==================== block 1
**Block 1: clock wires, drivers and flops**

Scale bar: 50 um.
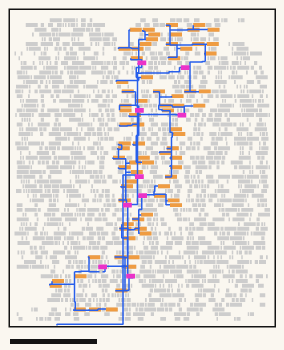

**src/rtl/voice_mix_ramp.sv**
```systemverilog
// Click-free crossfade between the dry and pitch-shifted samples ahead of the codec.
// The wet gain ramps one step per audio frame; each mix passes through a two-stage pipeline.
module voice_mix_ramp #(
  parameter int RAMP_LOG2 = 8
) (
  input  logic                 clk,
  input  logic                 reset,
  input  logic                 ready,
  input  logic [15:0]          dry_in,
  input  logic [15:0]          wet_in,
  input  logic                 change_en,
  output logic [23:0]          play_data,
  output logic                 sample_valid,
  output logic                 fading,
  output logic [RAMP_LOG2:0]   gain
);

  localparam int W      = 16 + RAMP_LOG2 + 2;
  localparam int F_INT  = 1 << RAMP_LOG2;
  localparam int FM1_INT = F_INT - 1;
  localparam int ONE_INT = 1;
  localparam logic [RAMP_LOG2:0] GAIN_MAX    = F_INT[RAMP_LOG2:0];
  localparam logic [RAMP_LOG2:0] GAIN_MAX_M1 = FM1_INT[RAMP_LOG2:0];
  localparam logic [RAMP_LOG2:0] GAIN_ONE    = ONE_INT[RAMP_LOG2:0];

  typedef enum logic [1:0] {
    ST_BYPASS  = 2'd0,
    ST_FADE_UP = 2'd1,
    ST_WET     = 2'd2,
    ST_FADE_DN = 2'd3
  } state_t;

  state_t               state_q, state_d;
  logic [RAMP_LOG2:0]   gain_q, gain_d;
  logic                 fading_q, fading_d;

  // NOTE: every variable written here gets a default first, so no path can infer a latch.
  always_comb begin
    state_d = state_q;
    gain_d  = gain_q;
    if (ready) begin
      case (state_q)
        ST_BYPASS:  if (change_en) state_d = ST_FADE_UP;
        ST_FADE_UP: begin
          if (!change_en)                 state_d = ST_FADE_DN;
          else if (gain_q >= GAIN_MAX_M1) state_d = ST_WET;
        end
        ST_WET:     if (!change_en) state_d = ST_FADE_DN;
        ST_FADE_DN: begin
          if (change_en)               state_d = ST_FADE_UP;
          else if (gain_q <= GAIN_ONE) state_d = ST_BYPASS;
        end
        default:    state_d = ST_BYPASS;
      endcase
      // The state being entered decides the step taken on this same strobe.
      case (state_d)
        ST_BYPASS:  gain_d = '0;
        ST_WET:     gain_d = GAIN_MAX;
        ST_FADE_UP: gain_d = (gain_q == GAIN_MAX) ? gain_q : gain_q + GAIN_ONE;
        ST_FADE_DN: gain_d = (gain_q == '0) ? gain_q : gain_q - GAIN_ONE;
        default:    gain_d = '0;
      endcase
    end
    fading_d = (state_d == ST_FADE_UP) || (state_d == ST_FADE_DN);
  end

  // NOTE: sequential state uses non-blocking assignments so all registers update together.
  always_ff @(posedge clk) begin
    if (reset) begin
      state_q  <= ST_BYPASS;
      gain_q   <= '0;
      fading_q <= 1'b0;
    end else begin
      state_q  <= state_d;
      gain_q   <= gain_d;
      fading_q <= fading_d;
    end
  end

  // Stage 1 operands: both samples sign-extended, both weights zero-extended.
  logic signed [W-1:0]  wet_ext, dry_ext, w_wet, w_dry;
  logic [RAMP_LOG2:0]   dry_weight;
  logic signed [W-1:0]  prod_wet_d, prod_dry_d;

  always_comb begin
    dry_weight = GAIN_MAX - gain_q;
    wet_ext    = W'($signed(wet_in));
    dry_ext    = W'($signed(dry_in));
    w_wet      = W'(gain_q);
    w_dry      = W'(dry_weight);
    prod_wet_d = wet_ext * w_wet;
    prod_dry_d = dry_ext * w_dry;
  end

  logic signed [W-1:0]  prod_wet_q, prod_dry_q;
  logic                 valid1_q;
  logic signed [W-1:0]  sum_d, shifted_d;
  logic [23:0]          play_data_q;
  logic                 sample_valid_q;

  // The weights sum to F, so the shifted sum always fits back into 16 bits.
  always_comb begin
    sum_d     = prod_wet_q + prod_dry_q;
    shifted_d = sum_d >>> RAMP_LOG2;
  end

  always_ff @(posedge clk) begin
    if (reset) begin
      prod_wet_q     <= '0;
      prod_dry_q     <= '0;
      valid1_q       <= 1'b0;
      play_data_q    <= '0;
      sample_valid_q <= 1'b0;
    end else begin
      valid1_q       <= ready;
      sample_valid_q <= valid1_q;
      if (ready) begin
        prod_wet_q <= prod_wet_d;
        prod_dry_q <= prod_dry_d;
      end
      if (valid1_q) play_data_q <= {shifted_d[15:0], 8'd0};
    end
  end

  assign play_data    = play_data_q;
  assign sample_valid = sample_valid_q;
  assign fading       = fading_q;
  assign gain         = gain_q;

endmodule

```
**config.mk**
```make
export PLATFORM = sky130hd
export DESIGN_NAME = voice_mix_ramp
export DESIGN_NICKNAME = d
export VERILOG_FILES = /design/src/rtl/voice_mix_ramp.sv
export SDC_FILE = /design/constraint.sdc
export NUM_CORES = 1
export LEC_CHECK = 0
export CAP_MARGIN = 10
export CORE_ASPECT_RATIO = 1.2
export CORE_MARGIN = 2
export CORE_UTILIZATION = 54
export CTS_BUF_LIST = sky130_fd_sc_hd__clkbuf_8
export CTS_CLUSTER_DIAMETER = 200
export DETAILED_ROUTE_END_ITERATION = 6
export GPL_ROUTABILITY_DRIVEN = 1
export GPL_TIMING_DRIVEN = 0
export MAX_ROUTING_LAYER = met4
export PLACE_DENSITY_LB_ADDON = 0.1
export SYNTH_ARGS = -nofsm -noshare
export SYNTH_HDL_FRONTEND = slang
export SYNTH_SLANG_ARGS = --single-unit
```
**constraint.sdc**
```tcl
create_clock -name clk -period 12.2 [get_ports clk]
set_clock_uncertainty 0.15 [all_clocks]
set_input_delay 2.44 -clock clk [delete_from_list [all_inputs] [get_ports clk]]
set_output_delay 2.44 -clock clk [all_outputs]
set_load 0.005 [all_outputs]
```
==================== block 2
$ cat src/rtl/alu_seq_core_if.sv
// Handshake and result bus for alu_seq_core.
// The master drives the request and operands; the slave (the ALU core)
// returns status, result and flags.
interface alu_seq_core_if #(
   parameter int WIDTH = 8
);
   logic             start;
   logic [2:0]       op;
   logic [WIDTH-1:0] a;
   logic [WIDTH-1:0] b;
   logic             fi;
   logic             eo;
   logic             busy;
   logic             done;
   logic [WIDTH-1:0] bus_out;
   logic [WIDTH-1:0] result_hi;
   logic             cf;
   logic             zf;
   logic             nf;
   logic             vf;

   modport master (
      output start, op, a, b, fi, eo,
      input  busy, done, bus_out, result_hi, cf, zf, nf, vf
   );

   modport slave (
      input  start, op, a, b, fi, eo,
      output busy, done, bus_out, result_hi, cf, zf, nf, vf
   );
endinterface

$ cat src/rtl/alu_seq_core.sv
// Registered ALU core with a start/busy/done handshake.
// Single-cycle ops complete at the start edge; MUL runs an LSB-first
// shift-add over WIDTH cycles. Result and flags are held in registers,
// and the result reaches the shared bus only while eo is high.
module alu_seq_core #(
   parameter int WIDTH = 8
) (
   input logic          clk,
   input logic          rst_n,
   alu_seq_core_if.slave alu_if
);
   localparam int CNT_W = $clog2(WIDTH) + 1;

   localparam logic [2:0] OP_ADD = 3'b000;
   localparam logic [2:0] OP_SUB = 3'b001;
   localparam logic [2:0] OP_AND = 3'b010;
   localparam logic [2:0] OP_OR  = 3'b011;
   localparam logic [2:0] OP_XOR = 3'b100;
   localparam logic [2:0] OP_SHL = 3'b101;
   localparam logic [2:0] OP_SHR = 3'b110;
   localparam logic [2:0] OP_MUL = 3'b111;

   typedef enum logic {S_IDLE, S_MUL} state_t;

   state_t             r_state;
   logic               r_busy;
   logic               r_done;
   logic [WIDTH-1:0]   r_result;
   logic [WIDTH-1:0]   r_result_hi;
   logic               r_cf, r_zf, r_nf, r_vf;
   logic [CNT_W-1:0]   r_cnt;
   logic [2*WIDTH-1:0] r_acc;
   logic [2*WIDTH-1:0] r_mcand;
   logic [WIDTH-1:0]   r_mplier;
   logic               r_fi;

   logic [WIDTH:0]     w_sum;
   logic [WIDTH-1:0]   w_res;
   logic               w_cf;
   logic               w_vf;
   logic [2*WIDTH-1:0] w_acc_next;
   logic               w_last;

   // Single-cycle operation result and carry/overflow for the current request
   always_comb begin
      w_sum = '0;
      w_res = '0;
      w_cf  = 1'b0;
      w_vf  = 1'b0;
      case (alu_if.op)
         OP_ADD: begin
            w_sum = {1'b0, alu_if.a} + {1'b0, alu_if.b};
            w_res = w_sum[WIDTH-1:0];
            w_cf  = w_sum[WIDTH];
            w_vf  = (alu_if.a[WIDTH-1] == alu_if.b[WIDTH-1]) &&
                    (w_res[WIDTH-1] != alu_if.a[WIDTH-1]);
         end
         OP_SUB: begin
            // Two's-complement subtract; carry-out of 1 means no borrow.
            w_sum = {1'b0, alu_if.a} + {1'b0, ~alu_if.b} + (WIDTH+1)'(1);
            w_res = w_sum[WIDTH-1:0];
            w_cf  = w_sum[WIDTH];
            w_vf  = (alu_if.a[WIDTH-1] != alu_if.b[WIDTH-1]) &&
                    (w_res[WIDTH-1] != alu_if.a[WIDTH-1]);
         end
         OP_AND: w_res = alu_if.a & alu_if.b;
         OP_OR:  w_res = alu_if.a | alu_if.b;
         OP_XOR: w_res = alu_if.a ^ alu_if.b;
         OP_SHL: begin
            w_res = {alu_if.a[WIDTH-2:0], 1'b0};
            w_cf  = alu_if.a[WIDTH-1];
         end
         OP_SHR: begin
            w_res = {1'b0, alu_if.a[WIDTH-1:1]};
            w_cf  = alu_if.a[0];
         end
         default: ;
      endcase
   end

   // One shift-add step: add the shifted multiplicand when the current multiplier LSB is set
   always_comb begin
      w_acc_next = r_mplier[0] ? (r_acc + r_mcand) : r_acc;
      w_last     = (r_cnt == CNT_W'(WIDTH - 1));
   end

   // Control FSM with registered result, flags and handshake outputs
   always_ff @(posedge clk or negedge rst_n) begin
      if (!rst_n) begin
         r_state     <= S_IDLE;
         r_busy      <= 1'b0;
         r_done      <= 1'b0;
         r_result    <= '0;
         r_result_hi <= '0;
         r_cf        <= 1'b0;
         r_zf        <= 1'b0;
         r_nf        <= 1'b0;
         r_vf        <= 1'b0;
         r_cnt       <= '0;
         r_acc       <= '0;
         r_mcand     <= '0;
         r_mplier    <= '0;
         r_fi        <= 1'b0;
      end else begin
         r_done <= 1'b0;
         case (r_state)
            S_IDLE: begin
               if (alu_if.start) begin
                  if (alu_if.op == OP_MUL) begin
                     r_acc    <= '0;
                     r_mcand  <= {{WIDTH{1'b0}}, alu_if.a};
                     r_mplier <= alu_if.b;
                     r_fi     <= alu_if.fi;
                     r_cnt    <= '0;
                     r_busy   <= 1'b1;
                     r_state  <= S_MUL;
                  end else begin
                     r_result    <= w_res;
                     r_result_hi <= '0;
                     r_done      <= 1'b1;
                     if (alu_if.fi) begin
                        r_cf <= w_cf;
                        r_zf <= (w_res == '0);
                        r_nf <= w_res[WIDTH-1];
                        r_vf <= w_vf;
                     end
                  end
               end
            end
            S_MUL: begin
               r_acc    <= w_acc_next;
               r_mcand  <= r_mcand << 1;
               r_mplier <= r_mplier >> 1;
               r_cnt    <= r_cnt + CNT_W'(1);
               if (w_last) begin
                  r_result    <= w_acc_next[WIDTH-1:0];
                  r_result_hi <= w_acc_next[2*WIDTH-1:WIDTH];
                  r_done      <= 1'b1;
                  r_busy      <= 1'b0;
                  r_state     <= S_IDLE;
                  if (r_fi) begin
                     r_cf <= |w_acc_next[2*WIDTH-1:WIDTH];
                     r_zf <= (w_acc_next == '0);
                     r_nf <= w_acc_next[WIDTH-1];
                     r_vf <= 1'b0;
                  end
               end
            end
            default: r_state <= S_IDLE;
         endcase
      end
   end

   assign alu_if.busy      = r_busy;
   assign alu_if.done      = r_done;
   assign alu_if.bus_out   = alu_if.eo ? r_result : '0;
   assign alu_if.result_hi = r_result_hi;
   assign alu_if.cf        = r_cf;
   assign alu_if.zf        = r_zf;
   assign alu_if.nf        = r_nf;
   assign alu_if.vf        = r_vf;
endmodule

$ cat src/flat_wrapper.sv
// flat-port wrapper written by rule: the top's interface ports become plain ports
module alu_seq_core_flat 
#(
   parameter int WIDTH = 8
)
  (clk, rst_n, alu_if_start, alu_if_op, alu_if_a, alu_if_b, alu_if_fi, alu_if_eo, alu_if_busy, alu_if_done, alu_if_bus_out, alu_if_result_hi, alu_if_cf, alu_if_zf, alu_if_nf, alu_if_vf);
  alu_seq_core_if #(.WIDTH(WIDTH)) alu_if_i ();
  input logic clk;
  input logic rst_n;
  input wire logic [$bits(alu_if_i.start)-1:0] alu_if_start;
  input wire logic [$bits(alu_if_i.op)-1:0] alu_if_op;
  input wire logic [$bits(alu_if_i.a)-1:0] alu_if_a;
  input wire logic [$bits(alu_if_i.b)-1:0] alu_if_b;
  input wire logic [$bits(alu_if_i.fi)-1:0] alu_if_fi;
  input wire logic [$bits(alu_if_i.eo)-1:0] alu_if_eo;
  output wire logic [$bits(alu_if_i.busy)-1:0] alu_if_busy;
  output wire logic [$bits(alu_if_i.done)-1:0] alu_if_done;
  output wire logic [$bits(alu_if_i.bus_out)-1:0] alu_if_bus_out;
  output wire logic [$bits(alu_if_i.result_hi)-1:0] alu_if_result_hi;
  output wire logic [$bits(alu_if_i.cf)-1:0] alu_if_cf;
  output wire logic [$bits(alu_if_i.zf)-1:0] alu_if_zf;
  output wire logic [$bits(alu_if_i.nf)-1:0] alu_if_nf;
  output wire logic [$bits(alu_if_i.vf)-1:0] alu_if_vf;
  assign alu_if_i.start = alu_if_start;
  assign alu_if_i.op = alu_if_op;
  assign alu_if_i.a = alu_if_a;
  assign alu_if_i.b = alu_if_b;
  assign alu_if_i.fi = alu_if_fi;
  assign alu_if_i.eo = alu_if_eo;
  assign alu_if_busy = alu_if_i.busy;
  assign alu_if_done = alu_if_i.done;
  assign alu_if_bus_out = alu_if_i.bus_out;
  assign alu_if_result_hi = alu_if_i.result_hi;
  assign alu_if_cf = alu_if_i.cf;
  assign alu_if_zf = alu_if_i.zf;
  assign alu_if_nf = alu_if_i.nf;
  assign alu_if_vf = alu_if_i.vf;
  alu_seq_core #(.WIDTH(WIDTH)) u_core (.clk(clk), .rst_n(rst_n), .alu_if(alu_if_i));
endmodule
$ cat config.mk
export PLATFORM = sky130hd
export DESIGN_NAME = alu_seq_core_flat
export DESIGN_NICKNAME = d
export VERILOG_FILES = /design/src/rtl/alu_seq_core_if.sv /design/src/rtl/alu_seq_core.sv /design/src/flat_wrapper.sv
export SDC_FILE = /design/constraint.sdc
export NUM_CORES = 1
export LEC_CHECK = 0
export CAP_MARGIN = 10
export CORE_UTILIZATION = 30
export CTS_CLUSTER_DIAMETER = 80
export DETAILED_ROUTE_END_ITERATION = 8
export PLACE_DENSITY = 0.47
export SKIP_CTS_REPAIR_TIMING = 1
export SYNTH_ARGS = -nofsm -noshare
export SYNTH_HDL_FRONTEND = slang
export SYNTH_SLANG_ARGS = --single-unit
$ cat constraint.sdc
create_clock -name clk -period 2.7 [get_ports clk]
set_input_delay 0.81 -clock clk [delete_from_list [all_inputs] [get_ports clk]]
set_output_delay 0.81 -clock clk [all_outputs]
set_load 0.01 [all_outputs]
==================== block 3
`src/rtl/tl_line_master.sv`:
```
// tl_line_master: turns one 512-bit cache-line refill/writeback into TL-UH Get / PutFullData
// traffic and folds the D-channel reply back into a single line-wide response.
module tl_line_master #(
    parameter int DATA_W    = 64,
    parameter int ADDR_W    = 64,
    parameter int BEATS     = 8,
    parameter int LINE_LGSZ = 6,
    parameter int SOURCE_ID = 0
) (
    input  logic                    clk,
    input  logic                    rst,
    input  logic                    req_valid,
    output logic                    req_ready,
    input  logic                    req_write,
    input  logic [ADDR_W-1:0]       req_addr,
    input  logic [DATA_W*BEATS-1:0] req_wdata,
    output logic                    resp_valid,
    input  logic                    resp_ready,
    output logic                    resp_write,
    output logic [DATA_W*BEATS-1:0] resp_rdata,
    output logic                    resp_denied,
    output logic                    resp_corrupt,
    output logic                    proto_err,
    output logic [2:0]              a_opcode,
    output logic [2:0]              a_param,
    output logic [2:0]              a_size,
    output logic [3:0]              a_source,
    output logic [ADDR_W-1:0]       a_address,
    output logic [7:0]              a_mask,
    output logic [DATA_W-1:0]       a_data,
    output logic                    a_valid,
    input  logic                    a_ready,
    input  logic [2:0]              d_opcode,
    input  logic [1:0]              d_param,
    input  logic [2:0]              d_size,
    input  logic [3:0]              d_source,
    input  logic [1:0]              d_sink,
    input  logic                    d_denied,
    input  logic [DATA_W-1:0]       d_data,
    input  logic                    d_corrupt,
    input  logic                    d_valid,
    output logic                    d_ready
);
    localparam int LINE_W = DATA_W * BEATS;
    localparam int CW = $clog2(BEATS);
    typedef enum logic [2:0] {IDLE, A_GET, A_PUT, D_WAIT, RESP} state_t;
    state_t state_q;
    logic write_q, denied_q, corrupt_q, proto_q;
    logic [ADDR_W-1:0] addr_q;
    logic [LINE_W-1:0] wdata_q, rdata_q;
    logic [CW-1:0] cnt_q;
    logic a_st, last_beat, d_bad, unused;
    assign unused = ^{d_param, d_size, d_sink, req_addr[LINE_LGSZ-1:0]};
    assign a_st = state_q == A_GET || state_q == A_PUT;
    assign last_beat = cnt_q == CW'(BEATS - 1);
    assign d_bad = d_source != 4'(SOURCE_ID) || d_opcode != {2'b00, ~write_q};
    // A fields are pure decodes of registered state, so they stay stable through a stall
    assign req_ready = state_q == IDLE;
    assign a_valid = a_st;
    assign a_opcode = state_q == A_GET ? 3'd4 : 3'd0;
    assign a_param = 3'd0;
    assign a_size = a_st ? 3'(LINE_LGSZ) : 3'd0;
    assign a_source = a_st ? 4'(SOURCE_ID) : 4'd0;
    assign a_mask = a_st ? 8'hFF : 8'h00;
    assign a_address = a_st ? addr_q : '0;
    assign a_data = state_q == A_PUT ? wdata_q[DATA_W*cnt_q +: DATA_W] : '0;
    assign d_ready = state_q == D_WAIT;
    assign resp_valid = state_q == RESP;
    assign resp_write = write_q;
    assign resp_rdata = rdata_q;
    assign resp_denied = denied_q;
    assign resp_corrupt = corrupt_q;
    assign proto_err = proto_q;
    always_ff @(posedge clk or posedge rst) begin
        if (rst) begin
            state_q <= IDLE;
            write_q <= 1'b0;
            addr_q <= '0;
            wdata_q <= '0;
            rdata_q <= '0;
            cnt_q <= '0;
            denied_q <= 1'b0;
            corrupt_q <= 1'b0;
            proto_q <= 1'b0;
        end else begin
            case (state_q)
                IDLE: if (req_valid) begin
                    write_q <= req_write;
                    addr_q <= {req_addr[ADDR_W-1:LINE_LGSZ], {LINE_LGSZ{1'b0}}};
                    wdata_q <= req_wdata;
                    rdata_q <= '0;
                    cnt_q <= '0;
                    denied_q <= 1'b0;
                    corrupt_q <= 1'b0;
                    state_q <= req_write ? A_PUT : A_GET;
                end
                A_GET: if (a_ready) state_q <= D_WAIT;
                A_PUT: if (a_ready) begin
                    cnt_q <= last_beat ? '0 : cnt_q + 1'b1;
                    if (last_beat) state_q <= D_WAIT;
                end
                D_WAIT: if (d_valid) begin
                    denied_q <= denied_q | d_denied;
                    corrupt_q <= corrupt_q | d_corrupt;
                    if (d_bad) proto_q <= 1'b1;
                    if (write_q) state_q <= RESP;
                    else begin
                        rdata_q[DATA_W*cnt_q +: DATA_W] <= d_data;
                        cnt_q <= last_beat ? '0 : cnt_q + 1'b1;
                        if (last_beat) state_q <= RESP;
                    end
                end
                RESP: if (resp_ready) state_q <= IDLE;
                default: state_q <= IDLE;
            endcase
        end
    end
endmodule

```
`config.mk`:
```
export PLATFORM = sky130hd
export DESIGN_NAME = tl_line_master
export DESIGN_NICKNAME = d
export VERILOG_FILES = /design/src/rtl/tl_line_master.sv
export SDC_FILE = /design/constraint.sdc
export NUM_CORES = 2
export LEC_CHECK = 0
export CAP_MARGIN = 20
export CELL_PAD_IN_SITES_DETAIL_PLACEMENT = 1
export CELL_PAD_IN_SITES_GLOBAL_PLACEMENT = 1
export CORE_AREA = 2 2 519 521
export DETAILED_ROUTE_END_ITERATION = 10
export DIE_AREA = 0 0 521 523
export DONT_BUFFER_PORTS = 1
export PLACE_DENSITY_LB_ADDON = 0.1
export SETUP_SLACK_MARGIN = 0.15
export SYNTH_ARGS = -nofsm -noshare
export SYNTH_HDL_FRONTEND = slang
export SYNTH_SLANG_ARGS = --single-unit
```
`constraint.sdc`:
```
create_clock -name clk -period 81.8 [get_ports clk]
set_input_delay 12.27 -clock clk [delete_from_list [all_inputs] [get_ports clk]]
set_output_delay 12.27 -clock clk [all_outputs]
set_load 0.01 [all_outputs]
```
==================== block 4
$ cat src/rtl/hazard_ctrl_seq.sv
// Hazard controller: forwarding, load-use/busy stalls, redirects and
// I-cache miss sequencing, with saturating hazard counters.
module hazard_ctrl_seq #(
    parameter int                REG_AW   = 5,
    parameter int                RSRC_W   = 3,
    parameter logic [RSRC_W-1:0] LOAD_SRC = RSRC_W'(1),
    parameter int                CNT_W    = 16
) (
    input  logic              clk,
    input  logic              rst_n,
    input  logic              RegwriteM,
    input  logic              RegwriteW,
    input  logic [REG_AW-1:0] RdM,
    input  logic [REG_AW-1:0] RdW,
    input  logic [REG_AW-1:0] RdE,
    input  logic [REG_AW-1:0] Rs1E,
    input  logic [REG_AW-1:0] Rs2E,
    input  logic [REG_AW-1:0] Rs1D,
    input  logic [REG_AW-1:0] Rs2D,
    input  logic [RSRC_W-1:0] resultsrcE,
    input  logic              Branch,
    input  logic              jalD,
    input  logic              ex_busy,
    input  logic              icache_miss,
    input  logic              icache_ready,
    input  logic              cnt_clr,
    output logic [1:0]        forwardAE,
    output logic [1:0]        forwardBE,
    output logic              stallF,
    output logic              stallD,
    output logic              stallE,
    output logic              flushD,
    output logic              flushE,
    output logic              flushM,
    output logic              icache_abort,
    output logic [CNT_W-1:0]  cnt_ldstall,
    output logic [CNT_W-1:0]  cnt_imiss,
    output logic [CNT_W-1:0]  cnt_redir
);

    typedef enum logic [1:0] {
        RUN   = 2'd0,
        IMISS = 2'd1,
        ABORT = 2'd2
    } state_t;

    state_t state;
    state_t state_n;

    logic lw;
    logic redir;
    logic miss_st;
    logic stall_f;
    logic stall_d;
    logic stall_e;
    logic flush_d;
    logic flush_e;
    logic flush_m;
    logic abort;

    function automatic logic [1:0] fwd_sel(
        input logic [REG_AW-1:0] rs
    );
        logic [1:0] sel;
        sel = 2'b00;
        if (rs != '0) begin
            if (RegwriteM && RdM == rs) begin
                sel = 2'b10;
            end else if (RegwriteW && RdW == rs) begin
                sel = 2'b01;
            end
        end
        return sel;
    endfunction

    assign forwardAE = fwd_sel(Rs1E);
    assign forwardBE = fwd_sel(Rs2E);

    assign lw = (resultsrcE == LOAD_SRC) && (RdE != '0)
             && (Rs1D == RdE || Rs2D == RdE);
    assign redir = (Branch || (jalD && !lw)) && !ex_busy;
    assign miss_st = (state == IMISS) || (state == ABORT);

    always_ff @(posedge clk or negedge rst_n) begin
        if (!rst_n) begin
            state <= RUN;
        end else begin
            state <= state_n;
        end
    end

    always_comb begin
        state_n = state;
        stall_f = 1'b0;
        stall_d = 1'b0;
        stall_e = 1'b0;
        flush_d = 1'b0;
        flush_e = 1'b0;
        flush_m = 1'b0;
        abort   = 1'b0;
        if (ex_busy) begin
            stall_f = 1'b1;
            stall_d = 1'b1;
            stall_e = 1'b1;
            flush_m = 1'b1;
        end else begin
            unique case (state)
                RUN: begin
                    if (icache_miss && !redir) state_n = IMISS;
                end
                IMISS: begin
                    if (icache_ready) begin
                        state_n = RUN;
                    end else if (redir) begin
                        abort   = 1'b1;
                        state_n = ABORT;
                    end
                end
                ABORT: begin
                    if (icache_ready) state_n = RUN;
                end
                default: state_n = RUN;
            endcase
            // a redirect overrides both the miss hold and the load-use stall
            if (redir) begin
                flush_d = 1'b1;
                flush_e = 1'b1;
            end else begin
                stall_f = lw || miss_st;
                stall_d = lw;
                flush_e = lw;
                flush_d = miss_st;
            end
        end
    end

    assign stallF       = rst_n && stall_f;
    assign stallD       = rst_n && stall_d;
    assign stallE       = rst_n && stall_e;
    assign flushD       = rst_n && flush_d;
    assign flushE       = rst_n && flush_e;
    assign flushM       = rst_n && flush_m;
    assign icache_abort = rst_n && abort;

    function automatic logic [CNT_W-1:0] sat_inc(
        input logic [CNT_W-1:0] v
    );
        return (v == '1) ? v : v + 1'b1;
    endfunction

    always_ff @(posedge clk or negedge rst_n) begin
        if (!rst_n) begin
            cnt_ldstall <= '0;
            cnt_imiss   <= '0;
            cnt_redir   <= '0;
        end else if (cnt_clr) begin
            cnt_ldstall <= '0;
            cnt_imiss   <= '0;
            cnt_redir   <= '0;
        end else begin
            if (lw && !ex_busy) cnt_ldstall <= sat_inc(cnt_ldstall);
            if (miss_st)        cnt_imiss   <= sat_inc(cnt_imiss);
            if (redir)          cnt_redir   <= sat_inc(cnt_redir);
        end
    end

endmodule

$ cat config.mk
export PLATFORM = sky130hd
export DESIGN_NAME = hazard_ctrl_seq
export DESIGN_NICKNAME = d
export VERILOG_FILES = /design/src/rtl/hazard_ctrl_seq.sv
export SDC_FILE = /design/constraint.sdc
export NUM_CORES = 1
export LEC_CHECK = 0
export CORE_ASPECT_RATIO = 1.75
export CORE_MARGIN = 5
export CORE_UTILIZATION = 30
export CTS_BUF_LIST = sky130_fd_sc_hd__clkbuf_8
export DETAILED_ROUTE_END_ITERATION = 12
export HOLD_SLACK_MARGIN = 0.08
export MAX_ROUTING_LAYER = met4
export PLACE_DENSITY = 0.68
export SLEW_MARGIN = 0
export SYNTH_ARGS = -nofsm -noshare
export SYNTH_HDL_FRONTEND = slang
export SYNTH_SLANG_ARGS = --single-unit
$ cat constraint.sdc
create_clock -name clk -period 4.9 [get_ports clk]
set_input_delay 1.47 -clock clk [delete_from_list [all_inputs] [get_ports clk]]
set_output_delay 1.47 -clock clk [all_outputs]
set_load 0.05 [all_outputs]
**Block 3: clock wires, drivers and flops**

Scale bar: 200 um.
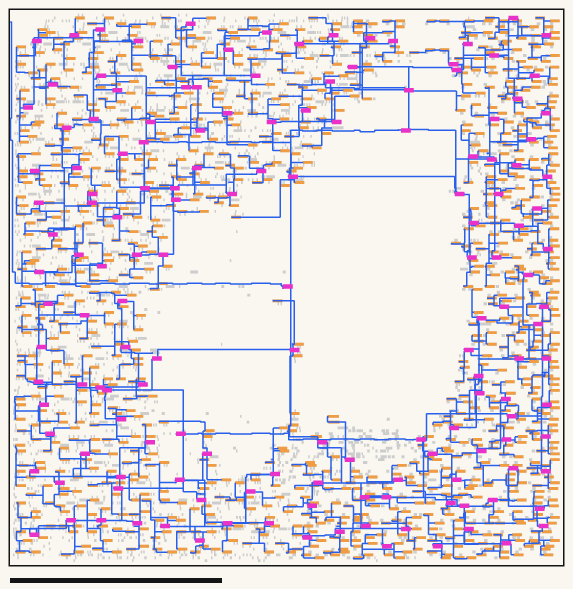
clock wires -> blue  # length 21.4 mm
flip-flops -> orange  # count 1092
cells driving clock nets -> magenta  # count 153
flops lie = spread over the die

==> flow_summary.yaml, block 3 <==
# synthesis and place-and-route metrics
grt:
  grt_pass1_wl_um: 317000
  grt_max_degree: 174
  first_global_vias: 35000
  antenna_found_initial: 104
  grt.overflow.total: 0
  met3_usage_pct: 7.82
power_and_ir_drop:
  powerSeq_uw: 914
  p_seq_share_pct: 42.3
  ir_drop_mv: 0.0188
  power_density_nw_per_um2: 40.3
  powerClk_uw: 681
  p_clk_share_pct: 31.5
  combPwrFrac_pct: 26.1
outcome:
  outcome: "finished clean"
critical_path:
  critPathMaxFanout: 43
  worstReg2RegStart: "state_q[2]$_DFFE_PP0P_"
  worstPathRequired_ns: 69.53
  path_buffers: 2
  startpoint_type: "flop"
  slowest_delay_ns: 0.79
detailed_routing:
  vias: 32800
  wl_per_cell_um: 29.7
  wl_met1_um: 90500
clocking:
  holdBufCountCts: 0
  cts_post_setup_buffers_inserted: 0
  clock_path_buffers: 4
  cts_root_buf: "clkbuf_16"
synth:
  yosysChipArea_sq_um: 45000
  yosysUniqueCellTypes: 50
  yosys_cells: 4267
  aoi_share_pct: 10.8
  xor_share_pct: 0.0389
flow_run:
  maxCapViolations: 0
timing:
  rsz0062_at_grt: "no"
  fin_ws_ns: 65.17
  whs_ns: 0.463
  final_max_slew_viol_count: 0
  fin_crit_sh_pct: 20.3
  setup_tns_ns: 0
layout:
  final_cell_mix: "1844 x nand2_1, 1089 x dfrtp_1, 470 x a22o_1"
  layout.nets: 4785
placed_design:
  placed_cells: 7512
  hpwlAfterDp_um: 165000
min_path:
  min_path_cells: 2
==> block 3: synth_stat cells, drive strengths merged, types with 2 or more instances <==
cell type and instances:
buf 242, inv 51, nor2 12, and2 59, o21ai 51, nor3 9
nand4 44, ha 7, clkbuf 144, and3 3, a31oi 3, mux4 128
nand3 5, a31o 2, mux2i 3, nand2b 4, a22o 470, nor3b 2
a32o 2, a21oi 67, dfrtp 1092, nand2 1847
==> block 3: final cells by class <==
cell class	count	area [sq um]	share of cell area (%)
Clock inverter	40	408	0.761
Antenna cell	30	75.1	0.140
Inverter	51	201	0.376
Multi-Input combinational cell	2753	15900	29.8
Clock buffer	229	4610	8.61
Tap cell	3552	4440	8.30
Timing Repair Buffer	64	551	1.03
Sequential cell	1092	27300	51.0
==> block 3: worst max path at each step <==
stage	endpoint	slack [ns]	cells past startpoint
2_1_floorplan	addr_q[10]$_DFFE_PP0P_	38.79	1
3_3_place_gp	resp_rdata[342]$_DFFE_PP0P_	65.53	5
3_5_place_dp	resp_rdata[412]$_DFFE_PP0P_	65.55	5
4_1_cts	a_data[12]	65.03	5
5_1_grt	a_data[12]	65.07	5
6_report	a_data[4]	65.17	5
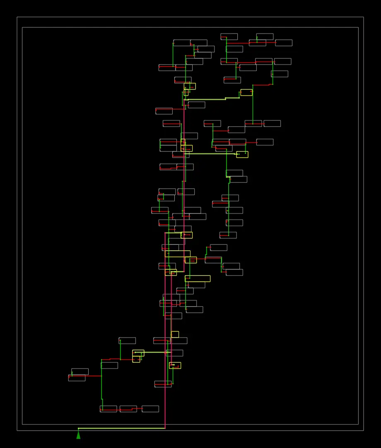
**Above:** block 1 (clock routing).
CTS sink count: 77
Flops: 77

About 'clock wires, drivers and flops' of block 1:
flip-flops -> orange  # count 77
cells driving clock nets -> magenta  # count 9
clock wires -> blue  # length 1060 um
routed clock nets = 10

==> flow_summary.yaml, block 1 <==
# synthesis and place-and-route metrics
placed_design:
  io_buffers: 53
grt:
  first_global_vias: 11500
  antenna_found_initial: 0
detailed_routing:
  wl_met3_um: 664
  first_pass_iters: 6
synth:
  synth.area.top_cells: "fa_1 33%, ha_1 12%, dfxtp_1 11%"
  ys_sh_mux_pct: 3.21
  netlist_instances: 1586
  ys.flops: 77
clocking:
  clock_path_buffers: 2
  cts_post_setup_buffers_inserted: 0
  cts_tree: "done"
  clk_pin_slew_ns: 0.08
layout:
  final_cell_mix: "279 x inv_1, 230 x fa_1, 168 x and2_1"
  mi_logic_area_sq_um: 11300
critical_path:
  crit_cells: 26
timing:
  finalSetupViolCount: 0
  max_slew_margin_pct: 29.6
  final_max_slew_viol_count: 0
power_and_ir_drop:
  ir_drop_mv: 0.187
  netSwitchingPower_mw: 1.86
floorplan:
  floorplan.die_area_sq_um: 27500
  num_rows: 64
outcome:
  outcome: "finished clean"
flow_run:
  maxCapViolations: 0
-- block 1: synth_stat cells, drive strengths merged, types with 9 or more instances --
library cell    n
nor2b          17
dfxtp          77
a211oi         17
fa            230
clkbuf         44
nand2         145
nand2b         14
xnor2          60
a211o          10
nor2           76
inv           279
o21ai          30
nor3b           9
ha            133
a21oi          47
o22ai           9
nand3          14
o21bai         11
buf            23
a21o           21
nor3           14
xor2           15
mux2i          45
and2          168
-- block 1: cell type report --
cell class              count  share of cell area (%)
multi-input cells        1170                    73.7
inverters                 279                    6.83
clock inverters             6                   0.571
well taps                 330                    2.69
repair buffers             53                    3.46
flip-flops and latches     77                    10.1
plain buffers              67                    1.93
clock buffers               9                   0.808
-- block 1: power by group through the flow --
stage	Combinational [mW]	Sequential, mW	Clock, mW
4_1_cts	3.08	0.342	0.216
2_1_floorplan	2.45	0.332	0
3_3_place_gp	2.99	0.347	0
5_1_grt	3.53	0.346	0.226
3_5_place_dp	3.06	0.347	0
6_report	3.05	0.343	0.214
-- block 1: flip-flops by register name, indices dropped and copies added (netlist names), named ones only --
name / cells
prod_dry_q: 24
prod_wet_q: 24
play_data: 16
gain: 9
sample_valid: 1
state_q: 1
valid1_q: 1
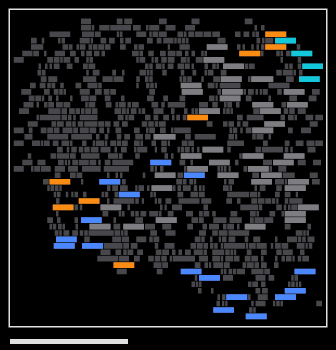
**Above:** block 2 (sequential cells grouped by signal name).
Scale bar: 50 um.
u_core.r_mplier -> orange  # flops 8
u_core.r_mcand -> blue  # flops 16
u_core.r_cnt -> cyan  # flops 4, where north-east
not colored = 40

**Block 2: clock routing**

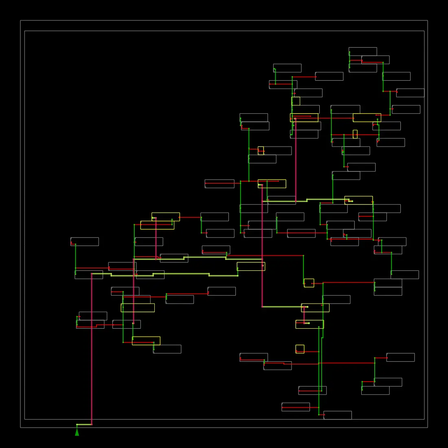
CTS Buf Count: 9
clk pwr: 1.28 mW
Flops: 68
CTS sink count: 68

==> flow_summary.yaml, block 2 <==
# synthesis and place-and-route metrics
outcome:
  outcome: "complete, but fails checks"
  violations: "setup timing"
floorplan:
  die_w_um: 134
  floorplan.die_area_sq_um: 18000
timing:
  finalHoldViolCount: 0
  fin_ws_ns: -0.103
  whs_ns: 0.450
  fin_crit_ns: 2.80
  finalSetupViolCount: 3
placed_design:
  io_buffers: 45
  globalplace.congestion: 0.895
  hpwlAfterDp_um: 13600
clocking:
  clock_path_buffers: 2
layout:
  buf_share_pct: 20.9
  n_antenna_cell: 0
  final_util_pct: 45.2
  area_growth_syn_to_layout_pct: 45.4
synth:
  ys.flops: 68
  syn_nets: 725
  synth_area_per_cell_sq_um: 7.95
critical_path:
  startpoint_type: "flop"
==> block 2: kinds of logic (layout without fill, tap and decap cells) <==
logic type                 Yosys count  in the layout  share of synthesized area (%)
adders and majority gates           43             43                           10.7
buffers and inverters               69            238                           5.14
DFF                                 68             68                           32.5
and+or+nand+nor                    245            245                           21.4
xor gates and xnor gates            15             15                           2.51
AOI/OAI and AO/OA                  201            201                           24.2
muxes                               17             17                           3.47
==> block 2: path summary, 6_finish.rpt <==
check	start	endpoint	slack (ns)
min in group clk	u_core.r_result[3]$_DFFE_PN0P_	u_core.r_result[3]$_DFFE_PN0P_	0.47
worst max-delay path	u_core.r_acc[0]$_DFFE_PN0P_	u_core.alu_if.cf$_DFFE_PN0P_	-0.10
max in group asynchronous	rst_n	u_core.r_acc[0]$_DFFE_PN0P_	1.65
worst min register to register	u_core.r_result[3]$_DFFE_PN0P_	u_core.r_result[3]$_DFFE_PN0P_	0.47
worst min-delay path	rst_n	u_core.r_mcand[15]$_DFFE_PN0P_	0.45
worst max register to register	u_core.r_acc[0]$_DFFE_PN0P_	u_core.alu_if.cf$_DFFE_PN0P_	-0.10
**Block 4: sequential cells grouped by signal name**

Scale bar: 20 um.
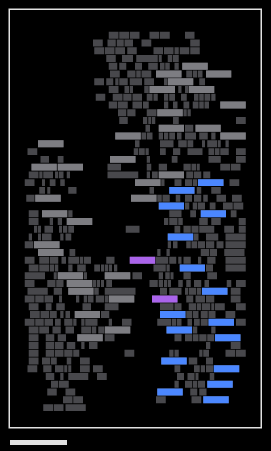
state -> purple  # flops 2
cnt_redir -> blue  # flops 16

==> flow_summary.yaml, block 4 <==
# synthesis and place-and-route metrics
critical_path:
  worstPathRequired_ns: 3.43
  r2r_cells: 7
  cp_cell_sequence: "clkdlybuf4s50_1 > buf_4 > xor2_1 > nor3_1 > a22oi_2 > nor3_1 > o21a_1 > a31o_1 > buf_12"
detailed_routing:
  vias: 3249
synth:
  synth_area_sq_um: 3180
  xor_share_pct: 12.4
  aoi_share_pct: 16.1
  ys_sh_adder_pct: 2.36
placed_design:
  globalplace.congestion: 0.856
timing:
  whs_ns: 0.566
outcome:
  outcome: "finished clean"
grt:
  grt_max_degree: 33
layout:
  buffers: 121
  final_common_cell: "clkdlybuf4s50_1"
clocking:
  cts_tree: "done"
block 4: sequential cells by signal, summed over array words and instances, names as in the netlist:
register	flops
cnt_imiss	16
cnt_ldstall	16
cnt_redir	16
state	2
block 4: stage by stage:
stage | area [sq um] | util, % | setup WS (ns)
after floorplan | 3190 | - | 0.0682
after global placement | 4540 | 43.9 | -0.00279
after detailed placement | 4540 | 43.9 | -0.0392
after CTS | 4690 | 45.2 | -0.0412
after global routing | 4700 | 45.4 | 0.00718
final | 4700 | 45.4 | 0.0694
block 4: where the power goes:
part / internal (mW) / total [mW] / switching (mW)
Sequential: 0.429 / 0.446 / 0.0173
Clock: 0.218 / 0.359 / 0.142
Combinational: 0.137 / 0.318 / 0.182
block 4: repair_timing:
item,CTS,global route
gates cloned,0,0
setup buffers,0,0
setup endpoints to repair,3,4
gates resized,0,4
pin swaps,0,3
block 4: metal layers:
metal | share of wire, % | wire length, um | GRT usage, %
met1 | 37 | 3580 | 16.9
met2 | 56 | 5360 | 28.1
met3 | 4.9 | 473 | 2.48
met4 | 1.9 | 182 | 5.15
met5 | 0 | 0 | -

==> gallery <==
Cell sizes after repair.
image #1
Scale bar: 50 um.
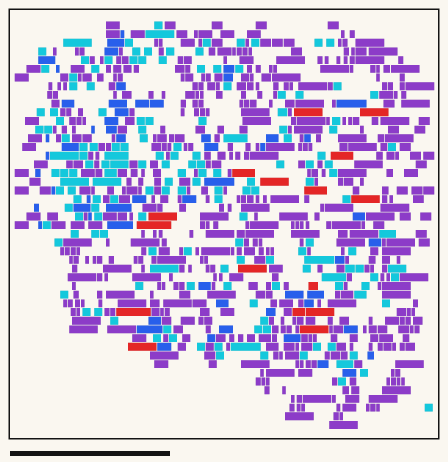
image #2
Scale bar: 50 um.
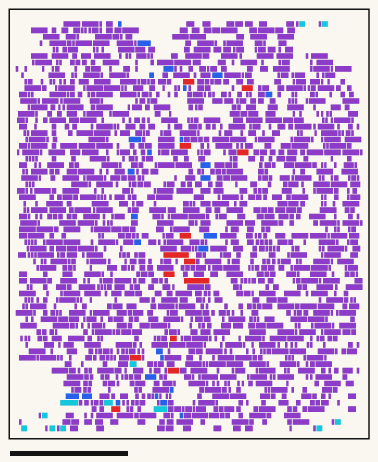
image #3
Scale bar: 20 um.
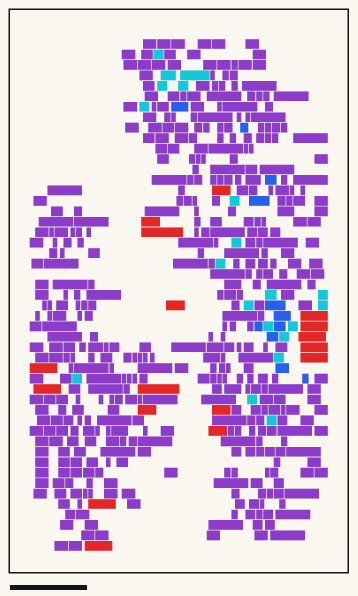
| from | picture |
|---|---|
| block 2 | image #1 |
| block 1 | image #2 |
| block 4 | image #3 |
Of these, fewest cells: image #3
Of these, largest die: image #2


==================== block 5
**Block 5: cell sizes after repair**

Scale bar: 20 um.
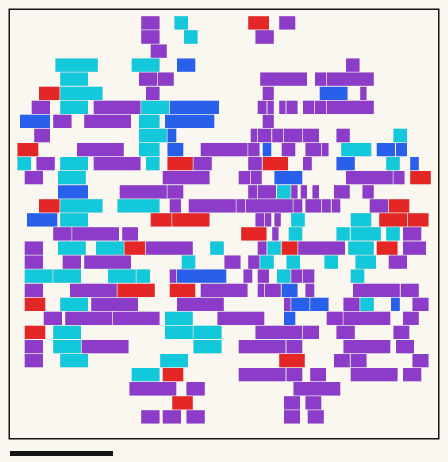

<file path="src/rtl/mau_seq_ctrl_4b.sv">
// Command sequencer for the 4-bit MAU datapath: splits one W-bit operation into
// LSB-first nibble passes with carry chaining and returns the reassembled result.
module mau_seq_ctrl_4b #(
  parameter int unsigned NIBBLES = 2,
  parameter int unsigned TIMEOUT = 16
) (
  input  logic                   clk,
  input  logic                   rst_n,
  input  logic                   ena,
  input  logic                   cmd_valid,
  output logic                   cmd_ready,
  input  logic [2:0]             cmd_op,
  input  logic [4*NIBBLES-1:0]   cmd_a,
  input  logic [4*NIBBLES-1:0]   cmd_b,
  output logic                   alu_start,
  output logic [2:0]             alu_op,
  output logic [3:0]             alu_a,
  output logic [3:0]             alu_b,
  output logic                   alu_cin,
  input  logic                   alu_done,
  input  logic [3:0]             alu_y,
  input  logic                   alu_cout,
  output logic                   rsp_valid,
  input  logic                   rsp_ready,
  output logic [4*NIBBLES-1:0]   rsp_y,
  output logic                   rsp_cout,
  output logic                   rsp_err,
  output logic                   busy
);

  localparam int unsigned W     = 4 * NIBBLES;
  localparam int unsigned NIB_W = (NIBBLES > 1) ? $clog2(NIBBLES) : 1;
  localparam int unsigned TW    = $clog2(TIMEOUT);

  typedef enum logic [1:0] {
    S_IDLE,
    S_ISSUE,
    S_WAIT,
    S_RESP
  } state_t;

  typedef enum logic [2:0] {
    OP_ADD = 3'd0,
    OP_SUB = 3'd1,
    OP_AND = 3'd2,
    OP_OR  = 3'd3,
    OP_XOR = 3'd4
  } op_t;

  state_t           state_q, state_d;
  logic [2:0]       op_q, op_d;
  logic [W-1:0]     a_q, a_d;
  logic [W-1:0]     b_q, b_d;
  logic [NIB_W-1:0] nib_q, nib_d;
  logic             carry_q, carry_d;
  logic [TW-1:0]    timer_q, timer_d;
  logic [W-1:0]     result_q, result_d;
  logic             rsp_cout_q, rsp_cout_d;
  logic             rsp_err_q, rsp_err_d;

  logic is_sub;
  logic is_arith;

  assign is_sub   = (op_q == OP_SUB);
  assign is_arith = (op_q == OP_ADD) || (op_q == OP_SUB);

  always_comb begin
    state_d    = state_q;
    op_d       = op_q;
    a_d        = a_q;
    b_d        = b_q;
    nib_d      = nib_q;
    carry_d    = carry_q;
    timer_d    = timer_q;
    result_d   = result_q;
    rsp_cout_d = rsp_cout_q;
    rsp_err_d  = rsp_err_q;

    // ena low freezes every register, so all transitions live under it
    if (ena) begin
      case (state_q)
        S_IDLE: begin
          if (cmd_valid) begin
            op_d       = cmd_op;
            a_d        = cmd_a;
            b_d        = cmd_b;
            nib_d      = '0;
            carry_d    = 1'b0;
            timer_d    = '0;
            result_d   = '0;
            rsp_cout_d = 1'b0;
            if (cmd_op <= OP_XOR) begin
              rsp_err_d = 1'b0;
              state_d   = S_ISSUE;
            end else begin
              rsp_err_d = 1'b1;
              state_d   = S_RESP;
            end
          end
        end
        S_ISSUE: begin
          timer_d = '0;
          state_d = S_WAIT;
        end
        S_WAIT: begin
          if (alu_done) begin
            result_d[4*nib_q +: 4] = alu_y;
            carry_d                = alu_cout;
            if (nib_q == NIB_W'(NIBBLES - 1)) begin
              rsp_cout_d = is_arith ? alu_cout : 1'b0;
              state_d    = S_RESP;
            end else begin
              nib_d   = nib_q + NIB_W'(1);
              state_d = S_ISSUE;
            end
          end else if (timer_q == TW'(TIMEOUT - 1)) begin
            rsp_err_d  = 1'b1;
            rsp_cout_d = 1'b0;
            state_d    = S_RESP;
          end else begin
            timer_d = timer_q + TW'(1);
          end
        end
        S_RESP: begin
          if (rsp_ready) state_d = S_IDLE;
        end
        default: state_d = S_IDLE;
      endcase
    end
  end

  always_ff @(posedge clk or negedge rst_n) begin
    if (!rst_n) begin
      state_q    <= S_IDLE;
      op_q       <= '0;
      a_q        <= '0;
      b_q        <= '0;
      nib_q      <= '0;
      carry_q    <= 1'b0;
      timer_q    <= '0;
      result_q   <= '0;
      rsp_cout_q <= 1'b0;
      rsp_err_q  <= 1'b0;
    end else begin
      state_q    <= state_d;
      op_q       <= op_d;
      a_q        <= a_d;
      b_q        <= b_d;
      nib_q      <= nib_d;
      carry_q    <= carry_d;
      timer_q    <= timer_d;
      result_q   <= result_d;
      rsp_cout_q <= rsp_cout_d;
      rsp_err_q  <= rsp_err_d;
    end
  end

  // ALU-side operands decode straight from registers that only change on pass exit
  assign alu_start = ena && (state_q == S_ISSUE);
  assign alu_op    = is_sub ? OP_ADD : op_q;
  assign alu_a     = a_q[4*nib_q +: 4];
  assign alu_b     = is_sub ? ~b_q[4*nib_q +: 4] : b_q[4*nib_q +: 4];
  assign alu_cin   = !is_arith ? 1'b0 : ((nib_q == '0) ? is_sub : carry_q);

  assign cmd_ready = rst_n && ena && (state_q == S_IDLE);
  assign rsp_valid = (state_q == S_RESP);
  assign rsp_y     = result_q;
  assign rsp_cout  = rsp_cout_q;
  assign rsp_err   = rsp_err_q;
  assign busy      = (state_q != S_IDLE);

endmodule

</file>
<file path="config.mk">
export PLATFORM = sky130hd
export DESIGN_NAME = mau_seq_ctrl_4b
export DESIGN_NICKNAME = d
export VERILOG_FILES = /design/src/rtl/mau_seq_ctrl_4b.sv
export SDC_FILE = /design/constraint.sdc
export NUM_CORES = 1
export LEC_CHECK = 0
export CORE_UTILIZATION = 30
export DETAILED_ROUTE_END_ITERATION = 8
export GPL_ROUTABILITY_DRIVEN = 0
export PLACE_DENSITY_LB_ADDON = 0.2
export SYNTH_ARGS = -nofsm -noshare
export SYNTH_HDL_FRONTEND = slang
export SYNTH_SLANG_ARGS = --single-unit
</file>
<file path="constraint.sdc">
create_clock -name clk -period 1.5 [get_ports clk]
set_input_delay 0.225 -clock clk [delete_from_list [all_inputs] [get_ports clk]]
set_output_delay 0.225 -clock clk [all_outputs]
set_load 0.03 [all_outputs]
</file>
==================== block 6
===== config.mk =====
export PLATFORM = sky130hd
export DESIGN_NAME = tanh_interp_pipe
export DESIGN_NICKNAME = d
export VERILOG_FILES = /design/src/rtl/tanh_interp_pipe.sv
export SDC_FILE = /design/constraint.sdc
export NUM_CORES = 1
export LEC_CHECK = 0
export ABC_AREA = 1
export CORE_MARGIN = 2
export CORE_UTILIZATION = 24
export DETAILED_ROUTE_END_ITERATION = 10
export GPL_ROUTABILITY_DRIVEN = 0
export SLEW_MARGIN = 20
export SYNTH_ARGS = -nofsm -noshare
export SYNTH_HDL_FRONTEND = slang
export SYNTH_SLANG_ARGS = --single-unit

===== constraint.sdc =====
create_clock -name clk -period 3.8 [get_ports clk]
set_input_delay 0.38 -clock clk [delete_from_list [all_inputs] [get_ports clk]]
set_output_delay 0.38 -clock clk [all_outputs]
set_load 0.1 [all_outputs]

===== src/rtl/tanh_interp_pipe.sv =====
// Three-stage piecewise-linear tanh evaluator.
// S1 registers the sample as LUT address + fraction; S2 captures the LUT base and the
// slope*fraction product; S3 adds, saturates and presents the result on a valid/ready stream.
module tanh_interp_pipe #(
  parameter int DATA_W = 8,
  parameter int ADDR_W = 4,
  parameter int CNT_W  = 16
) (
  input  logic              clk,
  input  logic              rst,
  input  logic              in_valid,
  output logic              in_ready,
  input  logic [DATA_W-1:0] in_x,
  output logic [ADDR_W-1:0] address,
  input  logic [DATA_W-1:0] base,
  input  logic [DATA_W-1:0] next__data,
  output logic              out_valid,
  input  logic              out_ready,
  output logic [DATA_W-1:0] out_y,
  output logic [CNT_W-1:0]  out_count
);

  localparam int FRAC_W = DATA_W - ADDR_W;
  localparam int PROD_W = DATA_W + FRAC_W + 2;

  localparam logic signed [PROD_W-1:0] YMAX = PROD_W'((64'sd1 <<< (DATA_W - 1)) - 64'sd1);
  localparam logic signed [PROD_W-1:0] YMIN = ~YMAX;

  logic                     adv;
  logic                     v1;
  logic                     v2;
  logic [ADDR_W-1:0]        a1;
  logic [FRAC_W-1:0]        f1;
  logic [DATA_W-1:0]        b2;
  logic signed [PROD_W-1:0] p2;

  logic signed [DATA_W:0]   diff;
  logic signed [PROD_W-1:0] diff_x;
  logic signed [PROD_W-1:0] frac_x;
  logic signed [PROD_W-1:0] prod;
  logic signed [PROD_W-1:0] sum;
  logic [DATA_W-1:0]        y_sat;

  // All stages advance together whenever the output slot is free or being taken.
  assign adv      = !out_valid || out_ready;
  assign in_ready = adv;
  assign address  = a1;

  // Slope times fraction at full width, then base plus floored quotient, clamped to DATA_W.
  always_comb begin
    diff   = $signed({next__data[DATA_W-1], next__data}) - $signed({base[DATA_W-1], base});
    diff_x = {{(PROD_W-DATA_W-1){diff[DATA_W]}}, diff};
    frac_x = {{(PROD_W-FRAC_W){1'b0}}, f1};
    prod   = diff_x * frac_x;
    sum    = $signed({{(PROD_W-DATA_W){b2[DATA_W-1]}}, b2}) + (p2 >>> FRAC_W);
    if (sum > YMAX) begin
      y_sat = YMAX[DATA_W-1:0];
    end else if (sum < YMIN) begin
      y_sat = YMIN[DATA_W-1:0];
    end else begin
      y_sat = sum[DATA_W-1:0];
    end
  end

  // Pipeline registers and transfer counter; a stall freezes every stage including the address.
  always_ff @(posedge clk) begin
    if (!rst) begin
      v1        <= 1'b0;
      v2        <= 1'b0;
      a1        <= '0;
      f1        <= '0;
      b2        <= '0;
      p2        <= '0;
      out_valid <= 1'b0;
      out_y     <= '0;
      out_count <= '0;
    end else begin
      if (adv) begin
        v1        <= in_valid;
        a1        <= in_x[DATA_W-1:FRAC_W];
        f1        <= in_x[FRAC_W-1:0];
        v2        <= v1;
        b2        <= base;
        p2        <= prod;
        out_valid <= v2;
        out_y     <= y_sat;
      end
      if (out_valid && out_ready) begin
        out_count <= out_count + CNT_W'(1);
      end
    end
  end

endmodule


==================== block 7
`src/rtl/fpu_pkg.sv`:
```
// Shared FPU definitions: compare/select op encodings, IEEE-754 single constants
// and the operand decode record passed from fcmp_decode into the pipeline.
package fpu_pkg;

    typedef enum logic [2:0] {
        FCMP_LT   = 3'd0,
        FCMP_LE   = 3'd1,
        FCMP_EQ   = 3'd2,
        FCMP_GT   = 3'd3,
        FCMP_GE   = 3'd4,
        FCMP_MIN  = 3'd5,
        FCMP_MAX  = 3'd6,
        FCMP_RSVD = 3'd7
    } fcmp_op_e;

    localparam logic [31:0] F_CANON_NAN = 32'h7FC0_0000;
    localparam logic [7:0]  F_EXP_ONES  = 8'hFF;
    localparam logic [31:0] F_NEG_ZERO  = 32'h8000_0000;
    localparam logic [31:0] F_POS_ZERO  = 32'h0000_0000;

    typedef struct packed {
        logic abs_lt;
        logic abs_eq;
        logic nan1;
        logic nan2;
        logic both_zero;
    } fcmp_dec_t;

    function automatic logic f_is_nan(input logic [31:0] x);
        return (x[30:23] == F_EXP_ONES) && (x[22:0] != 23'd0);
    endfunction

endpackage

```
`src/rtl/fcmp_pipe_if.sv`:
```
// Request/response bundle of the float compare/select unit.
// Both sides use valid/ready: a beat transfers on the rising edge where valid & ready
// are both high; the sender holds its fields stable while valid=1 and ready=0.
interface fcmp_pipe_if #(
    parameter int TAG_W = 5
);
    logic             in_valid;
    logic             in_ready;
    logic [2:0]       in_op;
    logic [31:0]      in_x1;
    logic [31:0]      in_x2;
    logic [TAG_W-1:0] in_tag;
    logic             out_valid;
    logic             out_ready;
    logic             out_flag;
    logic [31:0]      out_value;
    logic             out_unord;
    logic [TAG_W-1:0] out_tag;

    modport master (
        output in_valid, in_op, in_x1, in_x2, in_tag, out_ready,
        input  in_ready, out_valid, out_flag, out_value, out_unord, out_tag
    );

    modport slave (
        input  in_valid, in_op, in_x1, in_x2, in_tag, out_ready,
        output in_ready, out_valid, out_flag, out_value, out_unord, out_tag
    );
endinterface

```
`src/rtl/fcmp_decode.sv`:
```
// Combinational operand decode for float compares: magnitude order, NaN and
// double-zero detection. Shared with the branch unit.
module fcmp_decode
    import fpu_pkg::*;
(
    input  logic [31:0] x1,
    input  logic [31:0] x2,
    output fcmp_dec_t   dec
);
    assign dec.abs_lt    = x1[30:0] < x2[30:0];
    assign dec.abs_eq    = x1[30:0] == x2[30:0];
    assign dec.nan1      = f_is_nan(x1);
    assign dec.nan2      = f_is_nan(x2);
    assign dec.both_zero = (x1[30:0] == 31'd0) && (x2[30:0] == 31'd0);
endmodule

```
`src/rtl/fcmp_pipe.sv`:
```
// Two-stage float compare/select: s1 registers operands plus decode, s2 holds the
// final result. One op per cycle, two cycles of latency, tag passed through.
module fcmp_pipe
    import fpu_pkg::*;
#(
    parameter int TAG_W = 5
) (
    input  logic        clk,
    input  logic        rst,
    fcmp_pipe_if.slave  bus
);
    logic             s1_valid;
    logic [2:0]       s1_op;
    logic [TAG_W-1:0] s1_tag;
    logic [31:0]      s1_x1;
    logic [31:0]      s1_x2;
    fcmp_dec_t        s1_dec;
    fcmp_dec_t        dec_d;

    logic             s2_valid;
    logic             flag_q;
    logic [31:0]      value_q;
    logic             unord_q;
    logic [TAG_W-1:0] tag_q;

    logic s2_adv, s1_adv, accept;
    logic unord, lt, gt, eq, sgn1, sgn2;
    logic flag_d;
    logic [31:0] value_d;

    // in_ready looks straight through to out_ready so a full pipe can accept and
    // retire in the same cycle without a bubble.
    assign s2_adv       = ~s2_valid | bus.out_ready;
    assign s1_adv       = ~s1_valid | s2_adv;
    assign accept       = bus.in_valid & s1_adv;
    assign bus.in_ready = s1_adv;

    fcmp_decode u_decode (
        .x1  (bus.in_x1),
        .x2  (bus.in_x2),
        .dec (dec_d)
    );

    always_ff @(posedge clk or posedge rst) begin
        if (rst) begin
            s1_valid <= 1'b0;
        end else if (s1_adv) begin
            s1_valid <= bus.in_valid;
        end
    end

    always_ff @(posedge clk) begin
        if (accept) begin
            s1_op  <= bus.in_op;
            s1_tag <= bus.in_tag;
            s1_x1  <= bus.in_x1;
            s1_x2  <= bus.in_x2;
            s1_dec <= dec_d;
        end
    end

    // Sign-magnitude ordering; both negative reverses the magnitude order.
    assign sgn1  = s1_x1[31];
    assign sgn2  = s1_x2[31];
    assign unord = s1_dec.nan1 | s1_dec.nan2;
    assign lt = ~unord & ~s1_dec.both_zero &
                ((sgn1 & ~sgn2) |
                 (~sgn1 & ~sgn2 & s1_dec.abs_lt) |
                 (sgn1 & sgn2 & ~s1_dec.abs_lt & ~s1_dec.abs_eq));
    assign gt = ~unord & ~s1_dec.both_zero &
                ((sgn2 & ~sgn1) |
                 (~sgn1 & ~sgn2 & ~s1_dec.abs_lt & ~s1_dec.abs_eq) |
                 (sgn1 & sgn2 & s1_dec.abs_lt));
    assign eq = ~unord & (s1_dec.both_zero | (s1_x1 == s1_x2));

    always_comb begin
        flag_d  = 1'b0;
        value_d = 32'd0;
        case (fcmp_op_e'(s1_op))
            FCMP_LT: flag_d = lt;
            FCMP_LE: flag_d = lt | eq;
            FCMP_EQ: flag_d = eq;
            FCMP_GT: flag_d = gt;
            FCMP_GE: flag_d = gt | eq;
            FCMP_MIN, FCMP_MAX: begin
                if (s1_dec.nan1 & s1_dec.nan2) begin
                    value_d = F_CANON_NAN;
                end else if (s1_dec.nan1) begin
                    value_d = s1_x2;
                end else if (s1_dec.nan2) begin
                    value_d = s1_x1;
                end else if (s1_dec.both_zero) begin
                    // MIN prefers -0, MAX prefers +0
                    if (fcmp_op_e'(s1_op) == FCMP_MIN) begin
                        value_d = (sgn1 | sgn2) ? F_NEG_ZERO : F_POS_ZERO;
                    end else begin
                        value_d = (~sgn1 | ~sgn2) ? F_POS_ZERO : F_NEG_ZERO;
                    end
                end else if (fcmp_op_e'(s1_op) == FCMP_MIN) begin
                    value_d = lt ? s1_x1 : s1_x2;
                end else begin
                    value_d = gt ? s1_x1 : s1_x2;
                end
            end
            default: begin
                flag_d  = 1'b0;
                value_d = 32'd0;
            end
        endcase
    end

    always_ff @(posedge clk or posedge rst) begin
        if (rst) begin
            s2_valid <= 1'b0;
            flag_q   <= 1'b0;
            value_q  <= 32'd0;
            unord_q  <= 1'b0;
            tag_q    <= '0;
        end else if (s2_adv) begin
            s2_valid <= s1_valid;
            if (s1_valid) begin
                flag_q  <= flag_d;
                value_q <= value_d;
                unord_q <= unord;
                tag_q   <= s1_tag;
            end
        end
    end

    assign bus.out_valid = s2_valid;
    assign bus.out_flag  = flag_q;
    assign bus.out_value = value_q;
    assign bus.out_unord = unord_q;
    assign bus.out_tag   = tag_q;
endmodule

```
`src/flat_wrapper.sv`:
```
// flat-port wrapper written by rule: the top's interface ports become plain ports
module fcmp_pipe_flat import fpu_pkg::*;
#(
    parameter int TAG_W = 5
)
  (clk, rst, bus_in_valid, bus_in_op, bus_in_x1, bus_in_x2, bus_in_tag, bus_out_ready, bus_in_ready, bus_out_valid, bus_out_flag, bus_out_value, bus_out_unord, bus_out_tag);
  fcmp_pipe_if #(.TAG_W(TAG_W)) bus_i ();
  input  logic clk;
  input  logic rst;
  input wire logic [$bits(bus_i.in_valid)-1:0] bus_in_valid;
  input wire logic [$bits(bus_i.in_op)-1:0] bus_in_op;
  input wire logic [$bits(bus_i.in_x1)-1:0] bus_in_x1;
  input wire logic [$bits(bus_i.in_x2)-1:0] bus_in_x2;
  input wire logic [$bits(bus_i.in_tag)-1:0] bus_in_tag;
  input wire logic [$bits(bus_i.out_ready)-1:0] bus_out_ready;
  output wire logic [$bits(bus_i.in_ready)-1:0] bus_in_ready;
  output wire logic [$bits(bus_i.out_valid)-1:0] bus_out_valid;
  output wire logic [$bits(bus_i.out_flag)-1:0] bus_out_flag;
  output wire logic [$bits(bus_i.out_value)-1:0] bus_out_value;
  output wire logic [$bits(bus_i.out_unord)-1:0] bus_out_unord;
  output wire logic [$bits(bus_i.out_tag)-1:0] bus_out_tag;
  assign bus_i.in_valid = bus_in_valid;
  assign bus_i.in_op = bus_in_op;
  assign bus_i.in_x1 = bus_in_x1;
  assign bus_i.in_x2 = bus_in_x2;
  assign bus_i.in_tag = bus_in_tag;
  assign bus_i.out_ready = bus_out_ready;
  assign bus_in_ready = bus_i.in_ready;
  assign bus_out_valid = bus_i.out_valid;
  assign bus_out_flag = bus_i.out_flag;
  assign bus_out_value = bus_i.out_value;
  assign bus_out_unord = bus_i.out_unord;
  assign bus_out_tag = bus_i.out_tag;
  fcmp_pipe #(.TAG_W(TAG_W)) u_core (.clk(clk), .rst(rst), .bus(bus_i));
endmodule
```
`config.mk`:
```
export PLATFORM = sky130hd
export DESIGN_NAME = fcmp_pipe_flat
export DESIGN_NICKNAME = d
export VERILOG_FILES = /design/src/rtl/fpu_pkg.sv /design/src/rtl/fcmp_pipe_if.sv /design/src/rtl/fcmp_decode.sv /design/src/rtl/fcmp_pipe.sv /design/src/flat_wrapper.sv
export SDC_FILE = /design/constraint.sdc
export NUM_CORES = 1
export LEC_CHECK = 0
export ABC_AREA = 1
export CORE_ASPECT_RATIO = 0.75
export CORE_MARGIN = 3
export CORE_UTILIZATION = 43
export CTS_CLUSTER_DIAMETER = 40
export DETAILED_ROUTE_END_ITERATION = 8
export GPL_TIMING_DRIVEN = 0
export PLACE_DENSITY_LB_ADDON = 0.08
export SKIP_LAST_GASP = 1
export SYNTH_ARGS = -nofsm -noshare
export SYNTH_HDL_FRONTEND = slang
export SYNTH_SLANG_ARGS = --single-unit
```
`constraint.sdc`:
```
create_clock -name clk -period 2.5 [get_ports clk]
set_input_delay 0.5 -clock clk [delete_from_list [all_inputs] [get_ports clk]]
set_output_delay 0.5 -clock clk [all_outputs]
set_load 0.02 [all_outputs]
```
==================== block 8
===== src/rtl/wm_entry_ctrl.sv =====
// Front-panel entry controller: dial a signed BCD balance, pick a wash mode,
// then hand both to the wash sequencer with a one-cycle go pulse.
module wm_entry_ctrl #(
  parameter int DIGITS = 3,
  parameter int TICK   = 66000000,
  parameter int MODES  = 4,
  localparam int MW    = (MODES > 1) ? $clog2(MODES) : 1
) (
  input  logic                    clk,
  input  logic                    rst,
  input  logic                    on,
  input  logic [DIGITS-1:0]       inc,
  input  logic                    sign,
  input  logic                    ok_p,
  input  logic                    sel_p,
  input  logic                    back_p,
  output logic [4*(DIGITS+1)-1:0] disp,
  output logic [DIGITS*4-1:0]     bal,
  output logic [MW-1:0]           mode,
  output logic [1:0]              st,
  output logic [2:0]              st_light,
  output logic                    go
);

  localparam int CW = (TICK > 1) ? $clog2(TICK) : 1;
  localparam logic [CW-1:0] CNT_MAX  = CW'(TICK - 1);
  localparam logic [MW-1:0] MODE_MAX = MW'(MODES - 1);

  typedef enum logic [1:0] {
    ST_ENTRY = 2'b00,
    ST_MODE  = 2'b01,
    ST_READY = 2'b10,
    ST_BAD   = 2'b11
  } state_e;

  state_e                  st_q,    st_d;
  logic [DIGITS-1:0][3:0]  digit_q, digit_d;
  logic [DIGITS-1:0][3:0]  bal_q,   bal_d;
  logic                    neg_q,   neg_d;
  logic [MW-1:0]           mode_q,  mode_d;
  logic [CW-1:0]           cnt_q,   cnt_d;
  logic                    go_q,    go_d;
  logic                    tick;

  assign tick = (st_q == ST_ENTRY) && (cnt_q == CNT_MAX);

  always_comb begin
    // NOTE: every next-state signal gets its hold value first so no path
    // through the case statements can leave one unassigned and infer a latch.
    st_d    = st_q;
    digit_d = digit_q;
    bal_d   = bal_q;
    neg_d   = neg_q;
    mode_d  = mode_q;
    cnt_d   = cnt_q;
    go_d    = 1'b0;

    if (st_q == ST_BAD) begin
      // Illegal encoding recovers to ENTRY even while disabled.
      st_d  = ST_ENTRY;
      cnt_d = '0;
    end else if (on) begin
      case (st_q)
        ST_ENTRY: begin
          cnt_d = tick ? '0 : cnt_q + 1'b1;
          if (ok_p) begin
            // A confirm always consumes the cycle; any coincident tick is lost.
            if (inc == '0 && !sign && !neg_q) begin
              st_d   = ST_MODE;
              mode_d = '0;
              bal_d  = digit_q;
              cnt_d  = '0;
            end else begin
              digit_d = '0;
              neg_d   = 1'b0;
            end
          end else if (tick) begin
            for (int i = 0; i < DIGITS; i++) begin
              if (inc[i]) digit_d[i] = (digit_q[i] == 4'd9) ? 4'd0 : digit_q[i] + 4'd1;
            end
            if (sign) neg_d = ~neg_q;
          end
        end
        ST_MODE: begin
          cnt_d = '0;
          if (back_p) begin
            st_d    = ST_ENTRY;
            digit_d = bal_q;
            neg_d   = 1'b0;
          end else if (ok_p) begin
            st_d = ST_READY;
            go_d = 1'b1;
          end else if (sel_p) begin
            mode_d = (mode_q == MODE_MAX) ? '0 : mode_q + 1'b1;
          end
        end
        ST_READY: begin
          cnt_d = '0;
          if (back_p) st_d = ST_MODE;
        end
        default: begin
          st_d  = ST_ENTRY;
          cnt_d = '0;
        end
      endcase
    end
  end

  always_ff @(posedge clk) begin
    // NOTE: reset is synchronous, so it is tested inside the clocked block and
    // only takes effect on an edge; state updates use non-blocking assignment.
    if (!rst) begin
      st_q    <= ST_ENTRY;
      digit_q <= '0;
      bal_q   <= '0;
      neg_q   <= 1'b0;
      mode_q  <= '0;
      cnt_q   <= '0;
      go_q    <= 1'b0;
    end else begin
      st_q    <= st_d;
      digit_q <= digit_d;
      bal_q   <= bal_d;
      neg_q   <= neg_d;
      mode_q  <= mode_d;
      cnt_q   <= cnt_d;
      go_q    <= go_d;
    end
  end

  // ENTRY shows the dial with its sign; MODE and READY show the chosen mode.
  always_comb begin
    disp = '0;
    case (st_q)
      ST_ENTRY: begin
        disp[4*DIGITS-1:0]      = digit_q;
        disp[4*DIGITS +: 4]     = neg_q ? 4'd10 : 4'd0;
      end
      ST_MODE, ST_READY: disp[MW-1:0] = mode_q;
      default: disp = '0;
    endcase
  end

  always_comb begin
    case (st_q)
      ST_ENTRY: st_light = 3'b001;
      ST_MODE:  st_light = 3'b011;
      ST_READY: st_light = 3'b111;
      default:  st_light = 3'b000;
    endcase
  end

  assign st   = st_q;
  assign bal  = bal_q;
  assign mode = mode_q;
  assign go   = go_q;

endmodule

===== config.mk =====
export PLATFORM = sky130hd
export DESIGN_NAME = wm_entry_ctrl
export DESIGN_NICKNAME = d
export VERILOG_FILES = /design/src/rtl/wm_entry_ctrl.sv
export SDC_FILE = /design/constraint.sdc
export NUM_CORES = 1
export LEC_CHECK = 0
export CORE_ASPECT_RATIO = 0.6
export CORE_UTILIZATION = 30
export CTS_BUF_LIST = sky130_fd_sc_hd__clkbuf_4 sky130_fd_sc_hd__clkbuf_8 sky130_fd_sc_hd__clkbuf_16
export DETAILED_ROUTE_END_ITERATION = 8
export GPL_ROUTABILITY_DRIVEN = 0
export SYNTH_ARGS = -nofsm -noshare
export SYNTH_HDL_FRONTEND = slang
export SYNTH_SLANG_ARGS = --single-unit

===== constraint.sdc =====
create_clock -name clk -period 2.5 [get_ports clk]
set_clock_uncertainty 0.05 [all_clocks]
set_input_delay 0.5 -clock clk [delete_from_list [all_inputs] [get_ports clk]]
set_output_delay 0.5 -clock clk [all_outputs]
set_load 0.005 [all_outputs]

**Block 5: a small window of the routed layout**

Window x 47 to 77, y 6 to 36 um. Cells in gray, sequential cells in the stronger gray; small squares are vias.
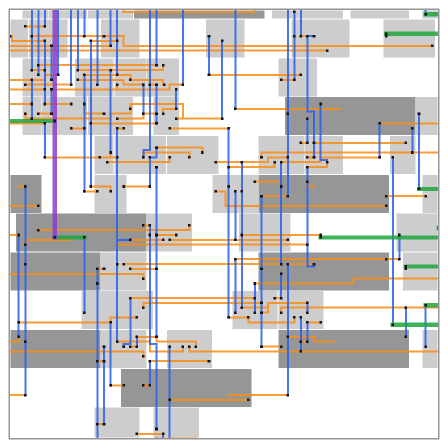
met2 -> blue
met4 -> purple
met1 -> orange
met3 -> green
netlist names of flops here include = rsp_y (8)
cells with their middle in the window = 43
most frequent = a22o_1 (8), dfrtp_1 (8), buf_4 (6)
sequential cells in the window = 8

Notes on 'cell sizes after repair' of block 5 above:
drive 6 and up -> red  # cells 23, most used buf_6
drive 1 or less -> purple  # cells 141, most used dfrtp_1
drive 2 -> blue  # cells 21, most used nor3_2
drive 3 to 4 -> cyan  # cells 55, most used mux2_4

==> flow_summary.yaml, block 5 <==
# synthesis and place-and-route metrics
detailed_routing:
  first_pass_iters: 4
  ant_nets: 0
critical_path:
  startpoint_type: "flop"
  worst_path_max_delay_cell: "dfrtp_2"
power_and_ir_drop:
  p_clk_share_pct: 11.0
  netSwitchingPower_mw: 2.56
  p_leak_nw: 1.38
  power_density_nw_per_um2: 2070
timing:
  finalSetupViolCount: 9
  fmax_mhz: 604
  max_slew_margin_pct: 68.1
  final_max_slew_viol_count: 0
  fin_ws_ns: -0.157
  whs_ns: -0.00170
  fin_crit_sh_pct: 110
  finalHoldViolCount: 1
clocking:
  htreeDepth: 2
  clk_pin_slew_ns: 0.08
  holdBufCountCts: 0
floorplan:
  fp_util_pct: 31.0
  n_tap_cell: 77
layout:
  final_cell_mix: "34 x dfrtp_1, 27 x clkdlybuf4s50_1, 23 x mux2_4"
  comb-cell-share_pct: 36.3
  nMultiInputCombCells: 108
  area_growth_syn_to_layout_pct: 53.2
  buf_share_pct: 25.6
  buffers: 80
  regArea_sq_um: 930
grt:
  grt_pass1_wl_um: 7820
synth:
  postSynthSeqShare_pct: 47.3
  edf_count: 0
  ys_sh_mux_pct: 20.5
  ff_type: "dfrtp_1"
  yosysWarnings: 0
  synth_area_per_cell_sq_um: 12.1
  yosysChipArea_sq_um: 1960
placed_design:
  placed_area_sq_um: 2690
  pre_cts_ws_ns: -0.158
  hpwlAfterDp_um: 3400
flow_run:
  maxCapViolations: 0
outcome:
  outcome: "complete, but fails checks"
  violations: "hold timing, setup timing"
block 5: metal layers:
layer  up-vias  global-route usage, %  part of all wire [%]
li1        735                      -                     -
met1       762                   21.6                    47
met2        43                   24.0                    46
met3         6                   4.51                   5.8
met4         0                   4.14                   1.1
met5         -                      0                     0
block 5: worst max-delay path: cells and delay by family (launching register included):
kind      cells  cell delay [ns]
flops         1             0.41
buf+inv       2             0.30
mux           1             0.25
xor+xnor      1             0.18
block 5: cells in the mapped netlist (4+ instances only):
cell | number | area, sq um
buf_2 | 6 | 30.0
a31oi_1 | 5 | 31.3
mux2i_1 | 7 | 70.1
mux2_1 | 4 | 45.0
inv_1 | 6 | 22.5
mux2_4 | 19 | 285
nor2b_1 | 5 | 31.3
a22o_1 | 9 | 78.8
o21ai_1 | 5 | 25.0
xor2_1 | 4 | 35.0
dfrtp_1 | 37 | 926
nand2_1 | 6 | 22.5
block 5: power groups by stage:
stage | clock network [mW] | logic [mW] | registers, mW
CTS | 0.697 | 3.55 | 1.86
global route | 0.744 | 3.90 | 1.95
finish | 0.682 | 3.65 | 1.89
floorplan | 0 | 1.94 | 1.95
global placement | 0 | 3.23 | 1.81
detailed placement | 0 | 3.26 | 1.81
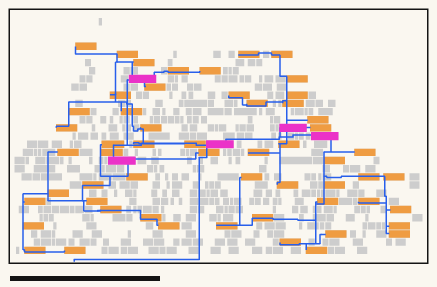
**Above:** block 8 (clock wires, drivers and flops).
Scale bar: 50 um.
cells driving clock nets -> magenta  # count 5
clock wires -> blue  # length 803 um
flip-flops -> orange  # count 56
routed clock nets = 6
flops lie = spread over the die

==> flow_summary.yaml, block 8 <==
# synthesis and place-and-route metrics
outcome:
  outcome: "finished clean"
layout:
  seq_area_share_pct: 26.0
  top_area_cell_class: "combinational gates"
  nMultiInputCombCells: 313
  buf_share_pct: 17.1
  seq_cells: 56
  clkbuf_count: 6
  comb-cell-share_pct: 47.6
  drive_above_1_share_pct: 12.9
  regArea_sq_um: 1120
  clock_area_share_pct: 3.87
timing:
  fin_crit_sh_pct: 95.9
  fin_crit_ns: 2.40
flow_run:
  maxCapViolations: 0
synth:
  yosysTopAreaCellShare_pct: 33.2
  yosysUniqueCellTypes: 58
  synth_area_per_cell_sq_um: 8.21
  xor_share_pct: 0.259
  ys.flops: 56
  top_cells_by_count: "56 x dfxtp_1, 41 x nand2_1, 26 x nor2_1"
  yosysWarnings: 0
  ys_sh_adder_pct: 4.82
  async_flop_share_pct: 0
  yosysChipArea_sq_um: 3380
  ff_type: "dfxtp_1"
detailed_routing:
  viasPerCell: 5.48
  wl_per_cell_um: 16.5
  ant_nets: 0
  wirelength_um: 10100
  wl_met3_um: 773
  drc: 0
placed_design:
  hpwlAfterDp_um: 7590
grt:
  top_usage_layer: "met1"
  grt.overflow.total: 0
floorplan:
  die_w_um: 139
  fp.dieH_um: 84.2
  floorplan.die_area_sq_um: 11700
  fp.coreArea_sq_um: 10700
  fp_util_pct: 31.4
critical_path:
  crit_cells: 6
  worst_path_max_delay_cell: "clkdlybuf4s50_1"
  worstPathRequired_ns: 1.95
  startpoint_type: "flop"
clocking:
  clock_path_buffers: 2
  cts_tree: "done"
power_and_ir_drop:
  ir_drop_mv: 0.326
block 8: where the power goes:
group / switching [mW] / internal (mW) / total (mW)
Clock: 0.339 / 0.484 / 0.823
Sequential: 0.0240 / 0.905 / 0.929
Combinational: 0.143 / 0.122 / 0.265
Total: 0.506 / 1.51 / 2.02
block 8: placed cells by master (no fill, tap or decap), types with 5 or more instances in the layout:
cell type        count
dfxtp_1             54
clkdlybuf4s50_1     43
nand2_1             41
buf_4               33
nor2_1              26
a31oi_1             22
inv_1               17
nand3_1             17
nand4_1             15
mux2i_1             15
and2_1              14
a21oi_1             14
nor2b_1             13
ha_1                13
o21ai_0             12
nand3b_1            11
o31ai_1              7
o22ai_1              6
nor3_1               6
a22oi_1              5
nand2b_1             5
o21ai_1              5
o211ai_1             5
clkbuf_16            5
block 8: metrics by stage:
stage	setup WS [ns]	TNS, ns	hold WS (ns)
after floorplan	0.405	0	0.382
after global placement	-0.0396	-0.110	0.409
after detailed placement	-0.0485	-0.110	0.417
after CTS	0.0139	0	0.429
after global routing	0.0235	0	0.473
final	0.103	0	0.439
block 8: flip-flops by register name, indices dropped and copies added, names as in the netlist:
register	count
st	2
bal	12
digit_q	12
neg_q	1
cnt_q	26
go	1
mode	2
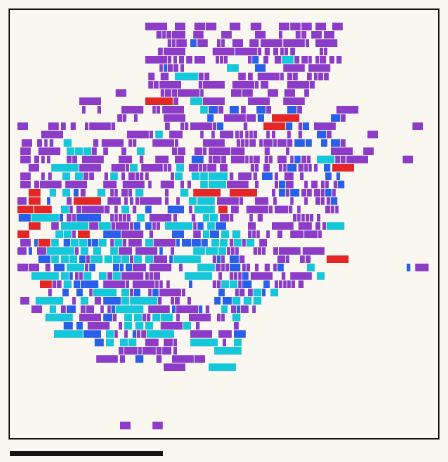
**Above:** block 6 (cell sizes after repair).
Scale bar: 50 um.
drive 3 to 4 -> cyan  # cells 122, most used buf_4
drive 2 -> blue  # cells 98, most used nand2_2
drive 1 or less -> purple  # cells 524, most used inv_1
drive 6 and up -> red  # cells 18, most used buf_6

==> flow_summary.yaml, block 6 <==
# synthesis and place-and-route metrics
layout:
  top_area_cell_class: "combinational gates"
  clkbuf_count: 6
  clock_area_share_pct: 2.16
  final_common_cell: "inv_1"
  buffers: 142
  regArea_sq_um: 1060
  largest_reg_flops: 16
  seq_cells: 53
  nFillCells: 1797
  reg_top3: "out_count: 16 flops, p2: 10 flops"
  inverters: 124
synth:
  yosys.area.top_type: "dfxtp_1"
  synth_area_sq_um: 4440
  syn_nets: 714
  yosysUniqueCellTypes: 37
  xor_share_pct: 3.35
  synth.most_common_cell: "inv_1"
  async_flop_share_pct: 0
  netlist_instances: 623
  synth_area_per_cell_sq_um: 7.13
  synth.area.top_cells: "dfxtp_1 24%, ha_1 12%, inv_1 10%"
timing:
  fmax_mhz: 254
  fin_ws_ns: -0.139
  fin_crit_sh_pct: 104
  finalSetupViolCount: 7
  rsz0062_at_grt: "yes"
  fin_crit_ns: 3.94
clocking:
  clkSinkCount: 53
  cts_tree: "done"
  htreeDepth: 2
min_path:
  min_path_type: "primary input to flop"
detailed_routing:
  first_iter_violations: 175
  vias: 4288
  drc: 2
  viasPerCell: 4.33
power_and_ir_drop:
  power_density_nw_per_um2: 396
  power_mw: 2.61
flow_run:
  maxCapViolations: 0
  tool_warnings: 30
outcome:
  outcome: "complete, but fails checks"
  violations: "DRC, setup timing"
critical_path:
  worst_path_max_delay_cell: "fa_1"
  arrival_ns: 4.13
grt:
  grt_pass1_wl_um: 19500
placed_design:
  io_buffers: 57
  placed_cells: 951
  placed_area_sq_um: 5810
floorplan:
  num_rows: 49
-- block 6: layer usage --
metal  GRT usage [%]  vias to the layer above  wire length [um]
met1            15.3                     1946              5510
met4            3.72                        0               335
met3            2.43                       24               448
met2            20.5                       80              5650
li1                -                     2238                 -
met5               0                        -                 0
-- block 6: path summary, 6_finish.rpt --
| check | startpoint | to | slack (ns) | cells after the start |
|---|---|---|---|---|
| worst min register to register | v2$_SDFFE_PN0P_ | out_valid$_SDFFE_PN0P_ | 0.48 | 2 |
| worst min-delay path | base[0] | b2[0]$_SDFFE_PN0P_ | 0.47 | 4 |
| worst max register to register | f1[3]$_SDFFE_PN0P_ | p2[13]$_SDFFE_PN0P_ | 0.39 | 17 |
| worst max-delay path | next__data[0] | p2[12]$_SDFFE_PN0P_ | -0.14 | 25 |
-- block 6: power by group --
part / leakage [nW] / switching [mW] / internal, mW / total, mW
sequential: 0.437 / 0.0378 / 0.621 / 0.659
clock: 0.0712 / 0.222 / 0.247 / 0.469
combinational: 2.60 / 0.855 / 0.627 / 1.48
-- block 6: timing repair --
action,CTS,global route
gates cloned,0,0
pin swaps,70,60
gates resized,94,47
setup buffers,24,9
hold buffers,0,0
endpoints found under the setup margin,10,9
**Block 7: clock routing**

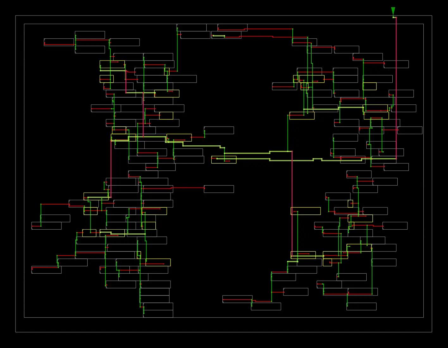
CTS sink count: 118
Worst Skew: 0.00879 ns

==> flow_summary.yaml, block 7 <==
# synthesis and place-and-route metrics
floorplan:
  ioPinCount: 117
  fp_util_pct: 44.1
  floorplan.die_area_sq_um: 18100
  fp.coreArea_sq_um: 16100
power_and_ir_drop:
  p_leak_nw: 4.04
  powerClk_mw: 2.38
  intPower_mw: 4.42
critical_path:
  r2r_end: "u_core.bus.out_value[25]$_DFFE_PP0P_"
  rrSetupSlack_ns: 0.39
  worstSetupEndpoint: "u_core.s1_x1[20]$_DFFE_PP_"
  worstPathRequired_ns: 2.64
  r2r_cells: 10
  arrival_ns: 2.40
layout:
  area_growth_syn_to_layout_pct: 28.7
  drive_above_1_share_pct: 6.52
  final_cell_mix: "173 x nand2_1, 116 x clkdlybuf4s50_1, 111 x a21oi_1"
  n_antenna_cell: 0
detailed_routing:
  viasPerCell: 5.33
  vias: 6519
  route.met2.wl_um: 8260
  ant_nets: 0
  first_pass_iters: 5
min_path:
  hold_start: "u_core.s1_tag[0]$_DFFE_PP_"
  min_path_cells: 2
clocking:
  cts_post_setup_buffers_inserted: 0
  cts_buffers: 17
  holdBufCountCts: 0
  post_cts_resized: 0
grt:
  first_global_vias: 6022
  grt_pass1_wl_um: 33800
outcome:
  outcome: "finished clean"
placed_design:
  placed_cells: 1191
synth:
  yosys_cells: 864
  edf_count: 77
  netlist_instances: 864
  synth-simple-area-share_pct: 17.1
  aoi_share_pct: 18.6
timing:
  finalHoldViolCount: 0
==> block 7: area by class of cell <==
type	instances	area, sq um
clock inverters	7	66.3
fillers	1477	6970
inverters	113	429
well taps	210	263
multi-input cells	597	3160
plain buffers	36	180
flip-flops and latches	118	3340
repair buffers	117	1180
clock buffers	25	526
==> block 7: stage by stage <==
stage,worst slack (ns),utilization [%],cell area [sq um],power [mW],hold slack (ns)
after floorplan,0.0155,-,7110,3.22,0.418
after CTS,0.233,56.8,9150,6.23,0.439
after detailed placement,-0.196,53.1,8560,3.83,0.428
after global placement,-0.869,53.0,8540,3.82,0.423
final,0.239,56.8,9150,6.19,0.438
after global routing,0.0534,56.8,9150,6.50,0.458
==> block 7: critical path, stage by stage <==
cell,delay (ns)
clkdlybuf4s50_1,0.40
inv_1,0.07
nand3_1,0.10
nand2_1,0.14
clkinvlp_4,0.69
buf_12,0.46
==> block 7: registers in the layout, summed over array words and instances (netlist names) <==
signal,flops
u_core.bus.out_value,32
u_core.s1_x1,32
u_core.s1_x2,32
u_core.bus.out_tag,5
u_core.s1_dec,5
u_core.s1_tag,5
u_core.s1_op,3
u_core.bus.out_flag,1
u_core.bus.out_unord,1
u_core.bus.out_valid,1
u_core.s1_valid,1


==> notes/layouts.md <==
Pictures saved along the way, in no particular order.

Clock routing.
Plate I
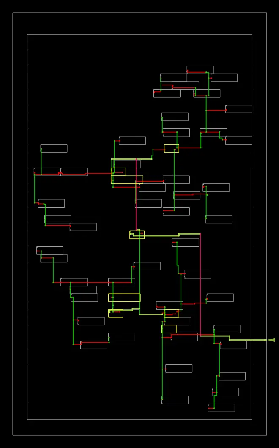
Plate II
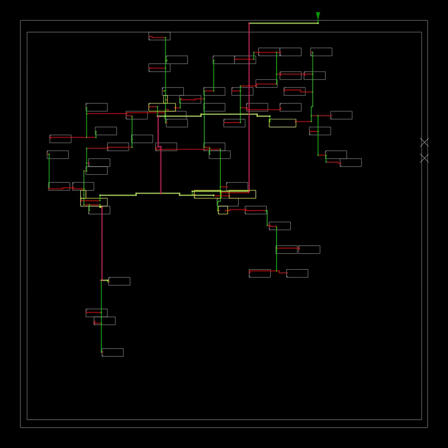
Plate III
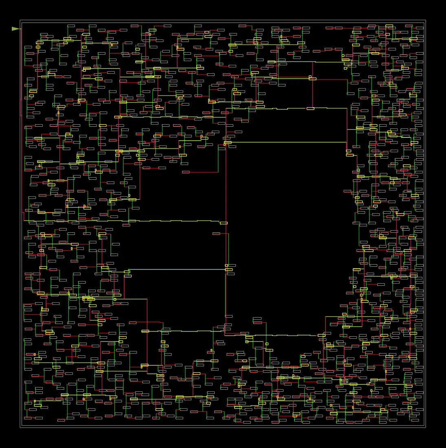
Plate IV
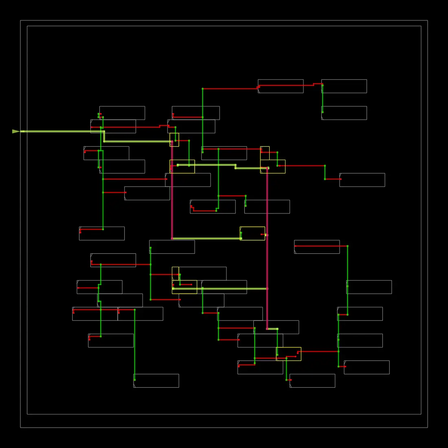
Plate V
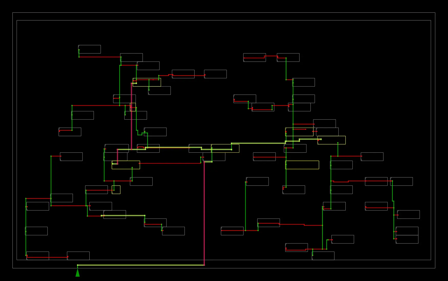
Block 8 is Plate V.
Block 3 is Plate III.
Block 4 is Plate I.
Block 6 is Plate II.
Block 5 is Plate IV.
Of these, most sequential cells: Plate III
Of these, most clock buffers: Plate III


==> gallery <==
Sequential cells grouped by signal name.
panel A
Scale bar: 50 um.
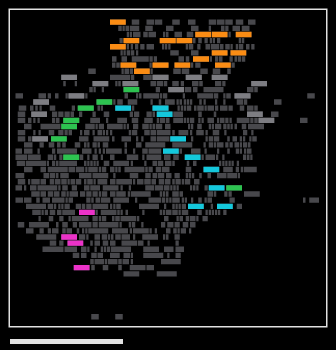
panel B
Scale bar: 20 um.
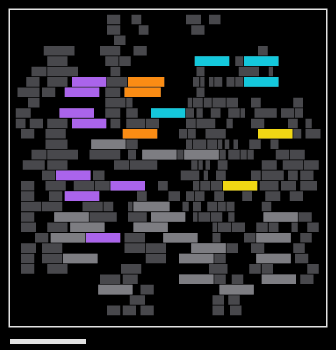
panel C
Scale bar: 200 um.
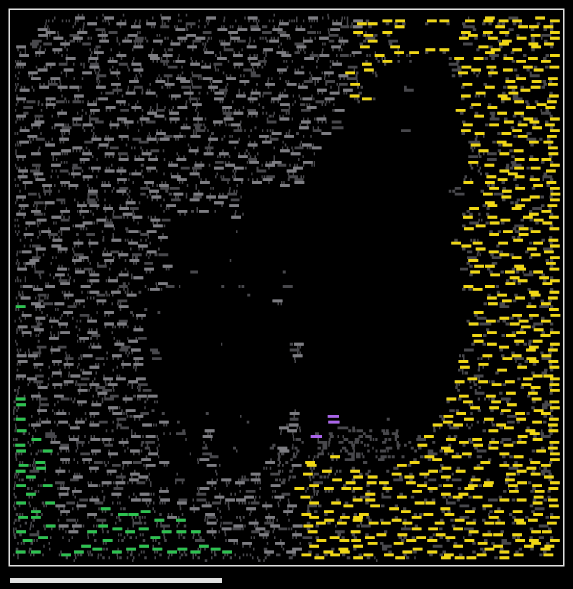
panel D
Scale bar: 50 um.
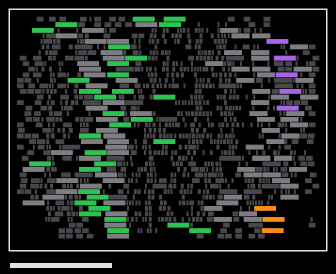
panel E
Scale bar: 50 um.
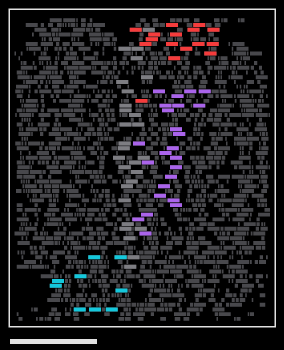
panel F
Scale bar: 50 um.
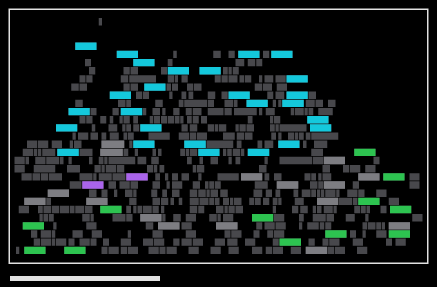
The one with the smallest die is panel B.
The one with the largest die is panel C.
panel B: block 5
panel F: block 8
panel A: block 6
panel C: block 3
panel E: block 1
panel D: block 7

Key to panel A:
f1 -> magenta  # flops 4, where south-west
out_count -> orange  # flops 16, where north
p2 -> cyan  # flops 10, where center
b2 -> green  # flops 8
not colored = 15

No activity file was given, so power comes from the tool's default toggle rates.
